# ---- design 1 ----
[src/rtl/uart_tx_engine.sv]
// uart_tx_engine: UART transmit serialiser between a show-ahead TX FIFO and
// a baud tick generator. One frame per popped word, with programmable data
// width, parity mode, stop-bit count and bit order. Frames run back to back
// while the FIFO holds data. State, bit counter and shift register can be
// triplicated with majority voting.
//
// Ports:
//   clk, rst         system clock, asynchronous active-low reset
//   p_BaudSig_i      one-clk baud tick; qualifies every transition
//   p_FiFoEmpty_i    FIFO empty flag
//   FiFoData_i       FIFO head word
//   p_FiFoRead_o     one-clk pop strobe
//   DataBits_i       data bits per frame (clamped to 5..MAX_DATA_BITS)
//   ParityMode_i     0 none, 1 even, 2 odd, 3 mark, 4 space, 5..7 none
//   StopBits_i       0 = one stop bit, 1 = two
//   MsbFirst_i       1 = MSB first
//   Tx_o             serial line, idle high
//   State_o          one-hot voted state
//   BitCounter_o     voted data-bit index
//   Busy_o           high outside INTERVAL
//   p_FrameDone_o    one-clk pulse on the final stop-bit tick
//
// state     | meaning
// INTERVAL  | idle, line high, waiting for data and a tick
// STARTBIT  | start bit on the line
// DATABITS  | data bit BitCounter on the line
// PARITYBIT | parity bit on the line
// STOPBIT1  | first stop bit
// STOPBIT2  | second stop bit (two-stop-bit frames only)
module uart_tx_engine #(
    parameter int MAX_DATA_BITS = 9,
    parameter bit TMR_EN        = 1'b1
) (
    input  logic                     clk,
    input  logic                     rst,
    input  logic                     p_BaudSig_i,
    input  logic                     p_FiFoEmpty_i,
    input  logic [MAX_DATA_BITS-1:0] FiFoData_i,
    output logic                     p_FiFoRead_o,
    input  logic [3:0]               DataBits_i,
    input  logic [2:0]               ParityMode_i,
    input  logic                     StopBits_i,
    input  logic                     MsbFirst_i,
    output logic                     Tx_o,
    output logic [5:0]               State_o,
    output logic [3:0]               BitCounter_o,
    output logic                     Busy_o,
    output logic                     p_FrameDone_o
);

    typedef enum logic [5:0] {
        S_INTERVAL  = 6'b000001,
        S_STARTBIT  = 6'b000010,
        S_DATABITS  = 6'b000100,
        S_PARITYBIT = 6'b001000,
        S_STOPBIT1  = 6'b010000,
        S_STOPBIT2  = 6'b100000
    } state_t;

    localparam logic [3:0] MIN_N = 4'd5;
    localparam logic [3:0] MAX_N = 4'(MAX_DATA_BITS);

    logic [5:0]               state_v, state_nx;
    logic [3:0]               cnt_v, cnt_nx;
    logic [MAX_DATA_BITS-1:0] shift_v, shift_nx, shift_adv;
    logic                     tx_q, tx_nx;
    logic                     par_acc_q, par_acc_nx;
    logic [3:0]               n_q, n_nx, n_in;
    logic [2:0]               pmode_q, pmode_nx;
    logic                     stop2_q, stop2_nx;
    logic                     msb_q, msb_nx;
    logic                     armed_q;
    logic                     tick, cur_bit, par_en, par_bit;
    logic                     start, last;

    // A tick on the first edge after reset release is discarded.
    always_ff @(posedge clk or negedge rst) begin
        if (!rst) armed_q <= 1'b0;
        else      armed_q <= 1'b1;
    end

    generate
        if (TMR_EN) begin : g_tmr
            logic [5:0]               state_a, state_b, state_c;
            logic [3:0]               cnt_a, cnt_b, cnt_c;
            logic [MAX_DATA_BITS-1:0] shift_a, shift_b, shift_c;

            always_ff @(posedge clk or negedge rst) begin
                if (!rst) begin
                    state_a <= S_INTERVAL;
                    state_b <= S_INTERVAL;
                    state_c <= S_INTERVAL;
                    cnt_a   <= '0;
                    cnt_b   <= '0;
                    cnt_c   <= '0;
                    shift_a <= '0;
                    shift_b <= '0;
                    shift_c <= '0;
                end else begin
                    state_a <= state_nx;
                    state_b <= state_nx;
                    state_c <= state_nx;
                    cnt_a   <= cnt_nx;
                    cnt_b   <= cnt_nx;
                    cnt_c   <= cnt_nx;
                    shift_a <= shift_nx;
                    shift_b <= shift_nx;
                    shift_c <= shift_nx;
                end
            end

            assign state_v = (state_a & state_b) | (state_a & state_c) | (state_b & state_c);
            assign cnt_v   = (cnt_a & cnt_b) | (cnt_a & cnt_c) | (cnt_b & cnt_c);
            assign shift_v = (shift_a & shift_b) | (shift_a & shift_c) | (shift_b & shift_c);
        end else begin : g_single
            logic [5:0]               state_a;
            logic [3:0]               cnt_a;
            logic [MAX_DATA_BITS-1:0] shift_a;

            always_ff @(posedge clk or negedge rst) begin
                if (!rst) begin
                    state_a <= S_INTERVAL;
                    cnt_a   <= '0;
                    shift_a <= '0;
                end else begin
                    state_a <= state_nx;
                    cnt_a   <= cnt_nx;
                    shift_a <= shift_nx;
                end
            end

            assign state_v = state_a;
            assign cnt_v   = cnt_a;
            assign shift_v = shift_a;
        end
    endgenerate

    always_ff @(posedge clk or negedge rst) begin
        if (!rst) begin
            tx_q      <= 1'b1;
            par_acc_q <= 1'b0;
            n_q       <= MIN_N;
            pmode_q   <= 3'd0;
            stop2_q   <= 1'b0;
            msb_q     <= 1'b0;
        end else begin
            tx_q      <= tx_nx;
            par_acc_q <= par_acc_nx;
            n_q       <= n_nx;
            pmode_q   <= pmode_nx;
            stop2_q   <= stop2_nx;
            msb_q     <= msb_nx;
        end
    end

    always_comb begin
        tick = p_BaudSig_i & armed_q;

        if (DataBits_i < MIN_N)      n_in = MIN_N;
        else if (DataBits_i > MAX_N) n_in = MAX_N;
        else                         n_in = DataBits_i;

        cur_bit   = msb_q ? shift_v[n_q - 4'd1] : shift_v[0];
        shift_adv = msb_q ? (shift_v << 1) : (shift_v >> 1);
        par_en    = (pmode_q >= 3'd1) && (pmode_q <= 3'd4);

        // par_acc_q already holds the XOR of every data bit sent.
        case (pmode_q)
            3'd1:    par_bit = par_acc_q;
            3'd2:    par_bit = ~par_acc_q;
            3'd3:    par_bit = 1'b1;
            default: par_bit = 1'b0;
        endcase

        state_nx      = state_v;
        cnt_nx        = cnt_v;
        shift_nx      = shift_v;
        tx_nx         = tx_q;
        par_acc_nx    = par_acc_q;
        n_nx          = n_q;
        pmode_nx      = pmode_q;
        stop2_nx      = stop2_q;
        msb_nx        = msb_q;
        start         = 1'b0;
        last          = 1'b0;
        p_FiFoRead_o  = 1'b0;
        p_FrameDone_o = 1'b0;

        case (state_v)
            S_INTERVAL: begin
                tx_nx  = 1'b1;
                cnt_nx = '0;
                if (tick && !p_FiFoEmpty_i) start = 1'b1;
            end
            S_STARTBIT: begin
                if (tick) begin
                    state_nx   = S_DATABITS;
                    cnt_nx     = '0;
                    tx_nx      = cur_bit;
                    par_acc_nx = par_acc_q ^ cur_bit;
                    shift_nx   = shift_adv;
                end
            end
            S_DATABITS: begin
                if (tick) begin
                    if (cnt_v < n_q - 4'd1) begin
                        cnt_nx     = cnt_v + 4'd1;
                        tx_nx      = cur_bit;
                        par_acc_nx = par_acc_q ^ cur_bit;
                        shift_nx   = shift_adv;
                    end else begin
                        cnt_nx = '0;
                        if (par_en) begin
                            state_nx = S_PARITYBIT;
                            tx_nx    = par_bit;
                        end else begin
                            state_nx = S_STOPBIT1;
                            tx_nx    = 1'b1;
                        end
                    end
                end
            end
            S_PARITYBIT: begin
                if (tick) begin
                    state_nx = S_STOPBIT1;
                    tx_nx    = 1'b1;
                end
            end
            S_STOPBIT1: begin
                if (tick) begin
                    if (stop2_q) begin
                        state_nx = S_STOPBIT2;
                        tx_nx    = 1'b1;
                    end else begin
                        last = 1'b1;
                    end
                end
            end
            S_STOPBIT2: begin
                if (tick) last = 1'b1;
            end
            default: begin
                // Voted state is not one-hot: recover to idle.
                state_nx = S_INTERVAL;
                tx_nx    = 1'b1;
                cnt_nx   = '0;
            end
        endcase

        if (last) begin
            p_FrameDone_o = 1'b1;
            if (!p_FiFoEmpty_i) begin
                start = 1'b1;
            end else begin
                state_nx = S_INTERVAL;
                tx_nx    = 1'b1;
            end
        end

        if (start) begin
            state_nx     = S_STARTBIT;
            p_FiFoRead_o = 1'b1;
            shift_nx     = FiFoData_i;
            n_nx         = n_in;
            pmode_nx     = ParityMode_i;
            stop2_nx     = StopBits_i;
            msb_nx       = MsbFirst_i;
            par_acc_nx   = 1'b0;
            tx_nx        = 1'b0;
            cnt_nx       = '0;
        end
    end

    assign Tx_o         = tx_q;
    assign State_o      = state_v;
    assign BitCounter_o = cnt_v;
    assign Busy_o       = (state_v != S_INTERVAL);

endmodule

[config.mk]
export PLATFORM = sky130hd
export DESIGN_NAME = uart_tx_engine
export DESIGN_NICKNAME = d
export VERILOG_FILES = /design/src/rtl/uart_tx_engine.sv
export SDC_FILE = /design/constraint.sdc
export NUM_CORES = 1
export LEC_CHECK = 0
export CELL_PAD_IN_SITES_DETAIL_PLACEMENT = 1
export CELL_PAD_IN_SITES_GLOBAL_PLACEMENT = 1
export CORE_MARGIN = 2
export CORE_UTILIZATION = 36
export CTS_CLUSTER_SIZE = 14
export DETAILED_ROUTE_END_ITERATION = 7
export PLACE_DENSITY = 0.86
export RECOVER_POWER = 100
export SLEW_MARGIN = 40
export SYNTH_ARGS = -nofsm -noshare
export SYNTH_HDL_FRONTEND = slang
export SYNTH_SLANG_ARGS = --single-unit
[constraint.sdc]
create_clock -name clk -period 2.5 [get_ports clk]
set_input_delay 0.625 -clock clk [delete_from_list [all_inputs] [get_ports clk]]
set_output_delay 0.625 -clock clk [all_outputs]
set_load 0.01 [all_outputs]
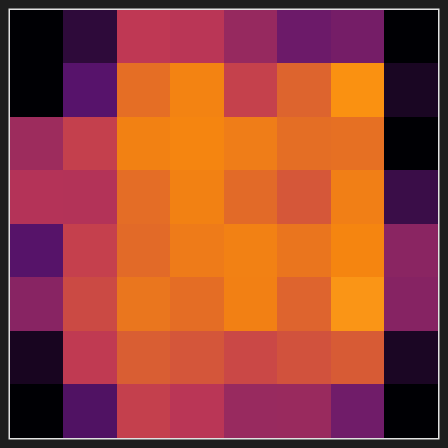
Fig. 1. Placement density heat map (design 1).
8 x 8 tiles, from black (low) to pale yellow (high), 0 to 100% covered.
nearly empty tiles = 9.4%
mean over tiles = 47%
fullest tile = 77%
Initial Utilization: 0.370
core box area: 5470 sq um

==> results.py <==
# Metrics from the implementation run
metrics = {
    "finish": {
        "top_register": "g_tmr.shift_c",
        "buffers": 69,
        "nonClkBufAreaFrac": 0.202,
    },
    "status": {
        "status": "finished, final reports clean",
    },
    "route": {
        "drt-vias-per-instance": 5.90,
    },
    "synthesis": {
        "edf_count": 0,
        "ys_ff": 31,
    },
    "placement": {
        "place_ws_ns": -0.269,
        "numPortBuffers": 35,
    },
    "setup_path": {
        "endpoint_kind": "flip-flop",
        "slowest_stage": "dfrtp_1",
    },
    "hold_path": {
        "hold_path.class": "flip-flop to flip-flop",
    },
    "job": {
        "openroad.warnings": 26,
    },
    "final_timing": {
        "timing.hold.ws_ns": 0.534,
        "maxSlewViolCount": 0,
    },
    "power_and_ir_drop": {
        "power_frac_comb": 0.317,
        "p_sw_frac": 0.341,
    },
}
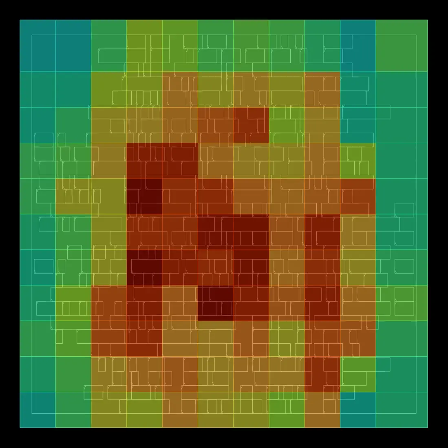
Fig. 2. Track usage over the die (design 1).
GRT met2 Usage: 0.425
GRT busiest layer: met2

==> logic make-up after synthesis <==
group | count (synthesis) | share of synthesized area
AOI/OAI and AO/OA | 66 | 0.233
other | 1 | 0.00185
xor gates and xnor gates | 3 | 0.0130
muxes | 12 | 0.0654
DFF | 31 | 0.385
and+or+nand+nor | 81 | 0.219
adders and majority gates | 5 | 0.0309
buffers and inverters | 22 | 0.0519
==> timing repair <==
item                                    in CTS  in global routing
setup buffers                                1                  8
pin swaps                                    4                 18
gates cloned                                 0                  0
resized                                     14                 42
endpoints found under the setup margin      17                 18

# ---- design 2 ----
Fig. 3: design 2, track usage over the die
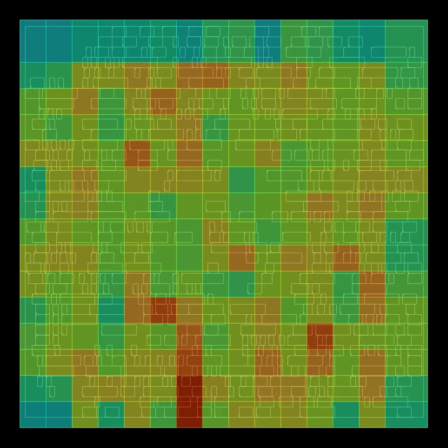
Fig. 4: design 2, placed cells, one color a class
Bar = 20 microns. Fill, decap, tap and diode cells in gray.
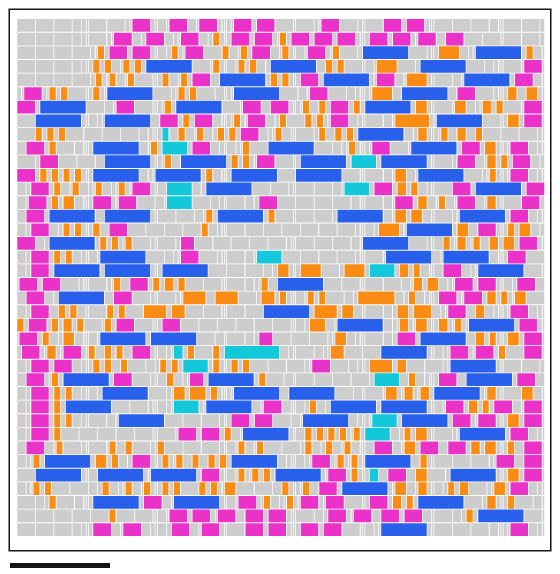
Fig. 5: design 2, placement density heat map
11 x 11 tiles, from black (low) to pale yellow (high), 0 to 100% covered.
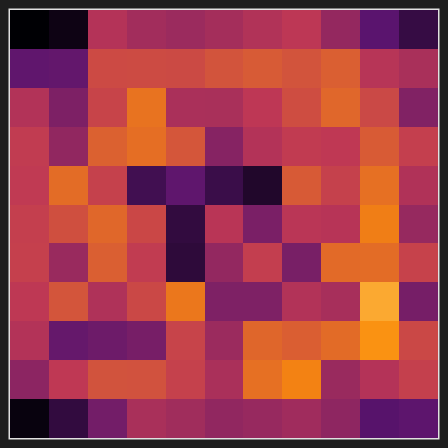
===== src/rtl/alu_exec_ctrl.sv =====
// Execute-stage controller for the multi-cycle alu: accepts one op from decode,
// holds alu operands for the op's settle window, captures result/flags, hands off to writeback.
//
// state | meaning
// IDLE  | ready for a new op from decode
// EXEC  | operands held on alu, settle counter running down
// DONE  | result presented to writeback, waiting for out_ready
module alu_exec_ctrl #(
    parameter int WIDTH   = 23,
    parameter int ADD_CYC = 1,
    parameter int MUL_CYC = 2,
    parameter int DIV_CYC = 4
) (
    input  logic             clk,
    input  logic             rst,
    input  logic             in_valid,
    output logic             in_ready,
    input  logic [WIDTH:0]   in_a,
    input  logic [WIDTH:0]   in_b,
    input  logic [1:0]       in_op,
    input  logic             in_ci,
    input  logic             in_setflags,
    output logic [WIDTH:0]   alu_a,
    output logic [WIDTH:0]   alu_b,
    output logic [1:0]       alu_opCode,
    output logic             alu_ci,
    input  logic [WIDTH:0]   alu_out,
    input  logic             alu_co,
    input  logic             alu_negativo,
    input  logic             alu_cero,
    input  logic             alu_acarreo,
    input  logic             alu_desbordamiento,
    output logic             out_valid,
    input  logic             out_ready,
    output logic [WIDTH:0]   out_result,
    output logic             out_co,
    output logic             out_err,
    output logic [3:0]       flags_nzcv
);

    localparam int MAX_AM = (ADD_CYC > MUL_CYC) ? ADD_CYC : MUL_CYC;
    localparam int MAX_C  = (MAX_AM > DIV_CYC) ? MAX_AM : DIV_CYC;
    localparam int CNT_W  = (MAX_C > 1) ? $clog2(MAX_C) : 1;

    localparam logic [CNT_W-1:0] ADD_LD = CNT_W'(ADD_CYC - 1);
    localparam logic [CNT_W-1:0] MUL_LD = CNT_W'(MUL_CYC - 1);
    localparam logic [CNT_W-1:0] DIV_LD = CNT_W'(DIV_CYC - 1);

    typedef enum logic [1:0] {
        IDLE = 2'b00,
        EXEC = 2'b01,
        DONE = 2'b10
    } state_t;

    state_t           state;
    state_t           state_d;
    logic [CNT_W-1:0] cnt;
    logic [CNT_W-1:0] load_val;
    logic             setflags_q;
    logic             err_q;
    logic             accept;
    logic             op_err;
    logic             capture;

    assign in_ready  = (state == IDLE) && !rst;
    assign accept    = in_valid && in_ready;
    assign op_err    = (in_op == 2'b11) || ((in_op == 2'b10) && (in_b == '0));
    assign capture   = (state == EXEC) && (cnt == '0);
    assign out_valid = (state == DONE);

    always_comb begin
        load_val = ADD_LD;
        case (in_op)
            2'b01:   load_val = MUL_LD;
            2'b10:   load_val = DIV_LD;
            default: load_val = ADD_LD;
        endcase
    end

    always_ff @(posedge clk or posedge rst) begin
        if (rst) begin
            state <= IDLE;
        end else begin
            state <= state_d;
        end
    end

    always_comb begin
        state_d = state;
        case (state)
            IDLE: if (accept) state_d = EXEC;
            EXEC: if (cnt == '0) state_d = DONE;
            DONE: if (out_ready) state_d = IDLE;
            default: state_d = IDLE;
        endcase
    end

    // Error ops spend one pass through EXEC with a zero count so they report
    // one cycle after accept, same as the fastest legal op.
    always_ff @(posedge clk or posedge rst) begin
        if (rst) begin
            cnt        <= '0;
            alu_a      <= '0;
            alu_b      <= '0;
            alu_opCode <= 2'b00;
            alu_ci     <= 1'b0;
            setflags_q <= 1'b0;
            err_q      <= 1'b0;
            out_result <= '0;
            out_co     <= 1'b0;
            out_err    <= 1'b0;
            flags_nzcv <= 4'b0000;
        end else begin
            if (accept) begin
                alu_a      <= in_a;
                alu_b      <= in_b;
                alu_opCode <= in_op;
                alu_ci     <= in_ci;
                setflags_q <= in_setflags;
                err_q      <= op_err;
                cnt        <= op_err ? '0 : load_val;
            end else if ((state == EXEC) && (cnt != '0)) begin
                cnt <= cnt - 1'b1;
            end

            if (capture) begin
                if (err_q) begin
                    out_result <= '0;
                    out_co     <= 1'b0;
                    out_err    <= 1'b1;
                end else begin
                    out_result <= alu_out;
                    out_co     <= alu_co;
                    out_err    <= 1'b0;
                    if (setflags_q) begin
                        flags_nzcv <= {alu_negativo, alu_cero, alu_acarreo, alu_desbordamiento};
                    end
                end
            end
        end
    end

endmodule


===== config.mk =====
export PLATFORM = sky130hd
export DESIGN_NAME = alu_exec_ctrl
export DESIGN_NICKNAME = d
export VERILOG_FILES = /design/src/rtl/alu_exec_ctrl.sv
export SDC_FILE = /design/constraint.sdc
export NUM_CORES = 1
export LEC_CHECK = 0
export CAP_MARGIN = 10
export CELL_PAD_IN_SITES_DETAIL_PLACEMENT = 1
export CELL_PAD_IN_SITES_GLOBAL_PLACEMENT = 1
export CORE_UTILIZATION = 32
export DETAILED_ROUTE_END_ITERATION = 6
export MAX_ROUTING_LAYER = met4
export PLACE_DENSITY = 0.85
export SLEW_MARGIN = 20
export SYNTH_ARGS = -nofsm -noshare
export SYNTH_HDL_FRONTEND = slang
export SYNTH_SLANG_ARGS = --single-unit

===== constraint.sdc =====
create_clock -name clk -period 4.2 [get_ports clk]
set_clock_uncertainty 0.05 [all_clocks]
set_input_delay 0.84 -clock clk [delete_from_list [all_inputs] [get_ports clk]]
set_output_delay 0.84 -clock clk [all_outputs]
set_load 0.02 [all_outputs]

==> results.py <==
# Metrics from the implementation run
metrics = {
    "status": {
        "status": "finished, final reports clean",
    },
    "setup_path": {
        "rrSetupSlack_ns": 2.13,
        "worst_setup_path_start_kind": "primary input",
    },
    "finish": {
        "n_clock_buffer": 13,
        "ff_count": 87,
        "reg_top3": "alu_a (24), alu_b (24), out_result (24)",
        "comb_share": 0.229,
        "area_growth_pct": 54.8,
        "dominant_cells": "registers",
    },
    "placement": {
        "dp.cells": 667,
        "gp_congestion": 0.712,
    },
    "synthesis": {
        "yosys.cell_count.top_type": "nand2_1",
        "synth-async-reset-ratio": 1.00,
        "largest_area_cell": "dfrtp_1",
        "synthAoiAreaFrac": 0.0437,
    },
    "power_and_ir_drop": {
        "p_sw_mw": 1.62,
        "power_leader": "combinational logic",
    },
    "clock_network": {
        "tritoncts": "built",
        "cts.path.max_buffers": 2,
        "numCtsBuffers": 9,
    },
    "global_route": {
        "grt_use_total": 0.189,
    },
    "route": {
        "drt-vias-per-instance": 4.59,
    },
    "final_timing": {
        "relSlewSlack": 0.307,
        "rsz0062_at_grt": "no",
        "hold_viol_final": 0,
    },
}
Notes on Fig. 3 above:
GRT busiest layer: met2
fin util: 0.509
grt met3 use: 0.0515
GRT met2 Usage: 0.309
WL/cell: 14.8 microns

Notes on Fig. 4 above:
cyan -> clock drivers and dummy loads  # cells 16, share of their area 3.9%
blue -> flops  # cells 87, share of their area 41%
orange -> all other logic  # cells 270, share of their area 24%
magenta -> other buffers and delay cells  # cells 170, share of their area 32%
# rows: 38
final instance area: 5550 sq um
flop share of the area: 0.393
core box area: 10900 sq um

Notes on Fig. 5 above:
mean over tiles = 46%
nearly empty tiles = 0.80%
tiles over 75% full = 1.7%
fullest tile = 81%
Initial Utilization: 0.329

stage by stage:
step | hold WS (ns) | total power [mW]
6_report | 0.430 | 4.17
5_1_grt | 0.442 | 4.47
4_1_cts | 0.433 | 4.23
3_5_place_dp | 0.416 | 3.60
3_3_place_gp | 0.406 | 3.51
2_1_floorplan | 0.397 | 2.55
worst max-delay path, stage by stage:
cell	delay [ns]
clkdlybuf4s50_1	0.47
nor3_2	0.26
clkdlybuf4s50_1	0.68

# ---- design 3 ----
Fig. 6: design 3, placement density heat map
13 x 13 tiles, from black (low) to pale yellow (high), 0 to 100% covered.
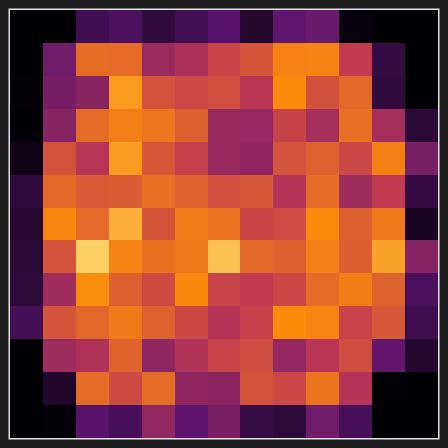
Fig. 7: design 3, routed metal, one color a layer
Bar = 50 microns. Only two layers are drawn.
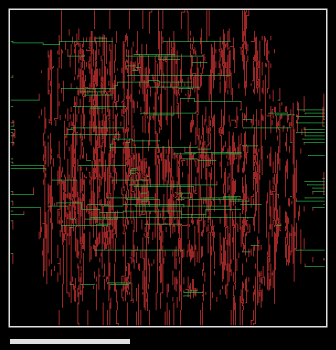
==> config.mk <==
export PLATFORM = sky130hd
export DESIGN_NAME = nco_sweep_ctrl
export DESIGN_NICKNAME = d
export VERILOG_FILES = /design/src/rtl/nco_sweep_ctrl.sv
export SDC_FILE = /design/constraint.sdc
export NUM_CORES = 1
export LEC_CHECK = 0
export ABC_AREA = 0
export CORE_MARGIN = 5
export CORE_UTILIZATION = 41
export CTS_BUF_LIST = sky130_fd_sc_hd__clkbuf_8
export DETAILED_ROUTE_END_ITERATION = 10
export GPL_TIMING_DRIVEN = 0
export PLACE_DENSITY_LB_ADDON = 0.08
export SYNTH_ARGS = -nofsm -noshare
export SYNTH_HDL_FRONTEND = slang
export SYNTH_SLANG_ARGS = --single-unit
export TNS_END_PERCENT = 50
==> constraint.sdc <==
create_clock -name clk -period 3.95 [get_ports clk]
set_input_delay 0.79 -clock clk [delete_from_list [all_inputs] [get_ports clk]]
set_output_delay 0.79 -clock clk [all_outputs]
set_load 0.05 [all_outputs]
==> src/rtl/nco_sweep_ctrl.sv <==
// Linear phase-increment sweep scheduler feeding nco.phase_inc.
// Define NCO_SWEEP_BIDIR_EN for the cfg_bidir port and triangular sweeps.
module nco_sweep_ctrl #(
   parameter int INC_W   = 16,
   parameter int DWELL_W = 16
) (
   input  logic               clk,
   input  logic               reset,
   input  logic               start,
   input  logic               abort,
   input  logic [INC_W-1:0]   cfg_start_inc,
   input  logic [INC_W-1:0]   cfg_stop_inc,
   input  logic [INC_W-1:0]   cfg_step,
   input  logic [DWELL_W-1:0] cfg_dwell,
   input  logic               cfg_repeat,
`ifdef NCO_SWEEP_BIDIR_EN
   input  logic               cfg_bidir,
`endif
   output logic [INC_W-1:0]   phase_inc,
   output logic               inc_valid,
   output logic               busy,
   output logic               done,
   output logic               err
);

`ifdef NCO_SWEEP_BIDIR_EN
   typedef enum logic [1:0] {
      IDLE = 2'd0,
      UP   = 2'd1,
      DONE = 2'd2,
      DOWN = 2'd3
   } state_t;
`else
   typedef enum logic [1:0] {
      IDLE = 2'd0,
      UP   = 2'd1,
      DONE = 2'd2
   } state_t;
`endif

   state_t state, state_n;

   logic [INC_W-1:0]   pi_n;
   logic               valid_n;
   logic               busy_n;
   logic               done_n;
   logic               err_n;
   logic [DWELL_W-1:0] cnt, cnt_n;

   logic [INC_W-1:0]   start_r, start_n;
   logic [INC_W-1:0]   stop_r, stop_n;
   logic [INC_W-1:0]   step_r, step_n;
   logic [DWELL_W-1:0] dwell_r, dwell_n;
   logic               rep_r, rep_n;
`ifdef NCO_SWEEP_BIDIR_EN
   logic               bidir_r, bidir_n;
`endif

   logic [INC_W:0]     up_nxt;
   logic               up_ok;
   logic [INC_W:0]     s_plus;
   logic [INC_W-1:0]   wrap_val;
   logic               expire;
   logic               cfg_bad;
   logic               turn;

   // Widened sums keep the top-of-range test free of wrap-around.
   assign up_nxt   = {1'b0, phase_inc} + {1'b0, step_r};
   assign up_ok    = up_nxt <= {1'b0, stop_r};
   assign s_plus   = {1'b0, start_r} + {1'b0, step_r};
   assign wrap_val = (s_plus <= {1'b0, stop_r})
                   ? s_plus[INC_W-1:0] : start_r;
   assign expire   = cnt == '0;
   assign cfg_bad  = (cfg_step == '0)
                   || (cfg_start_inc > cfg_stop_inc);

`ifdef NCO_SWEEP_BIDIR_EN
   logic [INC_W-1:0] dn_diff;
   logic             dn_ok;

   assign turn    = bidir_r && (phase_inc > start_r);
   assign dn_diff = phase_inc - start_r;
   assign dn_ok   = dn_diff >= step_r;
`else
   assign turn    = 1'b0;
`endif

   always_comb begin
      state_n = state;
      pi_n    = phase_inc;
      valid_n = 1'b0;
      busy_n  = busy;
      done_n  = 1'b0;
      err_n   = 1'b0;
      cnt_n   = cnt;
      start_n = start_r;
      stop_n  = stop_r;
      step_n  = step_r;
      dwell_n = dwell_r;
      rep_n   = rep_r;
`ifdef NCO_SWEEP_BIDIR_EN
      bidir_n = bidir_r;
`endif

      case (state)
         IDLE: begin
            if (start && !abort) begin
               start_n = cfg_start_inc;
               stop_n  = cfg_stop_inc;
               step_n  = cfg_step;
               dwell_n = cfg_dwell;
               rep_n   = cfg_repeat;
`ifdef NCO_SWEEP_BIDIR_EN
               bidir_n = cfg_bidir;
`endif
               if (cfg_bad) begin
                  err_n = 1'b1;
               end else begin
                  pi_n    = cfg_start_inc;
                  valid_n = 1'b1;
                  busy_n  = 1'b1;
                  cnt_n   = cfg_dwell;
                  state_n = UP;
               end
            end
         end

         UP: begin
            if (!expire) begin
               cnt_n = cnt - 1'b1;
            end else if (up_ok) begin
               pi_n    = up_nxt[INC_W-1:0];
               valid_n = 1'b1;
               cnt_n   = dwell_r;
            end else if (turn) begin
`ifdef NCO_SWEEP_BIDIR_EN
               // Top is not repeated: first DOWN value goes out now.
               pi_n    = phase_inc - step_r;
               valid_n = 1'b1;
               cnt_n   = dwell_r;
               state_n = DOWN;
`endif
            end else if (rep_r) begin
               pi_n    = start_r;
               valid_n = 1'b1;
               cnt_n   = dwell_r;
            end else begin
               busy_n  = 1'b0;
               done_n  = 1'b1;
               state_n = DONE;
            end
         end

`ifdef NCO_SWEEP_BIDIR_EN
         DOWN: begin
            if (!expire) begin
               cnt_n = cnt - 1'b1;
            end else if (dn_ok) begin
               pi_n    = phase_inc - step_r;
               valid_n = 1'b1;
               cnt_n   = dwell_r;
            end else if (rep_r) begin
               pi_n    = wrap_val;
               valid_n = 1'b1;
               cnt_n   = dwell_r;
               state_n = UP;
            end else begin
               busy_n  = 1'b0;
               done_n  = 1'b1;
               state_n = DONE;
            end
         end
`endif

         DONE: begin
            state_n = IDLE;
         end

         default: begin
            state_n = IDLE;
            busy_n  = 1'b0;
         end
      endcase

      if (abort && state != IDLE) begin
         state_n = IDLE;
         pi_n    = '0;
         valid_n = 1'b1;
         busy_n  = 1'b0;
         done_n  = 1'b0;
      end
   end

   always_ff @(posedge clk) begin
      if (reset) begin
         state     <= IDLE;
         phase_inc <= '0;
         inc_valid <= 1'b0;
         busy      <= 1'b0;
         done      <= 1'b0;
         err       <= 1'b0;
         cnt       <= '0;
         start_r   <= '0;
         stop_r    <= '0;
         step_r    <= '0;
         dwell_r   <= '0;
         rep_r     <= 1'b0;
`ifdef NCO_SWEEP_BIDIR_EN
         bidir_r   <= 1'b0;
`endif
      end else begin
         state     <= state_n;
         phase_inc <= pi_n;
         inc_valid <= valid_n;
         busy      <= busy_n;
         done      <= done_n;
         err       <= err_n;
         cnt       <= cnt_n;
         start_r   <= start_n;
         stop_r    <= stop_n;
         step_r    <= step_n;
         dwell_r   <= dwell_n;
         rep_r     <= rep_n;
`ifdef NCO_SWEEP_BIDIR_EN
         bidir_r   <= bidir_n;
`endif
      end
   end

endmodule

==> results.py <==
# Metrics from the implementation run
metrics = {
    "status": {
        "status": "complete, but fails checks",
        "violations": "negative setup slack",
    },
    "synthesis": {
        "xor_area_frac": 0.0303,
        "ff_type": "dfxtp_1",
        "synthMuxAreaShare": 0.0317,
        "ys_top_cells_by_count": "148 x nand2_1, 114 x a21oi_1, 103 x dfxtp_1, 52 x nor2_1, 50 x ha_1",
        "yosys-stat-cells": 775,
        "yosys.area_share.simple": 0.195,
        "yosys_area_sq_um": 6080,
        "top_area_frac": 0.339,
        "synthAoiAreaFrac": 0.237,
    },
    "final_timing": {
        "setup_viol": 31,
        "fin_ws_ns": -0.233,
        "period_needed_ns": 4.18,
    },
    "setup_path": {
        "cpPeakStageDelay_ns": 0.37,
        "cp_num_cells": 18,
    },
    "global_route": {
        "antenna_found_initial": 0,
        "met3_usage": 0.0565,
        "grt_pass1_vias": 5938,
        "use_met1": 0.323,
        "busiest_layer": "met2",
    },
    "placement": {
        "dp_hpwl_mm": 15.2,
    },
    "power_and_ir_drop": {
        "ir_worst_vdd_uv": 273,
        "p_sw_frac": 0.350,
        "p_sw_mw": 1.15,
        "power_frac_comb": 0.392,
        "power_leader": "combinational logic",
    },
    "clock_network": {
        "cts.path.max_buffers": 2,
        "cts_root_buffer": "clkbuf_8",
    },
    "finish": {
        "nNonClkInverters": 42,
    },
}
About Fig. 6:
tiles over 75% full = 4.1%
mean over tiles = 44%
densest ninth of the die = middle
nearly empty tiles = 11%
fin util: 0.547
Initial Utilization: 0.418
core box area: 14500 sq um

About Fig. 7:
green -> met3  # wire length 1460 microns
red -> met2  # wire length 9160 microns
GRT Overall Usage: 0.228
WL/cell: 18.8 microns
Via Count: 6207
Post-Route WL: 20.4 mm

-- what timing repair did --
item / in CTS / in global routing
setup buffers: 16 / 4
setup endpoints to repair: 35 / 37
resized: 40 / 24
pin swaps: 26 / 19
cloned: 2 / 0
-- state kept, by name, summed over array words and instances (netlist names) --
register   flops
cnt           16
dwell_r       16
phase_inc     16
start_r       16
step_r        16
stop_r        16
state          2
busy           1
done           1
err            1
inc_valid      1
rep_r          1
-- tightest hold or removal path, cell delays in order (launching register included) --
cell and delay (ns):
dfxtp_1 0.32, nand2_1 0.05, a21oi_1 0.05

# ---- design 4 ----
### src/rtl/poly_mixer_if.sv
// Bus bundle between a voice source (master) and poly_mixer (slave):
// snapshot inputs, mix controls and the mixed result with its status flags.
interface poly_mixer_if #(
    parameter int NUM_CH   = 8,
    parameter int SAMPLE_W = 24,
    parameter int GAIN_W   = 8
);
    logic [NUM_CH*SAMPLE_W-1:0] samples;
    logic [NUM_CH*GAIN_W-1:0]   ch_gain;
    logic [NUM_CH-1:0]          ch_enable;
    logic [7:0]                 master_vol;
    logic                       flag_clr;
    logic [SAMPLE_W-1:0]        mixed_sample;
    logic                       sample_valid;
    logic                       busy;
    logic                       clip_flag;
    logic                       overrun;

    modport master (
        output samples, ch_gain, ch_enable, master_vol, flag_clr,
        input  mixed_sample, sample_valid, busy, clip_flag, overrun
    );

    modport slave (
        input  samples, ch_gain, ch_enable, master_vol, flag_clr,
        output mixed_sample, sample_valid, busy, clip_flag, overrun
    );
endinterface

### src/rtl/poly_mixer.sv
// N-voice mixer: snapshots all voices on each LRCLK rise, accumulates one voice per clock,
// applies master volume and emits one sample. Define MIXER_SATURATE_EN to clamp instead of wrap.
module poly_mixer #(
    parameter int NUM_CH   = 8,
    parameter int SAMPLE_W = 24,
    parameter int GAIN_W   = 8
) (
    input  logic        clk,
    input  logic        reset_n,
    input  logic        sample_clk,
    poly_mixer_if.slave bus
);
    localparam int IDX_W  = (NUM_CH > 1) ? $clog2(NUM_CH) : 1;
    localparam int TERM_W = SAMPLE_W + GAIN_W + 1;
    localparam int ACC_W  = SAMPLE_W + GAIN_W + $clog2(NUM_CH) + 1;
    localparam int PROD_W = ACC_W + 8;
    localparam int SHIFT  = 8 + GAIN_W;
    localparam logic [IDX_W-1:0] LAST_IDX = IDX_W'(NUM_CH - 1);

    typedef enum logic [1:0] {
        IDLE,
        ACCUM,
        SCALE,
        OUT
    } state_t;

    state_t state;
    state_t state_next;

    logic                       sync_1;
    logic                       sync_2;
    logic                       sync_d;
    logic                       rise;
    logic [IDX_W-1:0]           idx;
    logic signed [ACC_W-1:0]    acc;
    logic [SAMPLE_W-1:0]        snap_sample [NUM_CH];
    logic [GAIN_W-1:0]          snap_gain [NUM_CH];
    logic [NUM_CH-1:0]          snap_enable;

    logic [SAMPLE_W-1:0]        cur_sample;
    logic [GAIN_W-1:0]          cur_gain;
    logic signed [TERM_W-1:0]   sample_ext;
    logic signed [TERM_W-1:0]   gain_ext;
    logic signed [TERM_W-1:0]   term;
    logic signed [ACC_W-1:0]    term_acc;
    logic signed [PROD_W-1:0]   acc_ext;
    logic signed [PROD_W-1:0]   vol_ext;
    logic signed [PROD_W-1:0]   scaled;
    logic [SAMPLE_W-1:0]        mix_result;

    logic [SAMPLE_W-1:0]        mixed_r;
    logic                       valid_r;
    logic                       overrun_r;

    // LRCLK is asynchronous to clk: two flops to resynchronise, a third to find the rising edge.
    always_ff @(posedge clk or negedge reset_n) begin
        if (!reset_n) begin
            sync_1 <= 1'b0;
            sync_2 <= 1'b0;
            sync_d <= 1'b0;
        end else begin
            sync_1 <= sample_clk;
            sync_2 <= sync_1;
            sync_d <= sync_2;
        end
    end

    assign rise = sync_2 & ~sync_d;

    always_ff @(posedge clk or negedge reset_n) begin
        if (!reset_n) begin
            state <= IDLE;
        end else begin
            state <= state_next;
        end
    end

    always_comb begin
        state_next = state;
        case (state)
            IDLE:    if (rise) state_next = ACCUM;
            ACCUM:   if (idx == LAST_IDX) state_next = SCALE;
            SCALE:   state_next = OUT;
            OUT:     state_next = IDLE;
            default: state_next = IDLE;
        endcase
    end

    // Gain is unsigned, so it is zero-extended before joining the signed multiply.
    assign cur_sample = snap_sample[idx];
    assign cur_gain   = snap_gain[idx];
    assign sample_ext = TERM_W'($signed(cur_sample));
    assign gain_ext   = TERM_W'(cur_gain);
    assign term       = sample_ext * gain_ext;
    assign term_acc   = ACC_W'(term);

    assign acc_ext = PROD_W'(acc);
    assign vol_ext = PROD_W'(bus.master_vol);
    assign scaled  = acc_ext * vol_ext;

`ifdef MIXER_SATURATE_EN
    logic signed [PROD_W-1:0] shifted;
    logic                     over_hi;
    logic                     over_lo;
    logic                     clip_r;

    // Result is in range only when every bit above the SAMPLE_W sign bit matches the product sign.
    assign shifted = scaled >>> SHIFT;
    assign over_hi = ~shifted[PROD_W-1] & (|shifted[PROD_W-2:SAMPLE_W-1]);
    assign over_lo = shifted[PROD_W-1] & ~(&shifted[PROD_W-2:SAMPLE_W-1]);

    always_comb begin
        mix_result = shifted[SAMPLE_W-1:0];
        if (over_hi) begin
            mix_result = {1'b0, {(SAMPLE_W-1){1'b1}}};
        end else if (over_lo) begin
            mix_result = {1'b1, {(SAMPLE_W-1){1'b0}}};
        end
    end

    always_ff @(posedge clk or negedge reset_n) begin
        if (!reset_n) begin
            clip_r <= 1'b0;
        end else if (state == SCALE && (over_hi || over_lo)) begin
            clip_r <= 1'b1;
        end else if (bus.flag_clr) begin
            clip_r <= 1'b0;
        end
    end

    assign bus.clip_flag = clip_r;
`else
    assign mix_result    = SAMPLE_W'(scaled >>> SHIFT);
    assign bus.clip_flag = 1'b0;
`endif

    // The result is registered at the end of SCALE so it is visible, with its strobe, during OUT.
    always_ff @(posedge clk or negedge reset_n) begin
        if (!reset_n) begin
            idx         <= '0;
            acc         <= '0;
            snap_enable <= '0;
            mixed_r     <= '0;
            valid_r     <= 1'b0;
            for (int k = 0; k < NUM_CH; k++) begin
                snap_sample[k] <= '0;
                snap_gain[k]   <= '0;
            end
        end else begin
            valid_r <= 1'b0;
            case (state)
                IDLE: begin
                    if (rise) begin
                        for (int k = 0; k < NUM_CH; k++) begin
                            snap_sample[k] <= bus.samples[k*SAMPLE_W +: SAMPLE_W];
                            snap_gain[k]   <= bus.ch_gain[k*GAIN_W +: GAIN_W];
                        end
                        snap_enable <= bus.ch_enable;
                        acc         <= '0;
                        idx         <= '0;
                    end
                end
                ACCUM: begin
                    if (snap_enable[idx]) begin
                        acc <= acc + term_acc;
                    end
                    idx <= idx + IDX_W'(1);
                end
                SCALE: begin
                    mixed_r <= mix_result;
                    valid_r <= 1'b1;
                end
                default: begin
                end
            endcase
        end
    end

    // A rise while a mix is in flight is dropped; a simultaneous clear loses to the set.
    always_ff @(posedge clk or negedge reset_n) begin
        if (!reset_n) begin
            overrun_r <= 1'b0;
        end else if (rise && state != IDLE) begin
            overrun_r <= 1'b1;
        end else if (bus.flag_clr) begin
            overrun_r <= 1'b0;
        end
    end

    assign bus.mixed_sample = mixed_r;
    assign bus.sample_valid = valid_r;
    assign bus.busy         = (state != IDLE);
    assign bus.overrun      = overrun_r;
endmodule

### src/flat_wrapper.sv
// flat-port wrapper written by rule: the top's interface ports become plain ports
module poly_mixer_flat 
#(
    parameter int NUM_CH   = 8,
    parameter int SAMPLE_W = 24,
    parameter int GAIN_W   = 8
)
  (clk, reset_n, sample_clk, bus_samples, bus_ch_gain, bus_ch_enable, bus_master_vol, bus_flag_clr, bus_mixed_sample, bus_sample_valid, bus_busy, bus_clip_flag, bus_overrun);
  poly_mixer_if #(.NUM_CH(NUM_CH), .SAMPLE_W(SAMPLE_W), .GAIN_W(GAIN_W)) bus_i ();
  input  logic clk;
  input  logic reset_n;
  input  logic sample_clk;
  input wire logic [$bits(bus_i.samples)-1:0] bus_samples;
  input wire logic [$bits(bus_i.ch_gain)-1:0] bus_ch_gain;
  input wire logic [$bits(bus_i.ch_enable)-1:0] bus_ch_enable;
  input wire logic [$bits(bus_i.master_vol)-1:0] bus_master_vol;
  input wire logic [$bits(bus_i.flag_clr)-1:0] bus_flag_clr;
  output wire logic [$bits(bus_i.mixed_sample)-1:0] bus_mixed_sample;
  output wire logic [$bits(bus_i.sample_valid)-1:0] bus_sample_valid;
  output wire logic [$bits(bus_i.busy)-1:0] bus_busy;
  output wire logic [$bits(bus_i.clip_flag)-1:0] bus_clip_flag;
  output wire logic [$bits(bus_i.overrun)-1:0] bus_overrun;
  assign bus_i.samples = bus_samples;
  assign bus_i.ch_gain = bus_ch_gain;
  assign bus_i.ch_enable = bus_ch_enable;
  assign bus_i.master_vol = bus_master_vol;
  assign bus_i.flag_clr = bus_flag_clr;
  assign bus_mixed_sample = bus_i.mixed_sample;
  assign bus_sample_valid = bus_i.sample_valid;
  assign bus_busy = bus_i.busy;
  assign bus_clip_flag = bus_i.clip_flag;
  assign bus_overrun = bus_i.overrun;
  poly_mixer #(.NUM_CH(NUM_CH), .SAMPLE_W(SAMPLE_W), .GAIN_W(GAIN_W)) u_core (.clk(clk), .reset_n(reset_n), .sample_clk(sample_clk), .bus(bus_i));
endmodule
### config.mk
export PLATFORM = sky130hd
export DESIGN_NAME = poly_mixer_flat
export DESIGN_NICKNAME = d
export VERILOG_FILES = /design/src/rtl/poly_mixer_if.sv /design/src/rtl/poly_mixer.sv /design/src/flat_wrapper.sv
export SDC_FILE = /design/constraint.sdc
export NUM_CORES = 2
export LEC_CHECK = 0
export CORE_UTILIZATION = 60
export CTS_BUF_LIST = sky130_fd_sc_hd__clkbuf_16
export CTS_CLUSTER_DIAMETER = 150
export DETAILED_ROUTE_END_ITERATION = 8
export PLACE_DENSITY = 0.83
export SYNTH_ARGS = -nofsm -noshare
export SYNTH_HDL_FRONTEND = slang
export SYNTH_SLANG_ARGS = --single-unit
### constraint.sdc
create_clock -name clk -period 11.45 [get_ports clk]
set_clock_uncertainty 0.15 [all_clocks]
set_input_delay 2.8625 -clock clk [delete_from_list [all_inputs] [get_ports clk]]
set_output_delay 2.8625 -clock clk [all_outputs]
set_load 0.05 [all_outputs]
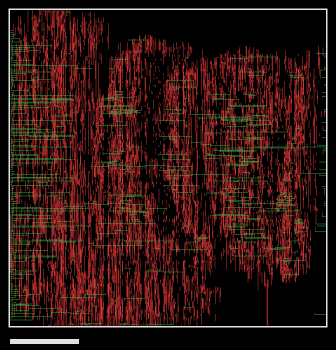
Fig. 8. Routed metal, one color a layer (design 4).
Bar = 50 microns. Only two layers are drawn.
green -> met3  # wire length 5550 microns
red -> met2  # wire length 36.2 mm
Post-Route WL: 72.3 mm
Via Count: 21300
WL/cell: 19.0 microns

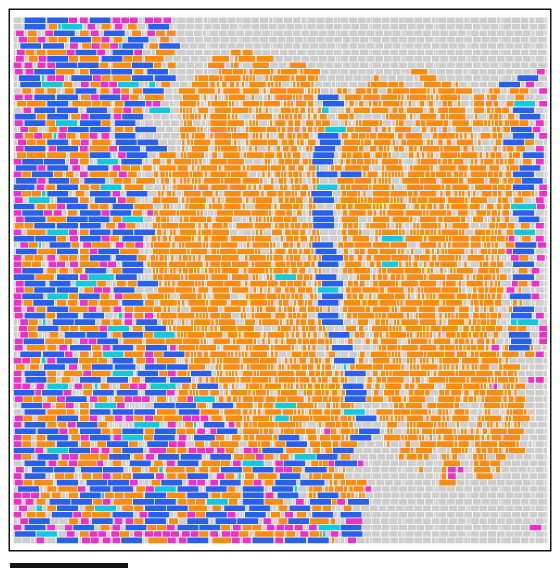
Fig. 9. Placed cells, one color a class (design 4).
Bar = 50 microns. Fill, decap, tap and diode cells in gray.
blue -> flops  # cells 334, share of their area 24%
magenta -> other buffers and delay cells  # cells 322, share of their area 9.2%
cyan -> clock drivers and dummy loads  # cells 66, share of their area 3.5%
orange -> all other logic  # cells 2393, share of their area 63%
core box area: 50500 sq um
# rows: 82

==> results.py <==
# Metrics from the implementation run
metrics = {
    "placement": {
        "dp_hpwl_mm": 55.1,
    },
    "finish": {
        "n_clock_buffer": 38,
        "final_cell_count_no_fill": 3800,
        "dominant_cells": "logic gates",
        "fin_nets": 3907,
        "layout.area.comb_sq_um": 20000,
        "logic_gate_count": 1866,
    },
    "floorplan": {
        "die_area_sq_um": 52300,
    },
    "setup_path": {
        "cp.arrival_ns": 9.25,
        "crit_family": "adder cells",
        "slowest_stage": "clkdlybuf4s50_1",
        "crit_required_ns": 11.74,
    },
    "route": {
        "ant_nets": 0,
    },
    "synthesis": {
        "synth-async-reset-ratio": 1.00,
    },
    "final_timing": {
        "timing.hold.ws_ns": 0.199,
        "hold_viol_final": 0,
    },
    "clock_network": {
        "numCtsBuffers": 37,
        "tritoncts": "built",
        "cts_resized": 0,
    },
    "job": {
        "max_cap_viol_count": 0,
    },
    "hold_path": {
        "hold_path.class": "flip-flop to flip-flop",
    },
    "status": {
        "status": "finished, final reports clean",
    },
}
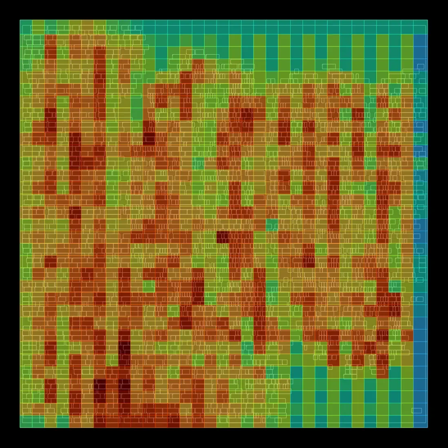
Fig. 10. Track usage over the die (design 4).
GRT met2 Usage: 0.496
grt met3 use: 0.0613
routing usage on met1: 0.356
fin util: 0.706

[cells in the final DEF, fill, tap and decap left out, types with 13 or more instances in the layout]
master	count
inv_1	532
fa_1	386
dfrtp_1	331
clkdlybuf4s50_1	300
mux2_2	292
nand2_1	211
and2_1	182
ha_1	157
nor2_1	120
mux4_2	66
a21oi_1	64
o21ai_0	57
xnor2_1	43
nand2b_1	38
clkbuf_16	38
a21o_1	27
nor2b_1	25
mux2i_1	23
xor2_1	21
nand3_1	18
buf_4	18
diode_2	13
o21bai_1	13

# ---- design 5 ----
--- src/rtl/qformat_pkg.sv ---
// Shared Q-format definitions: default widths, FSM state encoding and the
// round-half-up / saturate helper used by the requantizing stages.
package qformat_pkg;

  localparam int DATA_W_DEF = 8;
  localparam int FRAC_W_DEF = 4;
  localparam int ACC_W_DEF  = 20;
  localparam int LEN_W_DEF  = 8;

  typedef enum logic [1:0] {
    IDLE  = 2'd0,
    ACCUM = 2'd1,
    ROUND = 2'd2,
    OUT   = 2'd3
  } state_t;

  typedef struct packed {
    logic signed [DATA_W_DEF-1:0] value;
    logic                         clip;
  } rs_t;

  // Half an output LSB and the clip limits, all at accumulator width plus one
  // guard bit so the rounding add can never wrap.
  localparam logic signed [ACC_W_DEF:0] RS_HALF = (ACC_W_DEF+1)'(1) <<< (FRAC_W_DEF-1);
  localparam logic signed [ACC_W_DEF:0] RS_MAX  = (ACC_W_DEF+1)'((1 << (DATA_W_DEF-1)) - 1);
  localparam logic signed [ACC_W_DEF:0] RS_MIN  = ~RS_MAX;

  // Round-half-up (add half LSB, arithmetic shift) then clip to DATA_W_DEF bits.
  function automatic rs_t round_sat(input logic signed [ACC_W_DEF-1:0] acc);
    logic signed [ACC_W_DEF:0] biased;
    logic signed [ACC_W_DEF:0] shifted;
    rs_t r;
    biased  = $signed({acc[ACC_W_DEF-1], acc}) + RS_HALF;
    shifted = biased >>> FRAC_W_DEF;
    r.clip  = 1'b0;
    r.value = shifted[DATA_W_DEF-1:0];
    if (shifted > RS_MAX) begin
      r.value = RS_MAX[DATA_W_DEF-1:0];
      r.clip  = 1'b1;
    end else if (shifted < RS_MIN) begin
      r.value = RS_MIN[DATA_W_DEF-1:0];
      r.clip  = 1'b1;
    end
    return r;
  endfunction

endpackage

--- src/rtl/qformat_round_sat.sv ---
// Combinational requantizer: ACC_W accumulator (2*FRAC_W fractional bits in
// the dot-product use) to DATA_W result, round-half-up then clip, with flag.
// FRAC_W must be at least 1.
module qformat_round_sat
  import qformat_pkg::*;
#(
  parameter int DATA_W = DATA_W_DEF,
  parameter int FRAC_W = FRAC_W_DEF,
  parameter int ACC_W  = ACC_W_DEF
) (
  input  logic signed [ACC_W-1:0]  acc,
  output logic signed [DATA_W-1:0] result,
  output logic                     clip
);

  if (DATA_W == DATA_W_DEF && FRAC_W == FRAC_W_DEF && ACC_W == ACC_W_DEF) begin : g_pkg
    // Default geometry: use the package helper so this stage and the
    // downstream value stage round identically.
    rs_t rs;
    always_comb rs = round_sat(acc);
    assign result = rs.value;
    assign clip   = rs.clip;
  end else begin : g_generic
    localparam logic signed [ACC_W:0] HALF  = (ACC_W+1)'(1) <<< (FRAC_W-1);
    localparam logic signed [ACC_W:0] MAX_V = (ACC_W+1)'((1 << (DATA_W-1)) - 1);
    localparam logic signed [ACC_W:0] MIN_V = ~MAX_V;
    logic signed [ACC_W:0] biased;
    logic signed [ACC_W:0] shifted;
    // Same round-then-clip as the package helper, at this instance's widths.
    always_comb begin
      biased  = $signed({acc[ACC_W-1], acc}) + HALF;
      shifted = biased >>> FRAC_W;
      clip    = 1'b0;
      result  = shifted[DATA_W-1:0];
      if (shifted > MAX_V) begin
        result = MAX_V[DATA_W-1:0];
        clip   = 1'b1;
      end else if (shifted < MIN_V) begin
        result = MIN_V[DATA_W-1:0];
        clip   = 1'b1;
      end
    end
  end

endmodule

--- src/rtl/qformat_mac.sv ---
// Streaming signed Q-format dot product: accumulates LEN products at full
// precision with saturation, then rounds/clips to DATA_W and hands the result
// out on a valid/ready port.
module qformat_mac
  import qformat_pkg::*;
#(
  parameter int DATA_W = DATA_W_DEF,
  parameter int FRAC_W = FRAC_W_DEF,
  parameter int ACC_W  = ACC_W_DEF,
  parameter int LEN_W  = LEN_W_DEF
) (
  input  logic                     clk,
  input  logic                     reset,
  input  logic                     start,
  input  logic [LEN_W-1:0]         len,
  input  logic                     in_valid,
  output logic                     in_ready,
  input  logic signed [DATA_W-1:0] a,
  input  logic signed [DATA_W-1:0] b,
  output logic                     out_valid,
  input  logic                     out_ready,
  output logic signed [DATA_W-1:0] out_data,
  output logic                     out_sat,
  output logic                     busy
);

  localparam logic signed [ACC_W-1:0] ACC_MAX = {1'b0, {(ACC_W-1){1'b1}}};
  localparam logic signed [ACC_W-1:0] ACC_MIN = {1'b1, {(ACC_W-1){1'b0}}};

  state_t                     state_reg, state_next;
  logic signed [ACC_W-1:0]    acc_reg;
  logic [LEN_W-1:0]           count_reg;
  logic                       sticky_reg;
  logic                       out_valid_reg;
  logic signed [DATA_W-1:0]   out_data_reg;
  logic                       out_sat_reg;

  logic                       take_start;
  logic                       xfer;
  logic                       handshake;
  logic signed [2*DATA_W-1:0] prod;
  logic signed [ACC_W-1:0]    prod_ext;
  logic [ACC_W:0]             sum_wide;
  logic                       acc_ovf;
  logic signed [ACC_W-1:0]    acc_next;
  logic signed [DATA_W-1:0]   round_data;
  logic                       round_clip;

  // Full-precision product, sign-extended, added with one guard bit so that
  // overflow is visible as a disagreement of the top two sum bits.
  assign prod     = a * b;
  assign prod_ext = ACC_W'(prod);
  assign sum_wide = {acc_reg[ACC_W-1], acc_reg} + {prod_ext[ACC_W-1], prod_ext};
  assign acc_ovf  = sum_wide[ACC_W] ^ sum_wide[ACC_W-1];
  assign acc_next = acc_ovf ? (sum_wide[ACC_W] ? ACC_MIN : ACC_MAX)
                            : $signed(sum_wide[ACC_W-1:0]);

  qformat_round_sat #(
    .DATA_W (DATA_W),
    .FRAC_W (FRAC_W),
    .ACC_W  (ACC_W)
  ) u_round_sat (
    .acc    (acc_reg),
    .result (round_data),
    .clip   (round_clip)
  );

  // Next-state and per-cycle event decode; start only counts in IDLE.
  always_comb begin
    state_next = state_reg;
    take_start = 1'b0;
    xfer       = 1'b0;
    handshake  = 1'b0;
    case (state_reg)
      IDLE: begin
        if (start) begin
          take_start = 1'b1;
          state_next = (len == '0) ? ROUND : ACCUM;
        end
      end
      ACCUM: begin
        if (in_valid) begin
          xfer = 1'b1;
          if (count_reg == LEN_W'(1)) state_next = ROUND;
        end
      end
      ROUND: state_next = OUT;
      OUT: begin
        if (out_ready) begin
          handshake  = 1'b1;
          state_next = IDLE;
        end
      end
      default: state_next = IDLE;
    endcase
  end

  // State register.
  always_ff @(posedge clk) begin
    if (reset) state_reg <= IDLE;
    else       state_reg <= state_next;
  end

  // Accumulator, remaining-pair counter and accumulator-saturation sticky.
  always_ff @(posedge clk) begin
    if (reset) begin
      acc_reg    <= '0;
      count_reg  <= '0;
      sticky_reg <= 1'b0;
    end else if (take_start) begin
      acc_reg    <= '0;
      count_reg  <= len;
      sticky_reg <= 1'b0;
    end else if (xfer) begin
      acc_reg   <= acc_next;
      count_reg <= count_reg - LEN_W'(1);
      if (acc_ovf) sticky_reg <= 1'b1;
    end
  end

  // Result register: captured in ROUND, held until the consumer takes it.
  always_ff @(posedge clk) begin
    if (reset) begin
      out_valid_reg <= 1'b0;
      out_data_reg  <= '0;
      out_sat_reg   <= 1'b0;
    end else if (state_reg == ROUND) begin
      out_valid_reg <= 1'b1;
      out_data_reg  <= round_data;
      out_sat_reg   <= sticky_reg | round_clip;
    end else if (handshake) begin
      out_valid_reg <= 1'b0;
    end
  end

  assign in_ready  = (state_reg == ACCUM);
  assign busy      = (state_reg != IDLE);
  assign out_valid = out_valid_reg;
  assign out_data  = out_data_reg;
  assign out_sat   = out_sat_reg;

endmodule

--- config.mk ---
export PLATFORM = sky130hd
export DESIGN_NAME = qformat_mac
export DESIGN_NICKNAME = d
export VERILOG_FILES = /design/src/rtl/qformat_pkg.sv /design/src/rtl/qformat_round_sat.sv /design/src/rtl/qformat_mac.sv
export SDC_FILE = /design/constraint.sdc
export NUM_CORES = 1
export LEC_CHECK = 0
export CAP_MARGIN = 20
export CORE_MARGIN = 2
export CORE_UTILIZATION = 40
export CTS_BUF_LIST = sky130_fd_sc_hd__clkbuf_16
export DETAILED_ROUTE_END_ITERATION = 16
export SETUP_SLACK_MARGIN = 0.15
export SYNTH_ARGS = -nofsm -noshare
export SYNTH_HDL_FRONTEND = slang
export SYNTH_SLANG_ARGS = --single-unit
export TNS_END_PERCENT = 10
--- constraint.sdc ---
create_clock -name clk -period 6.9 [get_ports clk]
set_input_delay 1.035 -clock clk [delete_from_list [all_inputs] [get_ports clk]]
set_output_delay 1.035 -clock clk [all_outputs]
set_load 0.02 [all_outputs]
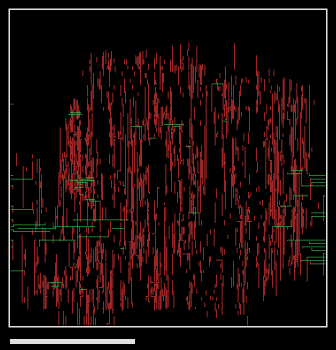
Fig. 11. Routed metal, one color a layer (design 5).
Bar = 50 microns. Only two layers are drawn.
green -> met3  # wire length 343 microns
red -> met2  # wire length 6330 microns
WL/cell: 14.6 microns
Post-Route WL: 13.4 mm
Via Count: 4817
GRT Overall Usage: 0.180

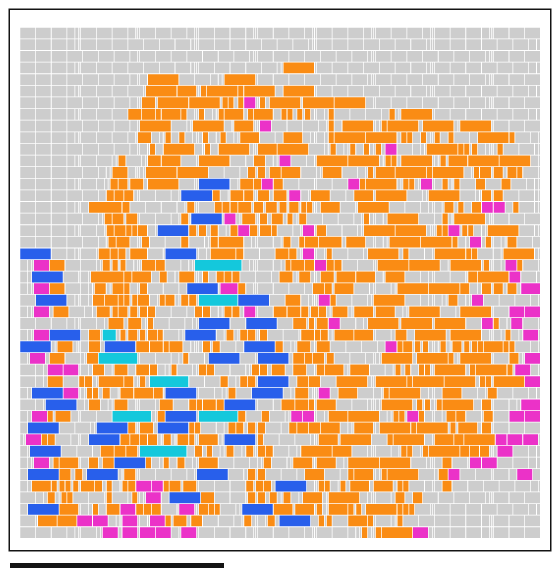
Fig. 12. Placed cells, one color a class (design 5).
Bar = 50 microns. Fill, decap, tap and diode cells in gray.
orange -> all other logic  # cells 605, share of their area 75%
blue -> flops  # cells 41, share of their area 12%
magenta -> other buffers and delay cells  # cells 75, share of their area 9.9%
cyan -> clock drivers and dummy loads  # cells 8, share of their area 2.9%
final instance area: 7030 sq um
flop share of the area: 0.117
core box area: 14600 sq um

==> results.py <==
# Metrics from the implementation run
metrics = {
    "status": {
        "status": "finished, final reports clean",
    },
    "setup_path": {
        "endpoint_kind": "flip-flop",
    },
    "synthesis": {
        "synth_seq_share": 0.137,
        "adder_share": 0.424,
        "topCellsByArea": "fa_1 31%, dfxtp_1 14%, ha_1 12%",
    },
    "finish": {
        "final_cell_count_no_fill": 913,
        "largest_register_ffs": 20,
        "area_growth_pct": 17.2,
    },
    "clock_network": {
        "cts_max_level": 2,
        "clkSinkCount": 41,
    },
    "placement": {
        "numPortBuffers": 40,
    },
    "route": {
        "ant_nets": 0,
    },
    "final_timing": {
        "rsz0062_at_grt": "no",
        "hold_viol_final": 0,
        "max_freq_mhz": 156,
        "final.setup.tns_ns": 0,
    },
    "global_route": {
        "met3_usage": 0.0160,
    },
}
-- layout make-up --
class                   count  area [sq um]
flip-flops and latches     41           821
inverters                 107           402
well taps                 184           230
fillers                  1372          7560
clock inverters             3          68.8
multi-input cells         498          4710
repair buffers             75           672
clock buffers               5           125
-- what timing repair did --
action	CTS	global route
gates resized	0	10
setup buffers	0	0
endpoints found under the setup margin	0	21
hold endpoints to repair	0	0
-- kinds of logic after synthesis --
family          count (synthesis)
simple gates                  158
compound gates                159
fa+ha+maj                     148
xor+xnor                       31
mux                             2
flops                          41
buf+inv                       128

# ---- design 6 ----
Fig. 13: design 6, placement density heat map
10 x 8 tiles, from black (low) to pale yellow (high), 0 to 100% covered.
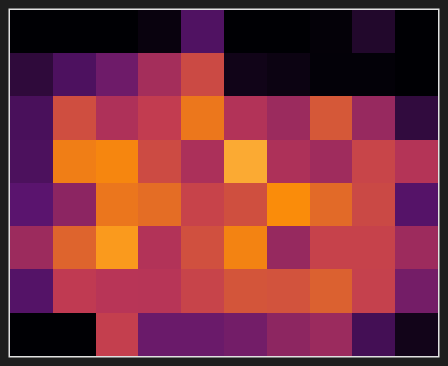
**src/rtl/vend_pkg.sv**
```systemverilog
// Shared vending-machine types: coin encodings, coin values and the payment FSM states.
package vend_pkg;

    localparam logic [1:0] COIN_5   = 2'b00;
    localparam logic [1:0] COIN_10  = 2'b01;
    localparam logic [1:0] COIN_25  = 2'b10;
    localparam logic [1:0] COIN_BAD = 2'b11;

    localparam int unsigned VAL_5  = 5;
    localparam int unsigned VAL_10 = 10;
    localparam int unsigned VAL_25 = 25;

    typedef enum logic [1:0] {
        IDLE    = 2'd0,
        REQUEST = 2'd1,
        CHANGE  = 2'd2
    } pay_state_t;

    // Value in cents of an encoded coin; the invalid encoding is worth nothing.
    function automatic logic [4:0] coin_value(input logic [1:0] coin);
        case (coin)
            COIN_5:  return 5'(VAL_5);
            COIN_10: return 5'(VAL_10);
            COIN_25: return 5'(VAL_25);
            default: return 5'd0;
        endcase
    endfunction

endpackage

```
**src/rtl/change_gen.sv**
```systemverilog
// Combinational greedy change selector: largest coin that does not exceed the remaining credit.
module change_gen
    import vend_pkg::*;
#(
    parameter int CREDIT_W = 8
) (
    input  logic [CREDIT_W-1:0] i_credit,
    output logic [1:0]          o_coin,
    output logic [CREDIT_W-1:0] o_value
);

    always_comb begin
        o_coin  = COIN_5;
        o_value = CREDIT_W'(VAL_5);
        if (i_credit >= CREDIT_W'(VAL_25)) begin
            o_coin  = COIN_25;
            o_value = CREDIT_W'(VAL_25);
        end else if (i_credit >= CREDIT_W'(VAL_10)) begin
            o_coin  = COIN_10;
            o_value = CREDIT_W'(VAL_10);
        end
    end

endmodule

```
**src/rtl/payment_ctrl.sv**
```systemverilog
// Vending payment controller: credit accumulation, dispense handshake, change/refund.
// Optional dispense-wait timeout with timeout_err output when PAYMENT_TIMEOUT_EN is defined.
module payment_ctrl
    import vend_pkg::*;
#(
    parameter int CREDIT_W   = 8,
    parameter int MAX_CREDIT = 200
`ifdef PAYMENT_TIMEOUT_EN
    ,
    parameter int TIMEOUT_CYCLES = 16
`endif
) (
    input  logic                clk,
    input  logic                rst,
    input  logic                coin_valid,
    input  logic [1:0]          coin_val,
    input  logic                sel_valid,
    input  logic [CREDIT_W-1:0] sel_price,
    input  logic                cancel,
    input  logic                dispense,
    output logic                dispense_req,
    output logic                payment_ok,
    output logic [CREDIT_W-1:0] credit,
    output logic                coin_reject,
    output logic                sel_reject,
    output logic                change_valid,
    output logic [1:0]          change_coin,
    output logic                busy
`ifdef PAYMENT_TIMEOUT_EN
    ,
    output logic                timeout_err
`endif
);

    localparam int SUM_W = CREDIT_W + 1;

    pay_state_t          r_state, w_state_nxt;
    logic [CREDIT_W-1:0] r_credit, w_credit_nxt;
    logic [CREDIT_W-1:0] r_price, w_price_nxt;
    logic                r_req, w_req_nxt;
    logic                r_coin_rej, w_coin_rej_nxt;
    logic                r_sel_rej, w_sel_rej_nxt;
    logic                r_chg_valid, w_chg_valid_nxt;
    logic [1:0]          r_chg_coin, w_chg_coin_nxt;
    logic                r_busy;

    logic [1:0]          w_gen_coin;
    logic [CREDIT_W-1:0] w_gen_value;
    logic [SUM_W-1:0]    w_coin_sum;
    logic                w_coin_fits;

`ifdef PAYMENT_TIMEOUT_EN
    localparam int TMO_W = $clog2(TIMEOUT_CYCLES + 1);
    logic [TMO_W-1:0] r_tmo_cnt, w_tmo_cnt_nxt;
    logic             r_tmo_err, w_tmo_err_nxt;
`endif

    change_gen #(.CREDIT_W(CREDIT_W)) u_change_gen (
        .i_credit (r_credit),
        .o_coin   (w_gen_coin),
        .o_value  (w_gen_value)
    );

    // Sum is one bit wider so an overflowing coin is detected rather than wrapped.
    assign w_coin_sum  = {1'b0, r_credit} + SUM_W'(coin_value(coin_val));
    assign w_coin_fits = (coin_val != COIN_BAD) && (w_coin_sum <= SUM_W'(MAX_CREDIT));

    always_comb begin
        w_state_nxt     = r_state;
        w_credit_nxt    = r_credit;
        w_price_nxt     = r_price;
        w_req_nxt       = 1'b0;
        w_coin_rej_nxt  = 1'b0;
        w_sel_rej_nxt   = 1'b0;
        w_chg_valid_nxt = 1'b0;
        w_chg_coin_nxt  = 2'b00;
`ifdef PAYMENT_TIMEOUT_EN
        w_tmo_cnt_nxt   = '0;
        w_tmo_err_nxt   = 1'b0;
`endif
        case (r_state)
            IDLE: begin
                if (cancel) begin
                    w_coin_rej_nxt = coin_valid;
                    if (r_credit != '0) w_state_nxt = CHANGE;
                end else begin
                    if (coin_valid) begin
                        if (w_coin_fits) w_credit_nxt = w_coin_sum[CREDIT_W-1:0];
                        else             w_coin_rej_nxt = 1'b1;
                    end
                    // Selection is judged against the credit before any same-cycle coin.
                    if (sel_valid) begin
                        if (r_credit >= sel_price) begin
                            w_price_nxt = sel_price;
                            w_req_nxt   = 1'b1;
                            w_state_nxt = REQUEST;
                        end else begin
                            w_sel_rej_nxt = 1'b1;
                        end
                    end
                end
            end
            REQUEST: begin
                w_coin_rej_nxt = coin_valid;
                if (dispense) begin
                    w_credit_nxt = r_credit - r_price;
                    w_state_nxt  = (r_credit == r_price) ? IDLE : CHANGE;
`ifdef PAYMENT_TIMEOUT_EN
                end else if (r_tmo_cnt == TMO_W'(TIMEOUT_CYCLES - 1)) begin
                    w_tmo_err_nxt = 1'b1;
                    w_state_nxt   = (r_credit != '0) ? CHANGE : IDLE;
                end else begin
                    w_req_nxt     = 1'b1;
                    w_tmo_cnt_nxt = r_tmo_cnt + TMO_W'(1);
                end
`else
                end else begin
                    w_req_nxt = 1'b1;
                end
`endif
            end
            CHANGE: begin
                w_coin_rej_nxt = coin_valid;
                if (r_credit == '0) begin
                    w_state_nxt = IDLE;
                end else begin
                    w_chg_valid_nxt = 1'b1;
                    w_chg_coin_nxt  = w_gen_coin;
                    w_credit_nxt    = r_credit - w_gen_value;
                    if (r_credit == w_gen_value) w_state_nxt = IDLE;
                end
            end
            default: w_state_nxt = IDLE;
        endcase
    end

    always_ff @(posedge clk) begin
        if (rst) begin
            r_state     <= IDLE;
            r_credit    <= '0;
            r_price     <= '0;
            r_req       <= 1'b0;
            r_coin_rej  <= 1'b0;
            r_sel_rej   <= 1'b0;
            r_chg_valid <= 1'b0;
            r_chg_coin  <= 2'b00;
            r_busy      <= 1'b0;
`ifdef PAYMENT_TIMEOUT_EN
            r_tmo_cnt   <= '0;
            r_tmo_err   <= 1'b0;
`endif
        end else begin
            r_state     <= w_state_nxt;
            r_credit    <= w_credit_nxt;
            r_price     <= w_price_nxt;
            r_req       <= w_req_nxt;
            r_coin_rej  <= w_coin_rej_nxt;
            r_sel_rej   <= w_sel_rej_nxt;
            r_chg_valid <= w_chg_valid_nxt;
            r_chg_coin  <= w_chg_coin_nxt;
            r_busy      <= (w_state_nxt != IDLE);
`ifdef PAYMENT_TIMEOUT_EN
            r_tmo_cnt   <= w_tmo_cnt_nxt;
            r_tmo_err   <= w_tmo_err_nxt;
`endif
        end
    end

    assign dispense_req = r_req;
    assign payment_ok   = r_req;
    assign credit       = r_credit;
    assign coin_reject  = r_coin_rej;
    assign sel_reject   = r_sel_rej;
    assign change_valid = r_chg_valid;
    assign change_coin  = r_chg_coin;
    assign busy         = r_busy;
`ifdef PAYMENT_TIMEOUT_EN
    assign timeout_err  = r_tmo_err;
`endif

endmodule

```
**config.mk**
```make
export PLATFORM = sky130hd
export DESIGN_NAME = payment_ctrl
export DESIGN_NICKNAME = d
export VERILOG_FILES = /design/src/rtl/vend_pkg.sv /design/src/rtl/change_gen.sv /design/src/rtl/payment_ctrl.sv
export SDC_FILE = /design/constraint.sdc
export NUM_CORES = 1
export LEC_CHECK = 0
export CORE_ASPECT_RATIO = 0.8
export CORE_MARGIN = 2
export CORE_UTILIZATION = 36
export DETAILED_ROUTE_END_ITERATION = 10
export GPL_TIMING_DRIVEN = 0
export SYNTH_ARGS = -nofsm -noshare
export SYNTH_HDL_FRONTEND = slang
export SYNTH_HIERARCHICAL = 1
export SYNTH_SLANG_ARGS = --single-unit
export TNS_END_PERCENT = 30
```
**constraint.sdc**
```tcl
create_clock -name clk -period 10.11 [get_ports clk]
set_input_delay 3.033 -clock clk [delete_from_list [all_inputs] [get_ports clk]]
set_output_delay 3.033 -clock clk [all_outputs]
set_load 0.05 [all_outputs]
```
==> results.py <==
# Metrics from the implementation run
metrics = {
    "status": {
        "status": "finished, final reports clean",
    },
    "floorplan": {
        "tapCellCount": 87,
    },
    "setup_path": {
        "endpoint_kind": "flip-flop",
        "r2r_cells": 10,
        "reg2reg_to": "credit[5]",
    },
    "final_timing": {
        "worst_pin_slew_ns": 0.710,
    },
    "finish": {
        "dominant_cells": "logic gates",
        "seq_share": 0.167,
        "area_growth_pct": 18.7,
        "n_clock_buffer": 4,
    },
    "synthesis": {
        "netlist_instances": 308,
        "xor_area_frac": 0.0590,
        "top_area_frac": 0.198,
        "ff_type": "dfxtp_1",
    },
    "clock_network": {
        "cts_max_level": 1,
        "postCtsSetupBuffers": 0,
        "cts_root_buffer": "clkbuf_8",
    },
    "power_and_ir_drop": {
        "power_frac_comb": 0.721,
    },
    "hold_path": {
        "min_path_cells": 2,
    },
}
Notes on Fig. 13 above:
mean over tiles = 38%
densest ninth of the die = middle
emptiest ninth of the die = top right
tiles over 75% full = 2.5%
nearly empty tiles = 15%
fullest tile = 82%
Initial Utilization: 0.370
core box area: 6820 sq um
fin util: 0.439

[power by group through the flow]
stage,Combinational [mW],Clock [mW],Sequential [mW]
after global placement,0.546,0,0.158
after CTS,0.555,0.0642,0.156
after global routing,0.615,0.0688,0.160
after floorplan,0.376,0,0.189
final,0.559,0.0607,0.155
after detailed placement,0.550,0,0.158
[layout by cell type (no fill, tap or decap), types with 7 or more instances in the layout]
cell type,instances
mux2i_1,11
nand3_1,10
dfxtp_1,25
o21ai_0,9
o211ai_1,7
a21o_1,10
clkdlybuf4s50_1,31
inv_1,37
ha_1,35
a21oi_1,19
nand2_1,12
nor2_1,21
xor2_1,11

# ---- design 7 ----
Fig. 14: design 7, track usage over the die
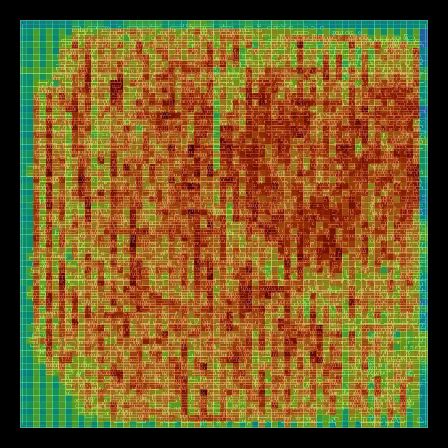
Fig. 15: design 7, routed metal, one color a layer
Bar = 100 microns. Only two layers are drawn.
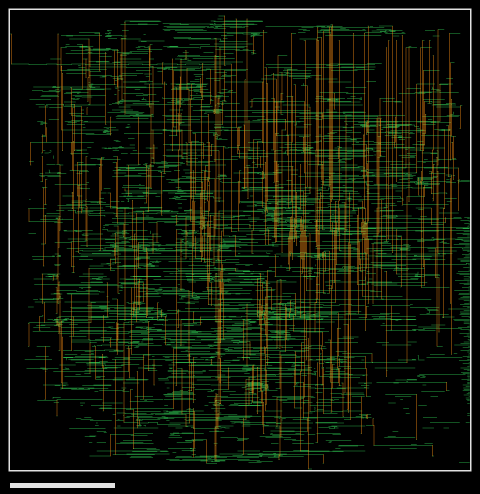
==> src/rtl/cpu_pkg.sv <==
// cpu_pkg: shared types and RV32I encoding constants for the multi-cycle CPU.
package cpu_pkg;
    localparam int WORD     = 32;
    localparam int REG_SIZE = 5;

    typedef enum logic [2:0] {S_FETCH, S_DECODE, S_EXEC, S_MEM, S_WB, S_HALT} state_e;
    typedef enum logic [2:0] {ALU_ADD, ALU_SUB, ALU_AND, ALU_OR, ALU_XOR, ALU_SLT, ALU_MUL} alu_op_e;

    localparam logic [6:0] OP_R      = 7'b0110011;
    localparam logic [6:0] OP_IMM    = 7'b0010011;
    localparam logic [6:0] OP_LOAD   = 7'b0000011;
    localparam logic [6:0] OP_STORE  = 7'b0100011;
    localparam logic [6:0] OP_BRANCH = 7'b1100011;

    localparam logic [2:0] F3_ADD = 3'b000;
    localparam logic [2:0] F3_SLT = 3'b010;
    localparam logic [2:0] F3_XOR = 3'b100;
    localparam logic [2:0] F3_OR  = 3'b110;
    localparam logic [2:0] F3_AND = 3'b111;
    localparam logic [2:0] F3_W   = 3'b010;
    localparam logic [2:0] F3_BEQ = 3'b000;

    localparam logic [6:0] F7_BASE = 7'b0000000;
    localparam logic [6:0] F7_SUB  = 7'b0100000;
    localparam logic [6:0] F7_MUL  = 7'b0000001;
endpackage

==> src/rtl/mc_alu.sv <==
// mc_alu: combinational XLEN-wide ALU; SLT is signed, all results wrap.
module mc_alu
    import cpu_pkg::*;
#(
    parameter int XLEN = 32
) (
    input  alu_op_e          op,
    input  logic [XLEN-1:0]  a,
    input  logic [XLEN-1:0]  b,
    output logic [XLEN-1:0]  y
);
    always_comb begin
        y = op == ALU_ADD ? a + b :
            op == ALU_SUB ? a - b :
            op == ALU_AND ? a & b :
            op == ALU_OR  ? a | b :
            op == ALU_XOR ? a ^ b :
            op == ALU_SLT ? {{(XLEN-1){1'b0}}, $signed(a) < $signed(b)} :
                            a * b;
    end
endmodule

==> src/rtl/mc_cpu.sv <==
// mc_cpu: multi-cycle RV32I subset CPU (FETCH/DECODE/EXEC/MEM/WB/HALT).
// MC_CPU_MUL_EN enables the MUL instruction; otherwise MUL decodes as illegal.
module mc_cpu
    import cpu_pkg::*;
#(
    parameter int              XLEN     = 32,
    parameter int              NREGS    = 32,
    parameter logic [XLEN-1:0] RESET_PC = '0
) (
    input  logic              clk,
    input  logic              rst_n,
    output logic              imem_req,
    output logic [XLEN-1:0]   imem_addr,
    input  logic              imem_ready,
    input  logic [WORD-1:0]   imem_rdata,
    output logic              dmem_req,
    output logic              dmem_we,
    output logic [XLEN-1:0]   dmem_addr,
    output logic [XLEN-1:0]   dmem_wdata,
    input  logic              dmem_ready,
    input  logic [XLEN-1:0]   dmem_rdata,
    output logic [XLEN-1:0]   pc,
    output logic              retire,
    output logic              halted
);
`ifdef MC_CPU_MUL_EN
    localparam bit MUL_EN = 1'b1;
`else
    localparam bit MUL_EN = 1'b0;
`endif

    state_e              state_q, state_d;
    alu_op_e             op_q, op_d, dec_op;
    logic [XLEN-1:0]     pc_q, pc_d, a_q, a_d, b_q, b_d, imm_q, imm_d, res_q, res_d;
    logic [WORD-1:0]     ir_q, ir_d;
    logic [XLEN-1:0]     rf_q [NREGS];
    logic [XLEN-1:0]     imm, alu_y, rd_a, rd_b;
    logic [REG_SIZE-1:0] rd, rs1, rs2;
    logic [6:0]          opcode, f7;
    logic [2:0]          f3;
    logic                is_r, is_addi, is_lw, is_sw, is_beq, r_base, r_sub, r_mul;
    logic                legal, rd_bad, wb_en;

    always_comb begin
        opcode  = ir_q[6:0];
        rd      = ir_q[11:7];
        f3      = ir_q[14:12];
        rs1     = ir_q[19:15];
        rs2     = ir_q[24:20];
        f7      = ir_q[31:25];
        is_r    = opcode == OP_R;
        is_addi = opcode == OP_IMM;
        is_lw   = opcode == OP_LOAD;
        is_sw   = opcode == OP_STORE;
        is_beq  = opcode == OP_BRANCH;
        r_base  = f7 == F7_BASE && (f3 inside {F3_ADD, F3_SLT, F3_XOR, F3_OR, F3_AND});
        r_sub   = f7 == F7_SUB && f3 == F3_ADD;
        r_mul   = f7 == F7_MUL && f3 == F3_ADD;
        legal   = (is_r && (r_base || r_sub || (MUL_EN && r_mul))) || (is_addi && f3 == F3_ADD) ||
                  ((is_lw || is_sw) && f3 == F3_W) || (is_beq && f3 == F3_BEQ);
        rd_bad  = (is_r || is_addi || is_lw) && int'(rd) >= NREGS;
        dec_op  = !is_r        ? ALU_ADD :
                  r_sub        ? ALU_SUB :
                  r_mul        ? ALU_MUL :
                  f3 == F3_SLT ? ALU_SLT :
                  f3 == F3_XOR ? ALU_XOR :
                  f3 == F3_OR  ? ALU_OR  :
                  f3 == F3_AND ? ALU_AND : ALU_ADD;
        imm     = is_sw  ? {{(XLEN-12){ir_q[31]}}, ir_q[31:25], ir_q[11:7]} :
                  is_beq ? {{(XLEN-13){ir_q[31]}}, ir_q[31], ir_q[7], ir_q[30:25], ir_q[11:8], 1'b0} :
                           {{(XLEN-12){ir_q[31]}}, ir_q[31:20]};
        rd_a    = int'(rs1) < NREGS ? rf_q[rs1] : '0;
        rd_b    = int'(rs2) < NREGS ? rf_q[rs2] : '0;
    end

    mc_alu #(.XLEN(XLEN)) u_alu (
        .op (op_q),
        .a  (a_q),
        .b  (is_r ? b_q : imm_q),
        .y  (alu_y)
    );

    always_ff @(posedge clk or negedge rst_n) begin
        if (!rst_n) begin
            state_q <= S_FETCH;
            pc_q    <= RESET_PC;
            ir_q    <= '0;
            a_q     <= '0;
            b_q     <= '0;
            imm_q   <= '0;
            op_q    <= ALU_ADD;
            res_q   <= '0;
            for (int i = 0; i < NREGS; i++) rf_q[i] <= '0;
        end else begin
            state_q <= state_d;
            pc_q    <= pc_d;
            ir_q    <= ir_d;
            a_q     <= a_d;
            b_q     <= b_d;
            imm_q   <= imm_d;
            op_q    <= op_d;
            res_q   <= res_d;
            if (wb_en) rf_q[rd] <= res_q;
        end
    end

    always_comb begin
        state_d = state_q;
        pc_d    = pc_q;
        ir_d    = ir_q;
        a_d     = a_q;
        b_d     = b_q;
        imm_d   = imm_q;
        op_d    = op_q;
        res_d   = res_q;
        wb_en   = 1'b0;
        case (state_q)
            S_FETCH: begin
                ir_d    = imem_ready ? imem_rdata : ir_q;
                state_d = imem_ready ? S_DECODE : S_FETCH;
            end
            S_DECODE: begin
                a_d     = rd_a;
                b_d     = rd_b;
                imm_d   = imm;
                op_d    = dec_op;
                state_d = legal && !rd_bad ? S_EXEC : S_HALT;
            end
            S_EXEC: begin
                res_d   = alu_y;
                pc_d    = !is_beq ? pc_q : a_q == b_q ? pc_q + imm_q : pc_q + XLEN'(4);
                state_d = is_beq ? S_FETCH : is_lw || is_sw ? S_MEM : S_WB;
            end
            S_MEM: begin
                res_d   = dmem_ready && is_lw ? dmem_rdata : res_q;
                pc_d    = dmem_ready && is_sw ? pc_q + XLEN'(4) : pc_q;
                state_d = !dmem_ready ? S_MEM : is_lw ? S_WB : S_FETCH;
            end
            S_WB: begin
                wb_en   = rd != '0;
                pc_d    = pc_q + XLEN'(4);
                state_d = S_FETCH;
            end
            S_HALT:  state_d = S_HALT;
            default: state_d = S_HALT;
        endcase
    end

    // Requests are gated by rst_n so they drop the moment reset asserts.
    always_comb begin
        imem_req   = rst_n && state_q == S_FETCH;
        imem_addr  = pc_q;
        dmem_req   = rst_n && state_q == S_MEM;
        dmem_we    = state_q == S_MEM && is_sw;
        dmem_addr  = res_q;
        dmem_wdata = b_q;
        pc         = pc_q;
        halted     = state_q == S_HALT;
        retire     = state_q == S_WB || (state_q == S_EXEC && is_beq) ||
                     (state_q == S_MEM && is_sw && dmem_ready);
    end
endmodule

==> config.mk <==
export PLATFORM = sky130hd
export DESIGN_NAME = mc_cpu
export DESIGN_NICKNAME = d
export VERILOG_FILES = /design/src/rtl/cpu_pkg.sv /design/src/rtl/mc_alu.sv /design/src/rtl/mc_cpu.sv
export SDC_FILE = /design/constraint.sdc
export NUM_CORES = 2
export LEC_CHECK = 0
export ABC_AREA = 1
export CORE_MARGIN = 2
export CORE_UTILIZATION = 45
export DETAILED_ROUTE_END_ITERATION = 10
export HOLD_SLACK_MARGIN = 0.15
export PLACE_DENSITY_LB_ADDON = 0.12
export SLEW_MARGIN = 20
export SYNTH_ARGS = -nofsm -noshare
export SYNTH_HDL_FRONTEND = slang
export SYNTH_SLANG_ARGS = --single-unit
==> constraint.sdc <==
create_clock -name clk -period 10.8 [get_ports clk]
set_clock_uncertainty 0.15 [all_clocks]
set_input_delay 2.16 -clock clk [delete_from_list [all_inputs] [get_ports clk]]
set_output_delay 2.16 -clock clk [all_outputs]
set_load 0.01 [all_outputs]
==> results.py <==
# Metrics from the implementation run
metrics = {
    "status": {
        "status": "finished, final reports clean",
    },
    "setup_path": {
        "crit_type": "flip-flop to flip-flop",
        "cp.arrival_ns": 10.16,
        "endpoint_kind": "flip-flop",
        "slowest_stage": "nand2_1",
        "r2r_start": "ir_q[2]",
    },
    "global_route": {
        "grt_pass1_vias": 79700,
        "antenna_found_initial": 25,
    },
    "finish": {
        "logic_gate_count": 8302,
        "final_cell_count_no_fill": 13400,
        "fillers": 18100,
    },
    "clock_network": {
        "cts_root_buffer": "clkbuf_16",
        "cts_max_level": 4,
    },
    "power_and_ir_drop": {
        "power_frac_clock": 0.515,
        "powerDensity_nw_per_um2": 105,
        "p_sw_frac": 0.234,
    },
    "floorplan": {
        "tapCellCount": 2480,
        "die_h_microns": 437,
    },
    "final_timing": {
        "period_needed_ns": 9.58,
        "timing.hold.ws_ns": 0.251,
    },
    "synthesis": {
        "netlist_instances": 11200,
        "adder_share": 0.135,
    },
}
## Picture notes: Fig. 14
GRT met2 Usage: 0.579
GRT Overall Usage: 0.388
GRT busiest layer: met2
grt met3 use: 0.0856
WL/cell: 28.0 microns

## Picture notes: Fig. 15
green -> met3  # wire length 42.0 mm
orange -> met4  # wire length 24.8 mm
Post-Route WL: 377 mm
Via Count: 84700

==> worst max-delay path, delay by kind of cell (launching register included) <==
family	cells	cell delay [ns]
DFF	1	0.36
AOI/OAI and AO/OA	5	1.09
adders and majority gates	9	4.46
buffers and inverters	10	1.10
and+or+nand+nor	14	2.29
==> metal layers <==
metal  GRT usage  wire length, microns
met1       0.519                148000
met2       0.579                162000
met3      0.0856                 42000
met4       0.222                 24800
met5           0                    75

# ---- design 8 ----
File: src/rtl/rr_grant_arbiter.sv
// Round-robin arbiter: one registered grant (one-hot + index) held until release, one turnaround cycle between owners.
// Optional forced release after TIMEOUT grant cycles when the GRANT_TIMEOUT_EN macro is defined.
module rr_grant_arbiter #(
    parameter int REQ_WIDTH = 8,
    parameter int IDX_WIDTH = 3,
    parameter int TIMEOUT   = 16
) (
    input  logic                 clk,
    input  logic                 rst,
    input  logic                 en,
    input  logic [REQ_WIDTH-1:0] req,
    input  logic                 done,
    output logic [REQ_WIDTH-1:0] grant,
    output logic [IDX_WIDTH-1:0] grant_idx,
    output logic                 grant_valid,
    output logic                 timeout_pulse
);

    typedef enum logic [1:0] {
        IDLE  = 2'd0,
        GRANT = 2'd1,
        TURN  = 2'd2
    } state_t;

    state_t               state_reg, state_next;
    logic [IDX_WIDTH-1:0] ptr_reg, ptr_next;
    logic [IDX_WIDTH-1:0] idx_reg, idx_next;
    logic [REQ_WIDTH-1:0] grant_reg, grant_next;
    logic                 valid_reg, valid_next;
    logic                 tpulse_reg, tpulse_next;

    logic [REQ_WIDTH-1:0] req_hi;
    logic [REQ_WIDTH-1:0] win_onehot;
    logic [IDX_WIDTH-1:0] win_idx;
    logic [IDX_WIDTH-1:0] ptr_adv;
    logic                 owner_req;
    logic                 arb_ok;
    logic                 release_evt;

    if ((2 ** IDX_WIDTH) < REQ_WIDTH || REQ_WIDTH < 2 || TIMEOUT < 2) begin : g_param_check
        $error("rr_grant_arbiter: illegal REQ_WIDTH/IDX_WIDTH/TIMEOUT combination");
    end

    // Requests at or above the pointer win first; otherwise fall back to the lowest request (wrap).
    generate
        for (genvar gi = 0; gi < REQ_WIDTH; gi++) begin : g_bit
            localparam logic [IDX_WIDTH-1:0] BIT_IDX = IDX_WIDTH'(gi);
            assign req_hi[gi]     = req[gi] & (BIT_IDX >= ptr_reg);
            assign win_onehot[gi] = (win_idx == BIT_IDX);
        end
    endgenerate

    function automatic logic [IDX_WIDTH-1:0] lowest_set(input logic [REQ_WIDTH-1:0] v);
        lowest_set = '0;
        for (int i = REQ_WIDTH - 1; i >= 0; i--) begin
            if (v[i]) lowest_set = IDX_WIDTH'(i);
        end
    endfunction

    assign win_idx   = (|req_hi) ? lowest_set(req_hi) : lowest_set(req);
    assign owner_req = |(req & grant_reg);
    assign arb_ok    = en & (|req);
    assign ptr_adv   = (idx_reg == IDX_WIDTH'(REQ_WIDTH - 1)) ? '0 : idx_reg + IDX_WIDTH'(1);
    assign release_evt = done | ~owner_req;

`ifdef GRANT_TIMEOUT_EN
    localparam int HOLD_W = $clog2(TIMEOUT + 1);
    logic [HOLD_W-1:0] hold_reg, hold_next;
    logic              expire;
    assign expire = (hold_reg == HOLD_W'(TIMEOUT - 1));
`endif

    always_comb begin
        state_next  = state_reg;
        ptr_next    = ptr_reg;
        idx_next    = idx_reg;
        grant_next  = grant_reg;
        valid_next  = valid_reg;
        tpulse_next = 1'b0;
`ifdef GRANT_TIMEOUT_EN
        hold_next   = hold_reg;
`endif
        case (state_reg)
            // The turnaround cycle itself is the only grant-free cycle; its exit edge arbitrates like IDLE.
            IDLE, TURN: begin
                state_next = IDLE;
                if (arb_ok) begin
                    state_next = GRANT;
                    grant_next = win_onehot;
                    idx_next   = win_idx;
                    valid_next = 1'b1;
`ifdef GRANT_TIMEOUT_EN
                    hold_next  = '0;
`endif
                end
            end
            GRANT: begin
`ifdef GRANT_TIMEOUT_EN
                hold_next = hold_reg + HOLD_W'(1);
                if (release_evt || expire) begin
                    tpulse_next = ~release_evt;
`else
                if (release_evt) begin
`endif
                    state_next = TURN;
                    ptr_next   = ptr_adv;
                    grant_next = '0;
                    idx_next   = '0;
                    valid_next = 1'b0;
                end
            end
            default: begin
                state_next = IDLE;
                grant_next = '0;
                idx_next   = '0;
                valid_next = 1'b0;
            end
        endcase
    end

    always_ff @(posedge clk or negedge rst) begin
        if (!rst) begin
            state_reg  <= IDLE;
            ptr_reg    <= '0;
            idx_reg    <= '0;
            grant_reg  <= '0;
            valid_reg  <= 1'b0;
            tpulse_reg <= 1'b0;
`ifdef GRANT_TIMEOUT_EN
            hold_reg   <= '0;
`endif
        end else begin
            state_reg  <= state_next;
            ptr_reg    <= ptr_next;
            idx_reg    <= idx_next;
            grant_reg  <= grant_next;
            valid_reg  <= valid_next;
            tpulse_reg <= tpulse_next;
`ifdef GRANT_TIMEOUT_EN
            hold_reg   <= hold_next;
`endif
        end
    end

    assign grant         = grant_reg;
    assign grant_idx     = idx_reg;
    assign grant_valid   = valid_reg;
    assign timeout_pulse = tpulse_reg;

endmodule
File: config.mk
export PLATFORM = sky130hd
export DESIGN_NAME = rr_grant_arbiter
export DESIGN_NICKNAME = d
export VERILOG_FILES = /design/src/rtl/rr_grant_arbiter.sv
export SDC_FILE = /design/constraint.sdc
export NUM_CORES = 1
export LEC_CHECK = 0
export ABC_AREA = 1
export CAP_MARGIN = 20
export CORE_ASPECT_RATIO = 1.2
export CORE_MARGIN = 2
export CORE_UTILIZATION = 45
export CTS_BUF_LIST = sky130_fd_sc_hd__clkbuf_8
export CTS_CLUSTER_SIZE = 14
export DETAILED_ROUTE_END_ITERATION = 6
export GPL_TIMING_DRIVEN = 0
export PLACE_DENSITY = 0.87
export SYNTH_ARGS = -nofsm -noshare
export SYNTH_HDL_FRONTEND = slang
export SYNTH_SLANG_ARGS = --single-unit
File: constraint.sdc
create_clock -name clk -period 1.5 [get_ports clk]
set_clock_uncertainty 0.15 [all_clocks]
set_input_delay 0.225 -clock clk [delete_from_list [all_inputs] [get_ports clk]]
set_output_delay 0.225 -clock clk [all_outputs]
set_load 0.01 [all_outputs]
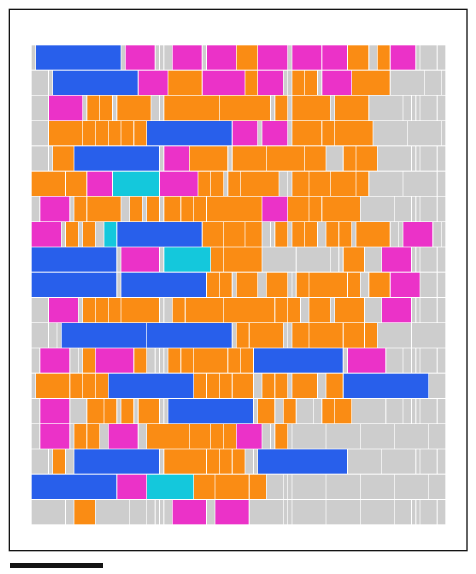
Fig. 16. Placed cells, one color a class (design 8).
Bar = 10 microns. Fill, decap, tap and diode cells in gray.
cyan -> clock drivers and dummy loads  # cells 4, share of their area 2.8%
magenta -> other buffers and delay cells  # cells 36, share of their area 20%
blue -> flops  # cells 17, share of their area 27%
orange -> all other logic  # cells 135, share of their area 51%
flop share of the area: 0.259
# rows: 19
fin util: 0.716
final instance area: 1650 sq um

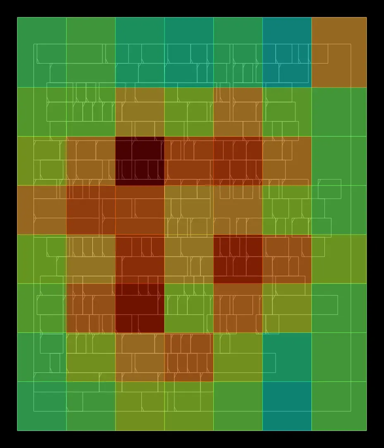
Fig. 17. Track usage over the die (design 8).
routing usage on met1: 0.267
WL/cell: 15.1 microns
GRT Overall Usage: 0.228
GRT met2 Usage: 0.419
grt met3 use: 0.0284

==> results.py <==
# Metrics from the implementation run
metrics = {
    "power_and_ir_drop": {
        "p_sw_mw": 1.03,
        "ir_worst_vdd_uv": 1120,
    },
    "clock_network": {
        "insertion_delay_ns": 0.26,
        "hold_buffers": 0,
        "tritoncts": "built",
        "clkTransAtPathRegs_ns": 0.07,
    },
    "finish": {
        "comb_share": 0.450,
        "diodes": 0,
        "n_clock_buffer": 3,
        "lay_top_count": "nand2_1",
    },
    "synthesis": {
        "synth_seq_share": 0.387,
        "topCellsByArea": "dfrtp_1 39%, nand2_1 22%, nand3_1 7.3%",
        "synthMuxAreaShare": 0,
        "largest_area_cell": "dfrtp_1",
    },
    "setup_path": {
        "crit_type": "flip-flop to flip-flop",
        "slowest_stage": "dfrtp_1",
        "rrSetupSlack_ns": -0.18,
    },
    "route": {
        "dr_wl_met3_microns": 150,
    },
    "status": {
        "violations": "negative setup slack",
        "status": "complete, but fails checks",
    },
    "placement": {
        "postPlaceCellArea_sq_um": 1370,
    },
    "final_timing": {
        "setup_viol": 12,
        "fin_ws_ns": -0.176,
    },
    "floorplan": {
        "tapCellCount": 31,
    },
    "hold_path": {
        "hold_path.class": "primary input to asynchronous set/reset pin",
    },
}
## what timing repair did
action,in CTS,in global routing
setup endpoints to repair,28,15
cloned,0,1
pin swaps,18,24
gates resized,53,22
buffers inserted,5,4
## synth_stat cells
master,number
a21oi_1,4
a21oi_2,2
a221oi_1,2
buf_4,3
conb_1,1
dfrtp_1,17
ha_1,2
inv_1,17
inv_2,2
nand2_1,64
nand2_2,5
nand2_4,1
nand3_1,16
nand3_2,2
nand4_1,2
nor2_1,3
nor2_2,3
nor2_4,3
o211ai_1,1
o21ai_0,2
o21bai_1,1
or2_1,1
or2_2,1

# ---- design 9 ----
<file path="src/rtl/mult_pkg.sv">
// Shared definitions for the multiplier slice: default operand width and the
// state encodings shared by every state_out debug bus.
package mult_pkg;

  localparam int MULT_WIDTH = 8;

  typedef enum logic [2:0] {
    ST_IDLE  = 3'b000,
    ST_START = 3'b001,
    ST_WAIT  = 3'b010,
    ST_HOLD  = 3'b011,
    ST_ERR   = 3'b100
  } mult_state_e;

endpackage

</file>
<file path="src/rtl/mult_issue_ctrl.sv">
// Requester-side sequencer for the shift-add multiplier core: latches one operand
// pair, pulses core_start, waits for core_done (bounded), returns the product.
module mult_issue_ctrl
  import mult_pkg::*;
#(
  parameter int WIDTH   = MULT_WIDTH,
  parameter int TIMEOUT = 8,
  parameter int TCNT_W  = 4
) (
  input  logic                 clk,
  input  logic                 reset_a,
  input  logic                 in_valid,
  output logic                 in_ready,
  input  logic [WIDTH-1:0]     in_a,
  input  logic [WIDTH-1:0]     in_b,
  output logic                 out_valid,
  input  logic                 out_ready,
  output logic [2*WIDTH-1:0]   out_product,
  output logic                 core_start,
  output logic [WIDTH-1:0]     core_dataa,
  output logic [WIDTH-1:0]     core_datab,
  input  logic                 core_done,
  input  logic [2*WIDTH-1:0]   core_product,
  input  logic                 err_clr,
  output logic                 err,
  output logic [2:0]           state_out
);

  localparam logic [TCNT_W-1:0] TCNT_LAST = TCNT_W'(TIMEOUT - 1);

  mult_state_e       state;
  mult_state_e       next_state;
  logic [TCNT_W-1:0] tcnt;

  always_comb begin
    // NOTE: default first so every path assigns next_state; a missed branch would infer a latch.
    next_state = state;
    case (state)
      ST_IDLE:  if (in_valid) next_state = ST_START;
      ST_START: next_state = ST_WAIT;
      // done is checked before the timeout so a last-cycle answer still wins
      ST_WAIT: begin
        if (core_done)               next_state = ST_HOLD;
        else if (tcnt >= TCNT_LAST)  next_state = ST_ERR;
      end
      ST_HOLD:  if (out_ready) next_state = ST_IDLE;
      ST_ERR:   if (err_clr)   next_state = ST_IDLE;
      default:  next_state = ST_IDLE;
    endcase
  end

  always_ff @(posedge clk) begin
    // NOTE: sequential state uses non-blocking assignments so every register samples pre-edge values.
    if (reset_a) begin
      state <= ST_IDLE;
      tcnt  <= '0;
    end else begin
      state <= next_state;
      if (state == ST_START)
        tcnt <= '0;
      else if (state == ST_WAIT && tcnt != '1)
        tcnt <= tcnt + 1'b1;
    end
  end

  // Outputs are registered from next_state so they line up with the state they describe.
  always_ff @(posedge clk) begin
    if (reset_a) begin
      in_ready    <= 1'b1;
      core_start  <= 1'b0;
      out_valid   <= 1'b0;
      err         <= 1'b0;
      out_product <= '0;
      core_dataa  <= '0;
      core_datab  <= '0;
    end else begin
      in_ready   <= (next_state == ST_IDLE);
      core_start <= (next_state == ST_START);
      out_valid  <= (next_state == ST_HOLD);
      err        <= (next_state == ST_ERR);
      if (state == ST_IDLE && in_valid) begin
        core_dataa <= in_a;
        core_datab <= in_b;
      end
      if (state == ST_WAIT && core_done)
        out_product <= core_product;
    end
  end

  assign state_out = state;

endmodule

</file>
<file path="config.mk">
export PLATFORM = sky130hd
export DESIGN_NAME = mult_issue_ctrl
export DESIGN_NICKNAME = d
export VERILOG_FILES = /design/src/rtl/mult_pkg.sv /design/src/rtl/mult_issue_ctrl.sv
export SDC_FILE = /design/constraint.sdc
export NUM_CORES = 1
export LEC_CHECK = 0
export CAP_MARGIN = 10
export CELL_PAD_IN_SITES_DETAIL_PLACEMENT = 1
export CELL_PAD_IN_SITES_GLOBAL_PLACEMENT = 2
export CORE_UTILIZATION = 25
export CTS_BUF_LIST = sky130_fd_sc_hd__clkbuf_2
export CTS_CLUSTER_SIZE = 16
export DETAILED_ROUTE_END_ITERATION = 6
export GPL_ROUTABILITY_DRIVEN = 0
export GPL_TIMING_DRIVEN = 0
export PLACE_DENSITY = 0.84
export SETUP_SLACK_MARGIN = 0.2
export SLEW_MARGIN = 20
export SYNTH_ARGS = -nofsm -noshare
export SYNTH_HDL_FRONTEND = slang
export SYNTH_SLANG_ARGS = --single-unit
</file>
<file path="constraint.sdc">
create_clock -name clk -period 3.8 [get_ports clk]
set_input_delay 0.95 -clock clk [delete_from_list [all_inputs] [get_ports clk]]
set_output_delay 0.95 -clock clk [all_outputs]
set_load 0.01 [all_outputs]
</file>
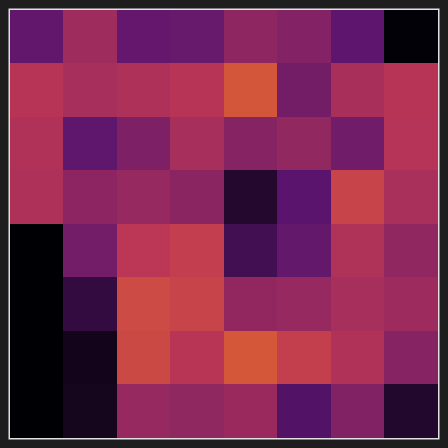
Fig. 18. Placement density heat map (design 9).
8 x 8 tiles, from black (low) to pale yellow (high), 0 to 100% covered.
mean over tiles = 35%
densest ninth of the die = bottom middle
nearly empty tiles = 7.8%
emptiest ninth of the die = bottom left
fullest tile = 59%
Initial Utilization: 0.264
fin util: 0.403
core box area: 6460 sq um

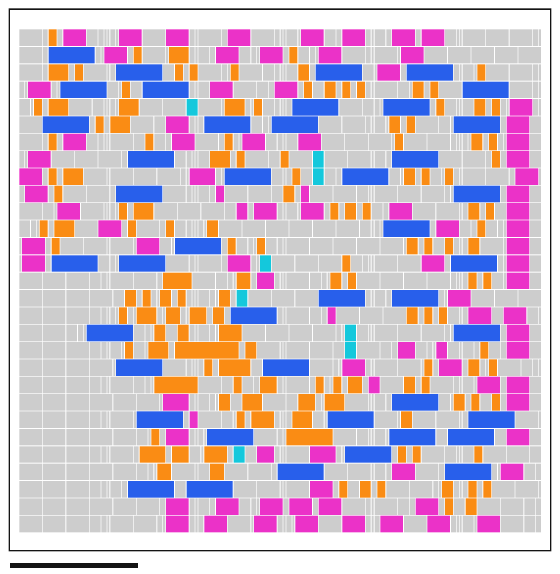
Fig. 19. Placed cells, one color a class (design 9).
Bar = 20 microns. Fill, decap, tap and diode cells in gray.
orange -> all other logic  # cells 138, share of their area 30%
magenta -> other buffers and delay cells  # cells 89, share of their area 34%
cyan -> clock drivers and dummy loads  # cells 8, share of their area 1.6%
blue -> flops  # cells 43, share of their area 34%
# rows: 29
flop share of the area: 0.331
final instance area: 2600 sq um

==> results.py <==
# Metrics from the implementation run
metrics = {
    "finish": {
        "largest_register_ffs": 16,
        "n_clock_buffer": 7,
        "buffers": 89,
        "fin_nets": 316,
    },
    "final_timing": {
        "worst_pin_slew_ns": 0.697,
    },
    "clock_network": {
        "postCtsSetupBuffers": 0,
        "clkTransAtPathRegs_ns": 0.20,
        "cts_max_level": 2,
        "tritoncts": "built",
    },
    "power_and_ir_drop": {
        "powerDensity_nw_per_um2": 348,
        "p_int_mw": 0.650,
        "power_leader": "sequential cells",
        "p_total_mw": 0.905,
    },
    "setup_path": {
        "crit_chain": "clkdlybuf4s50_1",
        "crit_required_ns": 2.85,
        "crit_family": "buffers and inverters",
        "cpPeakStageDelay_ns": 0.57,
    },
    "placement": {
        "place_ws_ns": 1.04,
    },
    "synthesis": {
        "top_area_frac": 0.505,
        "synth_seq_share": 0.505,
        "yosys-stat-cells": 194,
        "topCellsByArea": "dfxtp_1 50%, nand2_1 15%, a21oi_1 7.3%",
    },
    "route": {
        "drc_errors": 0,
        "dr.pass1.iters": 5,
        "drt-initial-drc-count": 27,
    },
    "global_route": {
        "overflow": 0,
    },
    "floorplan": {
        "die_w_microns": 84.6,
        "io_pins": 77,
    },
    "job": {
        "openroad.warnings": 26,
    },
    "status": {
        "status": "finished, final reports clean",
    },
}
==> metal layers <==
| layer | vias up | track usage | share of wire |
|---|---|---|---|
| met1 | 715 | 0.157 | 0.46 |
| met2 | 43 | 0.226 | 0.47 |
| li1 | 807 | - | - |
| met3 | 4 | 0.0383 | 0.058 |
| met4 | 0 | 0.0370 | 0.0073 |
| met5 | - | 0 | 0 |
==> final timing paths <==
path                                     from             to  slack [ns]
worst max register to register        tcnt[0]       in_ready        2.13
worst min-delay path            core_dataa[0]  core_dataa[0]        0.47
worst max-delay path             state_out[0]   state_out[0]        1.44
worst min register to register  core_dataa[0]  core_dataa[0]        0.47

# ---- design 10 ----
[src/rtl/bus_arbiter_pkg.sv]
// Shared types and constants for the system bus arbiter.
// Holds state encoding, requester indices, bus widths and the
// packed command captured from the winning requester.
package bus_arbiter_pkg;

  localparam int BUS_AW  = 23;
  localparam int BUS_DW  = 16;
  localparam int NUM_REQ = 3;

  // Requester bit positions inside every request/grant/done vector
  localparam int REQ_M = 0;
  localparam int REQ_F = 1;
  localparam int REQ_X = 2;

  typedef enum logic [1:0] {
    ARB_IDLE   = 2'd0,
    ARB_ACCESS = 2'd1,
    ARB_DONE   = 2'd2
  } arb_state_e;

  // One bus command as presented by a requester
  typedef struct packed {
    logic [BUS_AW-1:0] addr;
    logic              we;
    logic [BUS_DW-1:0] wd;
  } bus_cmd_t;

endpackage

[src/rtl/bus_arbiter_prio.sv]
// Purpose:      one-hot winner select, fixed priority M > F > X with X override.
// Latency:      combinational, zero cycles.
// Backpressure: none; losers simply see no grant bit and keep requesting.
// Ports: req   - request vector indexed by REQ_M/REQ_F/REQ_X
//        force_x - starvation override, only honoured while X is requesting
//        win   - one-hot winner, all zero when nothing is requested
module bus_arbiter_prio
  import bus_arbiter_pkg::*;
(
  input  logic [NUM_REQ-1:0] req,
  input  logic               force_x,
  output logic [NUM_REQ-1:0] win
);

  always_comb begin
    win = '0;
    // Override is gated by req so a stale starve count never grants an idle X
    if (force_x && req[REQ_X]) begin
      win[REQ_X] = 1'b1;
    end else if (req[REQ_M]) begin
      win[REQ_M] = 1'b1;
    end else if (req[REQ_F]) begin
      win[REQ_F] = 1'b1;
    end else if (req[REQ_X]) begin
      win[REQ_X] = 1'b1;
    end
  end

endmodule

[src/rtl/bus_arbiter.sv]
// Purpose:      owns the shared system bus; arbitrates M/F/X and runs one
//               IDLE -> ACCESS -> DONE transaction at a time.
// Latency:      REQ sampled in IDLE at t -> DONE pulse at t+WAIT_STATES+2;
//               one access per WAIT_STATES+3 cycles back to back.
// Backpressure: requesters hold REQ until their DONE; losers wait untouched.
// Optional:     BUS_ARB_STARVE_EN adds a starvation counter that force-grants X
//               after STARVE_LIMIT consecutive lost arbitrations.
// Ports: _CLK/_RST clock and async active-low reset; M_*/F_*/X_* requester
//        side (REQ, address, write select/data, GNT, DONE); ARB_RD read data;
//        ARB_BUSY; BUS_* shared bus address, data, enable and strobes.
module bus_arbiter
  import bus_arbiter_pkg::*;
#(
  parameter int WAIT_STATES  = 1,
  parameter int STARVE_LIMIT = 8
) (
  input  logic              _CLK,
  input  logic              _RST,
  input  logic              M_REQ,
  input  logic [BUS_AW-1:0] M_A,
  input  logic              M_W,
  input  logic [BUS_DW-1:0] M_WD,
  input  logic              F_REQ,
  input  logic [BUS_AW-1:0] F_A,
  input  logic              X_REQ,
  input  logic [BUS_AW-1:0] X_A,
  input  logic              X_W,
  input  logic [BUS_DW-1:0] X_WD,
  output logic              M_GNT,
  output logic              F_GNT,
  output logic              X_GNT,
  output logic              M_DONE,
  output logic              F_DONE,
  output logic              X_DONE,
  output logic [BUS_DW-1:0] ARB_RD,
  output logic              ARB_BUSY,
  output logic [BUS_AW-1:0] BUS_A,
  output logic [BUS_DW-1:0] BUS_DO,
  output logic              BUS_DOE,
  input  logic [BUS_DW-1:0] BUS_DI,
  output logic              BUS_R,
  output logic              BUS_W
);

  arb_state_e         state_q, state_d;
  logic [NUM_REQ-1:0] gnt_q, gnt_d;
  logic [NUM_REQ-1:0] done_q, done_d;
  logic [3:0]         wait_q, wait_d;
  logic [BUS_AW-1:0]  bus_a_q, bus_a_d;
  logic [BUS_DW-1:0]  bus_do_q, bus_do_d;
  logic               bus_r_q, bus_r_d;
  logic               bus_w_q, bus_w_d;
  logic               bus_doe_q, bus_doe_d;
  logic [BUS_DW-1:0]  arb_rd_q, arb_rd_d;

  logic [NUM_REQ-1:0] req_vec;
  logic [NUM_REQ-1:0] win;
  logic               force_x;
  bus_cmd_t           sel_cmd;

  assign req_vec[REQ_M] = M_REQ;
  assign req_vec[REQ_F] = F_REQ;
  assign req_vec[REQ_X] = X_REQ;

`ifdef BUS_ARB_STARVE_EN
  logic [7:0] starve_q, starve_d;

  assign force_x = (starve_q == 8'(STARVE_LIMIT));

  always_comb begin
    starve_d = starve_q;
    if (state_q == ARB_IDLE) begin
      if (!X_REQ || win[REQ_X]) begin
        starve_d = '0;
      end else if (starve_q != 8'(STARVE_LIMIT)) begin
        starve_d = starve_q + 8'd1;
      end
    end
  end

  always_ff @(posedge _CLK or negedge _RST) begin
    if (!_RST) begin
      starve_q <= '0;
    end else begin
      starve_q <= starve_d;
    end
  end
`else
  // No starvation tracking: STARVE_LIMIT has no effect in this build
  logic unused_starve_limit;
  assign unused_starve_limit = ^8'(STARVE_LIMIT);
  assign force_x = 1'b0;
`endif

  bus_arbiter_prio u_prio (
    .req     (req_vec),
    .force_x (force_x),
    .win     (win)
  );

  // Fetch is read-only, so its command carries we = 0 and no write data
  always_comb begin
    sel_cmd = '0;
    if (win[REQ_M]) begin
      sel_cmd = '{addr: M_A, we: M_W, wd: M_WD};
    end else if (win[REQ_F]) begin
      sel_cmd = '{addr: F_A, we: 1'b0, wd: '0};
    end else if (win[REQ_X]) begin
      sel_cmd = '{addr: X_A, we: X_W, wd: X_WD};
    end
  end

  always_comb begin
    state_d   = state_q;
    gnt_d     = gnt_q;
    done_d    = done_q;
    wait_d    = wait_q;
    bus_a_d   = bus_a_q;
    bus_do_d  = bus_do_q;
    bus_r_d   = bus_r_q;
    bus_w_d   = bus_w_q;
    bus_doe_d = bus_doe_q;
    arb_rd_d  = arb_rd_q;
    case (state_q)
      ARB_IDLE: begin
        if (|req_vec) begin
          state_d   = ARB_ACCESS;
          gnt_d     = win;
          bus_a_d   = sel_cmd.addr;
          bus_do_d  = sel_cmd.wd;
          bus_w_d   = sel_cmd.we;
          bus_r_d   = !sel_cmd.we;
          bus_doe_d = sel_cmd.we;
          wait_d    = 4'(WAIT_STATES);
        end
      end
      ARB_ACCESS: begin
        if (wait_q == 4'd0) begin
          state_d   = ARB_DONE;
          bus_r_d   = 1'b0;
          bus_w_d   = 1'b0;
          bus_doe_d = 1'b0;
          done_d    = gnt_q;
          if (bus_r_q) begin
            arb_rd_d = BUS_DI;
          end
        end else begin
          wait_d = wait_q - 4'd1;
        end
      end
      ARB_DONE: begin
        // Always pass through IDLE for one turnaround cycle
        state_d = ARB_IDLE;
        gnt_d   = '0;
        done_d  = '0;
      end
      default: begin
        state_d   = ARB_IDLE;
        gnt_d     = '0;
        done_d    = '0;
        bus_r_d   = 1'b0;
        bus_w_d   = 1'b0;
        bus_doe_d = 1'b0;
      end
    endcase
  end

  always_ff @(posedge _CLK or negedge _RST) begin
    if (!_RST) begin
      state_q   <= ARB_IDLE;
      gnt_q     <= '0;
      done_q    <= '0;
      wait_q    <= '0;
      bus_a_q   <= '0;
      bus_do_q  <= '0;
      bus_r_q   <= 1'b0;
      bus_w_q   <= 1'b0;
      bus_doe_q <= 1'b0;
      arb_rd_q  <= '0;
    end else begin
      state_q   <= state_d;
      gnt_q     <= gnt_d;
      done_q    <= done_d;
      wait_q    <= wait_d;
      bus_a_q   <= bus_a_d;
      bus_do_q  <= bus_do_d;
      bus_r_q   <= bus_r_d;
      bus_w_q   <= bus_w_d;
      bus_doe_q <= bus_doe_d;
      arb_rd_q  <= arb_rd_d;
    end
  end

  assign M_GNT    = gnt_q[REQ_M];
  assign F_GNT    = gnt_q[REQ_F];
  assign X_GNT    = gnt_q[REQ_X];
  assign M_DONE   = done_q[REQ_M];
  assign F_DONE   = done_q[REQ_F];
  assign X_DONE   = done_q[REQ_X];
  assign ARB_RD   = arb_rd_q;
  assign ARB_BUSY = (state_q != ARB_IDLE);
  assign BUS_A    = bus_a_q;
  assign BUS_DO   = bus_do_q;
  assign BUS_DOE  = bus_doe_q;
  assign BUS_R    = bus_r_q;
  assign BUS_W    = bus_w_q;

endmodule

[config.mk]
export PLATFORM = sky130hd
export DESIGN_NAME = bus_arbiter
export DESIGN_NICKNAME = d
export VERILOG_FILES = /design/src/rtl/bus_arbiter_pkg.sv /design/src/rtl/bus_arbiter_prio.sv /design/src/rtl/bus_arbiter.sv
export SDC_FILE = /design/constraint.sdc
export NUM_CORES = 1
export LEC_CHECK = 0
export CORE_MARGIN = 8
export CORE_UTILIZATION = 35
export CTS_CLUSTER_DIAMETER = 100
export CTS_CLUSTER_SIZE = 30
export DETAILED_ROUTE_END_ITERATION = 8
export HOLD_SLACK_MARGIN = 0.03
export PLACE_DENSITY = 0.79
export SLEW_MARGIN = 20
export SYNTH_ARGS = -nofsm -noshare
export SYNTH_HDL_FRONTEND = slang
export SYNTH_SLANG_ARGS = --single-unit
[constraint.sdc]
create_clock -name _CLK -period 1.85 [get_ports _CLK]
set_input_delay 0.185 -clock _CLK [delete_from_list [all_inputs] [get_ports _CLK]]
set_output_delay 0.185 -clock _CLK [all_outputs]
set_load 0.02 [all_outputs]
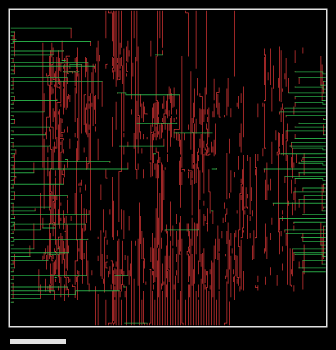
Fig. 20. Routed metal, one color a layer (design 10).
Bar = 20 microns. Only two layers are drawn.
green -> met3  # wire length 1310 microns
red -> met2  # wire length 5530 microns
Post-Route WL: 11.4 mm
WL/cell: 18.3 microns
GRT Overall Usage: 0.178
Via Count: 3232

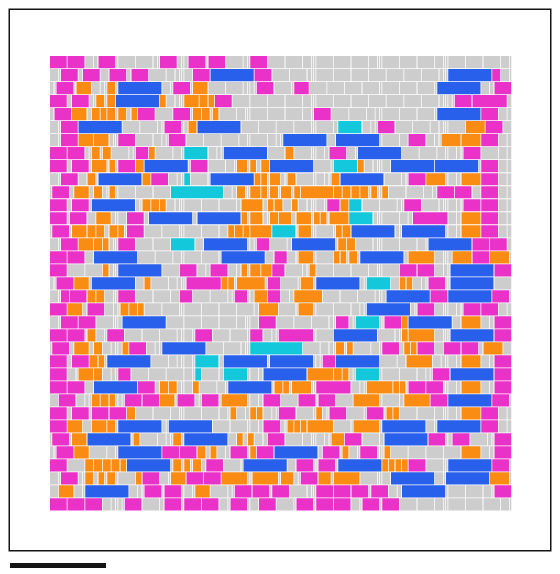
Fig. 21. Placed cells, one color a class (design 10).
Bar = 20 microns. Fill, decap, tap and diode cells in gray.
orange -> all other logic  # cells 219, share of their area 26%
magenta -> other buffers and delay cells  # cells 207, share of their area 38%
blue -> flops  # cells 69, share of their area 32%
cyan -> clock drivers and dummy loads  # cells 16, share of their area 4.1%
final instance area: 5600 sq um
flop share of the area: 0.308

==> routing by layer <==
metal,vias to the layer above,global-route usage
met4,0,0.0586
met5,-,0
li1,1531,-
met1,1531,0.186
met2,155,0.304
met3,15,0.0927
==> registers in the layout, summed over array words and instances (netlist names) <==
name,cells
gnt_q,3
done_q,3
BUS_R,1
wait_q,4
state_q,2
ARB_RD,16
BUS_DOE,1
BUS_A,23
BUS_DO,16
==> worst max-delay path, cell delays in order (launching register included) <==
cell,delay (ns)
dfrtp_1,0.37
or2_1,0.32
buf_4,0.20
or2_4,0.33
buf_12,0.17
a221oi_2,0.19
nor2_1,0.07
==> results.py <==
# Metrics from the implementation run
metrics = {
    "floorplan": {
        "fp_util": 0.357,
        "rows": 35,
    },
    "synthesis": {
        "netlist_instances": 313,
        "synth-async-reset-ratio": 1.00,
        "yosys-stat-cells": 313,
        "synth_area_sq_um": 3290,
        "largest_area_cell": "dfrtp_1",
    },
    "route": {
        "drt-initial-drc-count": 105,
        "dr.pass1.iters": 5,
        "highest_layer": "met4",
    },
    "finish": {
        "ff_count": 69,
        "lay_top_count": "clkdlybuf4s50_1",
    },
    "power_and_ir_drop": {
        "ir_worst_vdd_uv": 570,
        "p_sw_frac": 0.385,
        "p_total_mw": 8.64,
    },
    "global_route": {
        "overflow": 0,
        "antenna_found_initial": 0,
    },
    "setup_path": {
        "r2r_cells": 6,
        "cp.arrival_ns": 1.98,
        "critPathCapture": "BUS_DO[8]",
        "rrSetupSlack_ns": 0.09,
    },
    "placement": {
        "dp_hpwl_mm": 8.82,
    },
    "final_timing": {
        "timing.hold.ws_ns": 0.259,
        "period_needed_ns": 1.76,
    },
    "status": {
        "status": "finished, final reports clean",
    },
}

# ---- design 11 ----
Fig. 22: design 11, placed cells, one color a class
Bar = 50 microns. Fill, decap, tap and diode cells in gray.
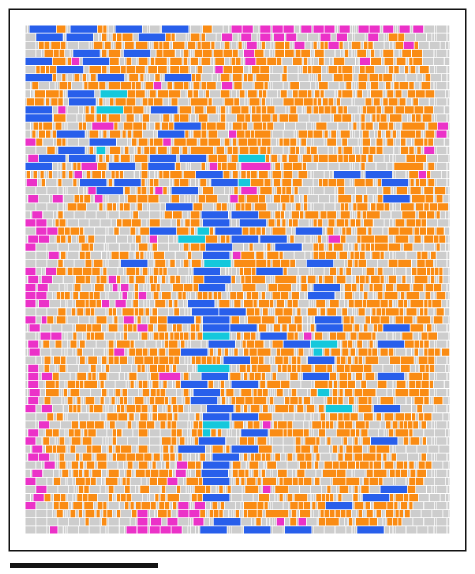
--- config.mk ---
export PLATFORM = sky130hd
export DESIGN_NAME = seq_muldiv
export DESIGN_NICKNAME = d
export VERILOG_FILES = /design/src/rtl/seq_muldiv.sv
export SDC_FILE = /design/constraint.sdc
export NUM_CORES = 1
export LEC_CHECK = 0
export CAP_MARGIN = 40
export CORE_ASPECT_RATIO = 1.2
export CORE_MARGIN = 5
export CORE_UTILIZATION = 56
export DETAILED_ROUTE_END_ITERATION = 7
export PLACE_DENSITY = 0.77
export SYNTH_ARGS = -nofsm -noshare
export SYNTH_HDL_FRONTEND = slang
export SYNTH_SLANG_ARGS = --single-unit
--- constraint.sdc ---
create_clock -name i_clk -period 9.7 [get_ports i_clk]
set_input_delay 1.94 -clock i_clk [delete_from_list [all_inputs] [get_ports i_clk]]
set_output_delay 1.94 -clock i_clk [all_outputs]
set_load 0.03 [all_outputs]
--- src/rtl/seq_muldiv.sv ---
// Sequential RISC-V M-extension unit: shift-add multiply, restoring divide.
// Ports: i_valid/o_ready request in; o_valid/i_ready result out; i_flush abort; o_busy.
module seq_muldiv #(
  parameter int XLEN = 32
) (
  input  logic            i_clk,
  input  logic            i_rst_n,
  input  logic            i_valid,
  output logic            o_ready,
  input  logic [2:0]      i_op,
  input  logic [XLEN-1:0] i_operand_a,
  input  logic [XLEN-1:0] i_operand_b,
  input  logic            i_flush,
  output logic            o_valid,
  input  logic            i_ready,
  output logic [XLEN-1:0] o_result,
  output logic            o_busy
);

  typedef enum logic [1:0] {IDLE, BUSY, DONE} state_e;

  localparam int CW = $clog2(XLEN + 1);
  localparam logic [XLEN-1:0] MIN_NEG = {1'b1, {(XLEN-1){1'b0}}};

  state_e              state_q, state_d;
  logic [CW-1:0]       cnt_q, cnt_d;
  logic [2:0]          op_q, op_d;
  logic                sa_q, sa_d;
  logic                sb_q, sb_d;
  logic [2*XLEN-1:0]   acc_q, acc_d;
  logic [XLEN-1:0]     opb_q, opb_d;

  logic                is_div, a_signed, b_signed;
  logic                sign_a, sign_b, div_zero, ovf;
  logic [XLEN-1:0]     a_mag, b_mag;
  logic [XLEN:0]       mul_sum, div_shift, div_trial;
  logic [2*XLEN-1:0]   mul_next, div_next, prod;
  logic [XLEN-1:0]     quo, rem, res;

  always_comb begin
    is_div   = i_op[2];
    a_signed = is_div ? ~i_op[0] : (i_op != 3'b011);
    b_signed = is_div ? ~i_op[0] : ~i_op[1];
    sign_a   = a_signed & i_operand_a[XLEN-1];
    sign_b   = b_signed & i_operand_b[XLEN-1];
    a_mag    = sign_a ? (0 - i_operand_a) : i_operand_a;
    b_mag    = sign_b ? (0 - i_operand_b) : i_operand_b;
    div_zero = is_div & (i_operand_b == '0);
    ovf      = is_div & ~i_op[0] & (i_operand_a == MIN_NEG)
             & (i_operand_b == '1);
  end

  // Multiply: acc = {partial, multiplier}; add multiplicand on lsb, shift right.
  // Divide: acc = {remainder, dividend/quotient}; shift left, trial subtract.
  always_comb begin
    mul_sum   = {1'b0, acc_q[2*XLEN-1:XLEN]}
              + (acc_q[0] ? {1'b0, opb_q} : '0);
    mul_next  = {mul_sum, acc_q[XLEN-1:1]};
    div_shift = {acc_q[2*XLEN-1:XLEN], acc_q[XLEN-1]};
    div_trial = div_shift - {1'b0, opb_q};
    if (div_trial[XLEN])
      div_next = {div_shift[XLEN-1:0], acc_q[XLEN-2:0], 1'b0};
    else
      div_next = {div_trial[XLEN-1:0], acc_q[XLEN-2:0], 1'b1};
  end

  always_comb begin
    prod = (sa_q ^ sb_q) ? (0 - acc_q) : acc_q;
    quo  = (sa_q ^ sb_q) ? (0 - acc_q[XLEN-1:0]) : acc_q[XLEN-1:0];
    rem  = sa_q ? (0 - acc_q[2*XLEN-1:XLEN]) : acc_q[2*XLEN-1:XLEN];
    unique case (op_q)
      3'b000:  res = prod[XLEN-1:0];
      3'b001,
      3'b010,
      3'b011:  res = prod[2*XLEN-1:XLEN];
      3'b100,
      3'b101:  res = quo;
      default: res = rem;
    endcase
  end

  always_comb begin
    state_d = state_q;
    cnt_d   = cnt_q;
    op_d    = op_q;
    sa_d    = sa_q;
    sb_d    = sb_q;
    acc_d   = acc_q;
    opb_d   = opb_q;
    unique case (state_q)
      IDLE: begin
        if (i_valid) begin
          op_d = i_op;
          // Bypass cases preload acc so the normal selection yields the
          // architectural result with signs cleared.
          if (div_zero) begin
            acc_d   = {i_operand_a, {XLEN{1'b1}}};
            sa_d    = 1'b0;
            sb_d    = 1'b0;
            cnt_d   = '0;
            state_d = DONE;
          end else if (ovf) begin
            acc_d   = {{XLEN{1'b0}}, i_operand_a};
            sa_d    = 1'b0;
            sb_d    = 1'b0;
            cnt_d   = '0;
            state_d = DONE;
          end else begin
            sa_d    = sign_a;
            sb_d    = sign_b;
            cnt_d   = CW'(XLEN);
            acc_d   = {{XLEN{1'b0}}, is_div ? a_mag : b_mag};
            opb_d   = is_div ? b_mag : a_mag;
            state_d = BUSY;
          end
        end
      end
      BUSY: begin
        acc_d = op_q[2] ? div_next : mul_next;
        cnt_d = cnt_q - 1'b1;
        if (cnt_q == CW'(1))
          state_d = DONE;
      end
      DONE: begin
        if (i_ready)
          state_d = IDLE;
      end
      default: state_d = IDLE;
    endcase
    if (i_flush) begin
      state_d = IDLE;
      cnt_d   = '0;
    end
  end

  always_ff @(posedge i_clk or negedge i_rst_n) begin
    if (!i_rst_n) begin
      state_q <= IDLE;
      cnt_q   <= '0;
      op_q    <= '0;
      sa_q    <= 1'b0;
      sb_q    <= 1'b0;
      acc_q   <= '0;
      opb_q   <= '0;
    end else begin
      state_q <= state_d;
      cnt_q   <= cnt_d;
      op_q    <= op_d;
      sa_q    <= sa_d;
      sb_q    <= sb_d;
      acc_q   <= acc_d;
      opb_q   <= opb_d;
    end
  end

  assign o_ready  = (state_q == IDLE);
  assign o_valid  = (state_q == DONE);
  assign o_busy   = (state_q != IDLE);
  assign o_result = o_valid ? res : '0;

endmodule

==> results.py <==
# Metrics from the implementation run
metrics = {
    "finish": {
        "diodes": 0,
        "dominant_cells": "logic gates",
        "fillers": 2309,
        "layout-drive-gt1-share": 0.0581,
    },
    "floorplan": {
        "die_h_microns": 182,
        "tapCellCount": 325,
    },
    "route": {
        "drc_errors": 0,
        "routed_wl_mm": 51.4,
        "wl_per_cell_microns": 23.0,
    },
    "power_and_ir_drop": {
        "power_frac_comb": 0.688,
        "power_frac_seq": 0.215,
        "comb-power_mw": 2.87,
        "power_leader": "combinational logic",
    },
    "setup_path": {
        "r2r_start": "acc_q[32]",
        "cp.arrival_ns": 4.65,
        "r2r_cells": 13,
        "rrSetupSlack_ns": 4.57,
    },
    "job": {
        "openroad.warnings": 28,
    },
    "placement": {
        "dp_hpwl_mm": 39.9,
    },
    "clock_network": {
        "insertion_delay_ns": 0.37,
        "cts_root_buffer": "clkbuf_16",
    },
    "final_timing": {
        "max_freq_mhz": 152,
        "fin_ws_ns": 3.11,
    },
    "global_route": {
        "grt_pass1_vias": 14000,
    },
    "status": {
        "status": "finished, final reports clean",
    },
    "synthesis": {
        "syn_area_per_cell_sq_um": 7.28,
    },
}
Notes on Fig. 22 above:
cyan -> clock drivers and dummy loads  # cells 16, share of their area 2.1%
orange -> all other logic  # cells 1646, share of their area 71%
blue -> flops  # cells 109, share of their area 18%
magenta -> other buffers and delay cells  # cells 138, share of their area 9.1%
core box area: 24500 sq um
flop share of the area: 0.178
fin util: 0.625

## registers in the layout, indices dropped and copies added (netlist names)
register / count
opb_q: 32
acc_q: 64
cnt_q: 6
sb_q: 1
op_q: 3
state_q: 2
sa_q: 1
## worst max-delay path: cells and delay by family, from the launching register on
family	cells	cell delay (ns)
compound gates	1	0.32
xor+xnor	1	0.13
buf+inv	1	0.72
flops	1	0.47
simple gates	7	2.61
## kinds of logic after synthesis
group,after synthesis,synth area share
mux,70,0.0534
fa+ha+maj,73,0.0673
compound gates,634,0.289
buf+inv,208,0.0607
xor+xnor,196,0.124
flops,109,0.198
simple gates,605,0.208


## Gallery

Placement density heat map.
panel A
15 x 18 tiles, from black (low) to pale yellow (high), 0 to 100% covered.
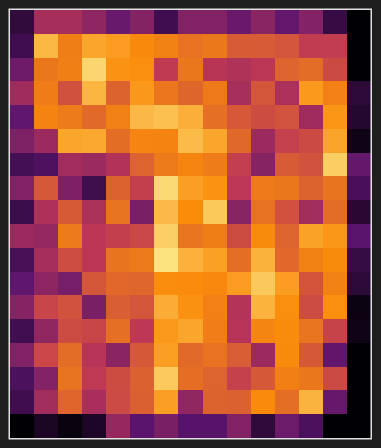
panel B
10 x 12 tiles, from black (low) to pale yellow (high), 0 to 100% covered.
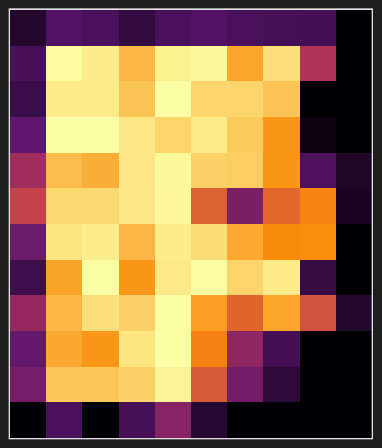
panel C
13 x 13 tiles, from black (low) to pale yellow (high), 0 to 100% covered.
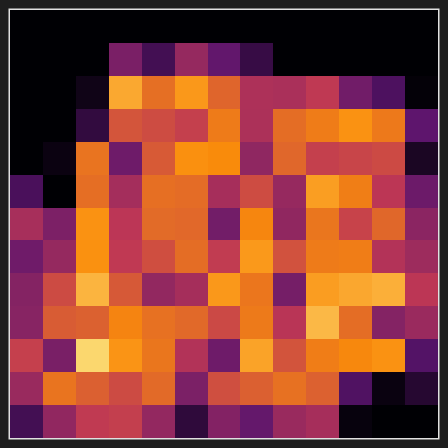
panel D
22 x 22 tiles, from black (low) to pale yellow (high), 0 to 100% covered.
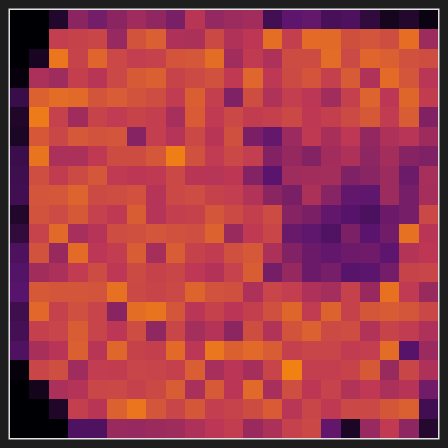
panel E
23 x 23 tiles, from black (low) to pale yellow (high), 0 to 100% covered.
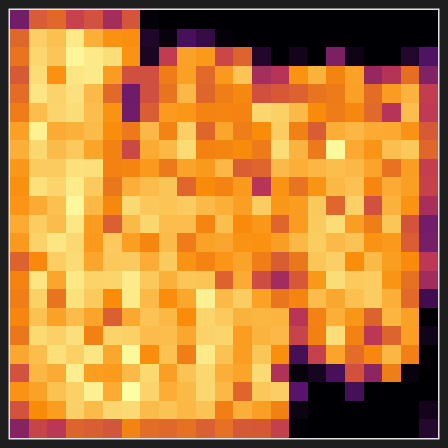
panel F
11 x 11 tiles, from black (low) to pale yellow (high), 0 to 100% covered.
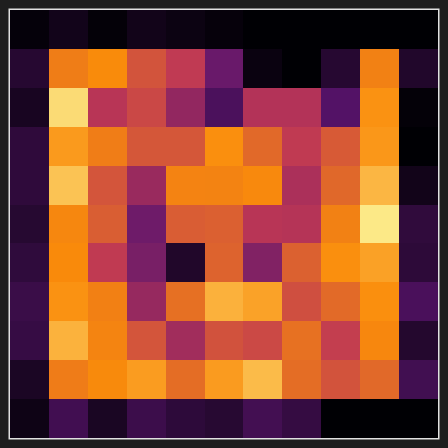
Panel E comes from design 4.
Panel C comes from design 5.
Panel A comes from design 11.
Panel B comes from design 8.
Panel F comes from design 10.
Panel D comes from design 7.


==> gallery <==
Placed cells, one color a class.
Plate I
Bar = 20 microns. Fill, decap, tap and diode cells in gray.
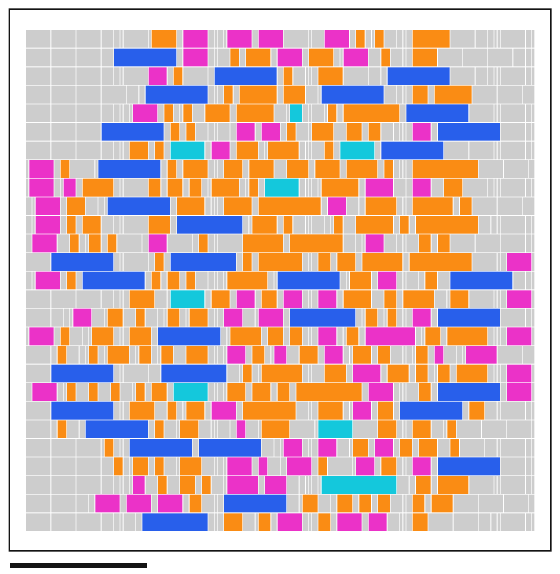
Plate II
Bar = 100 microns. Fill, decap, tap and diode cells in gray.
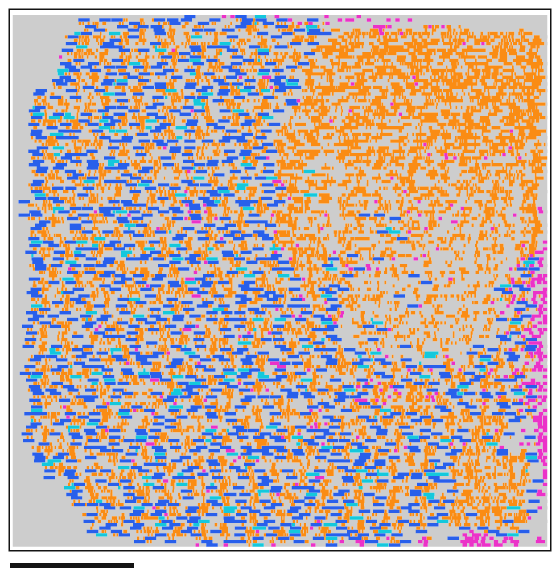
Plate III
Bar = 20 microns. Fill, decap, tap and diode cells in gray.
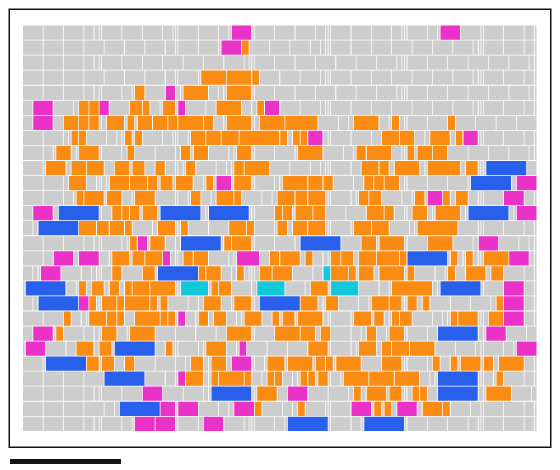
Plate IV
Bar = 50 microns. Fill, decap, tap and diode cells in gray.
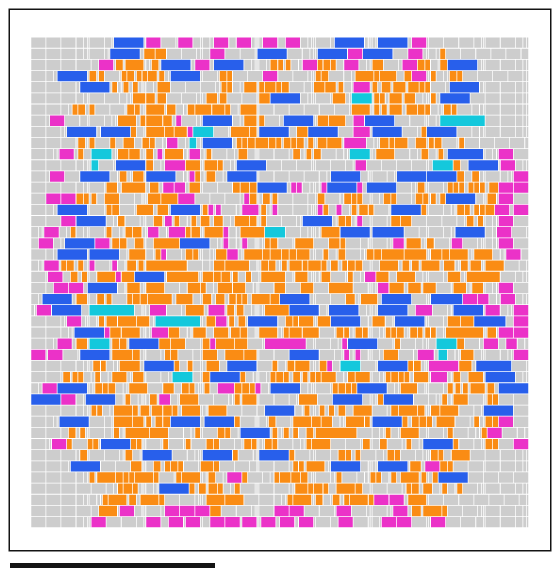
For design 7, see Plate II.
For design 1, see Plate I.
For design 3, see Plate IV.
For design 6, see Plate III.

No activity file was given, so power comes from the tool's default toggle rates.
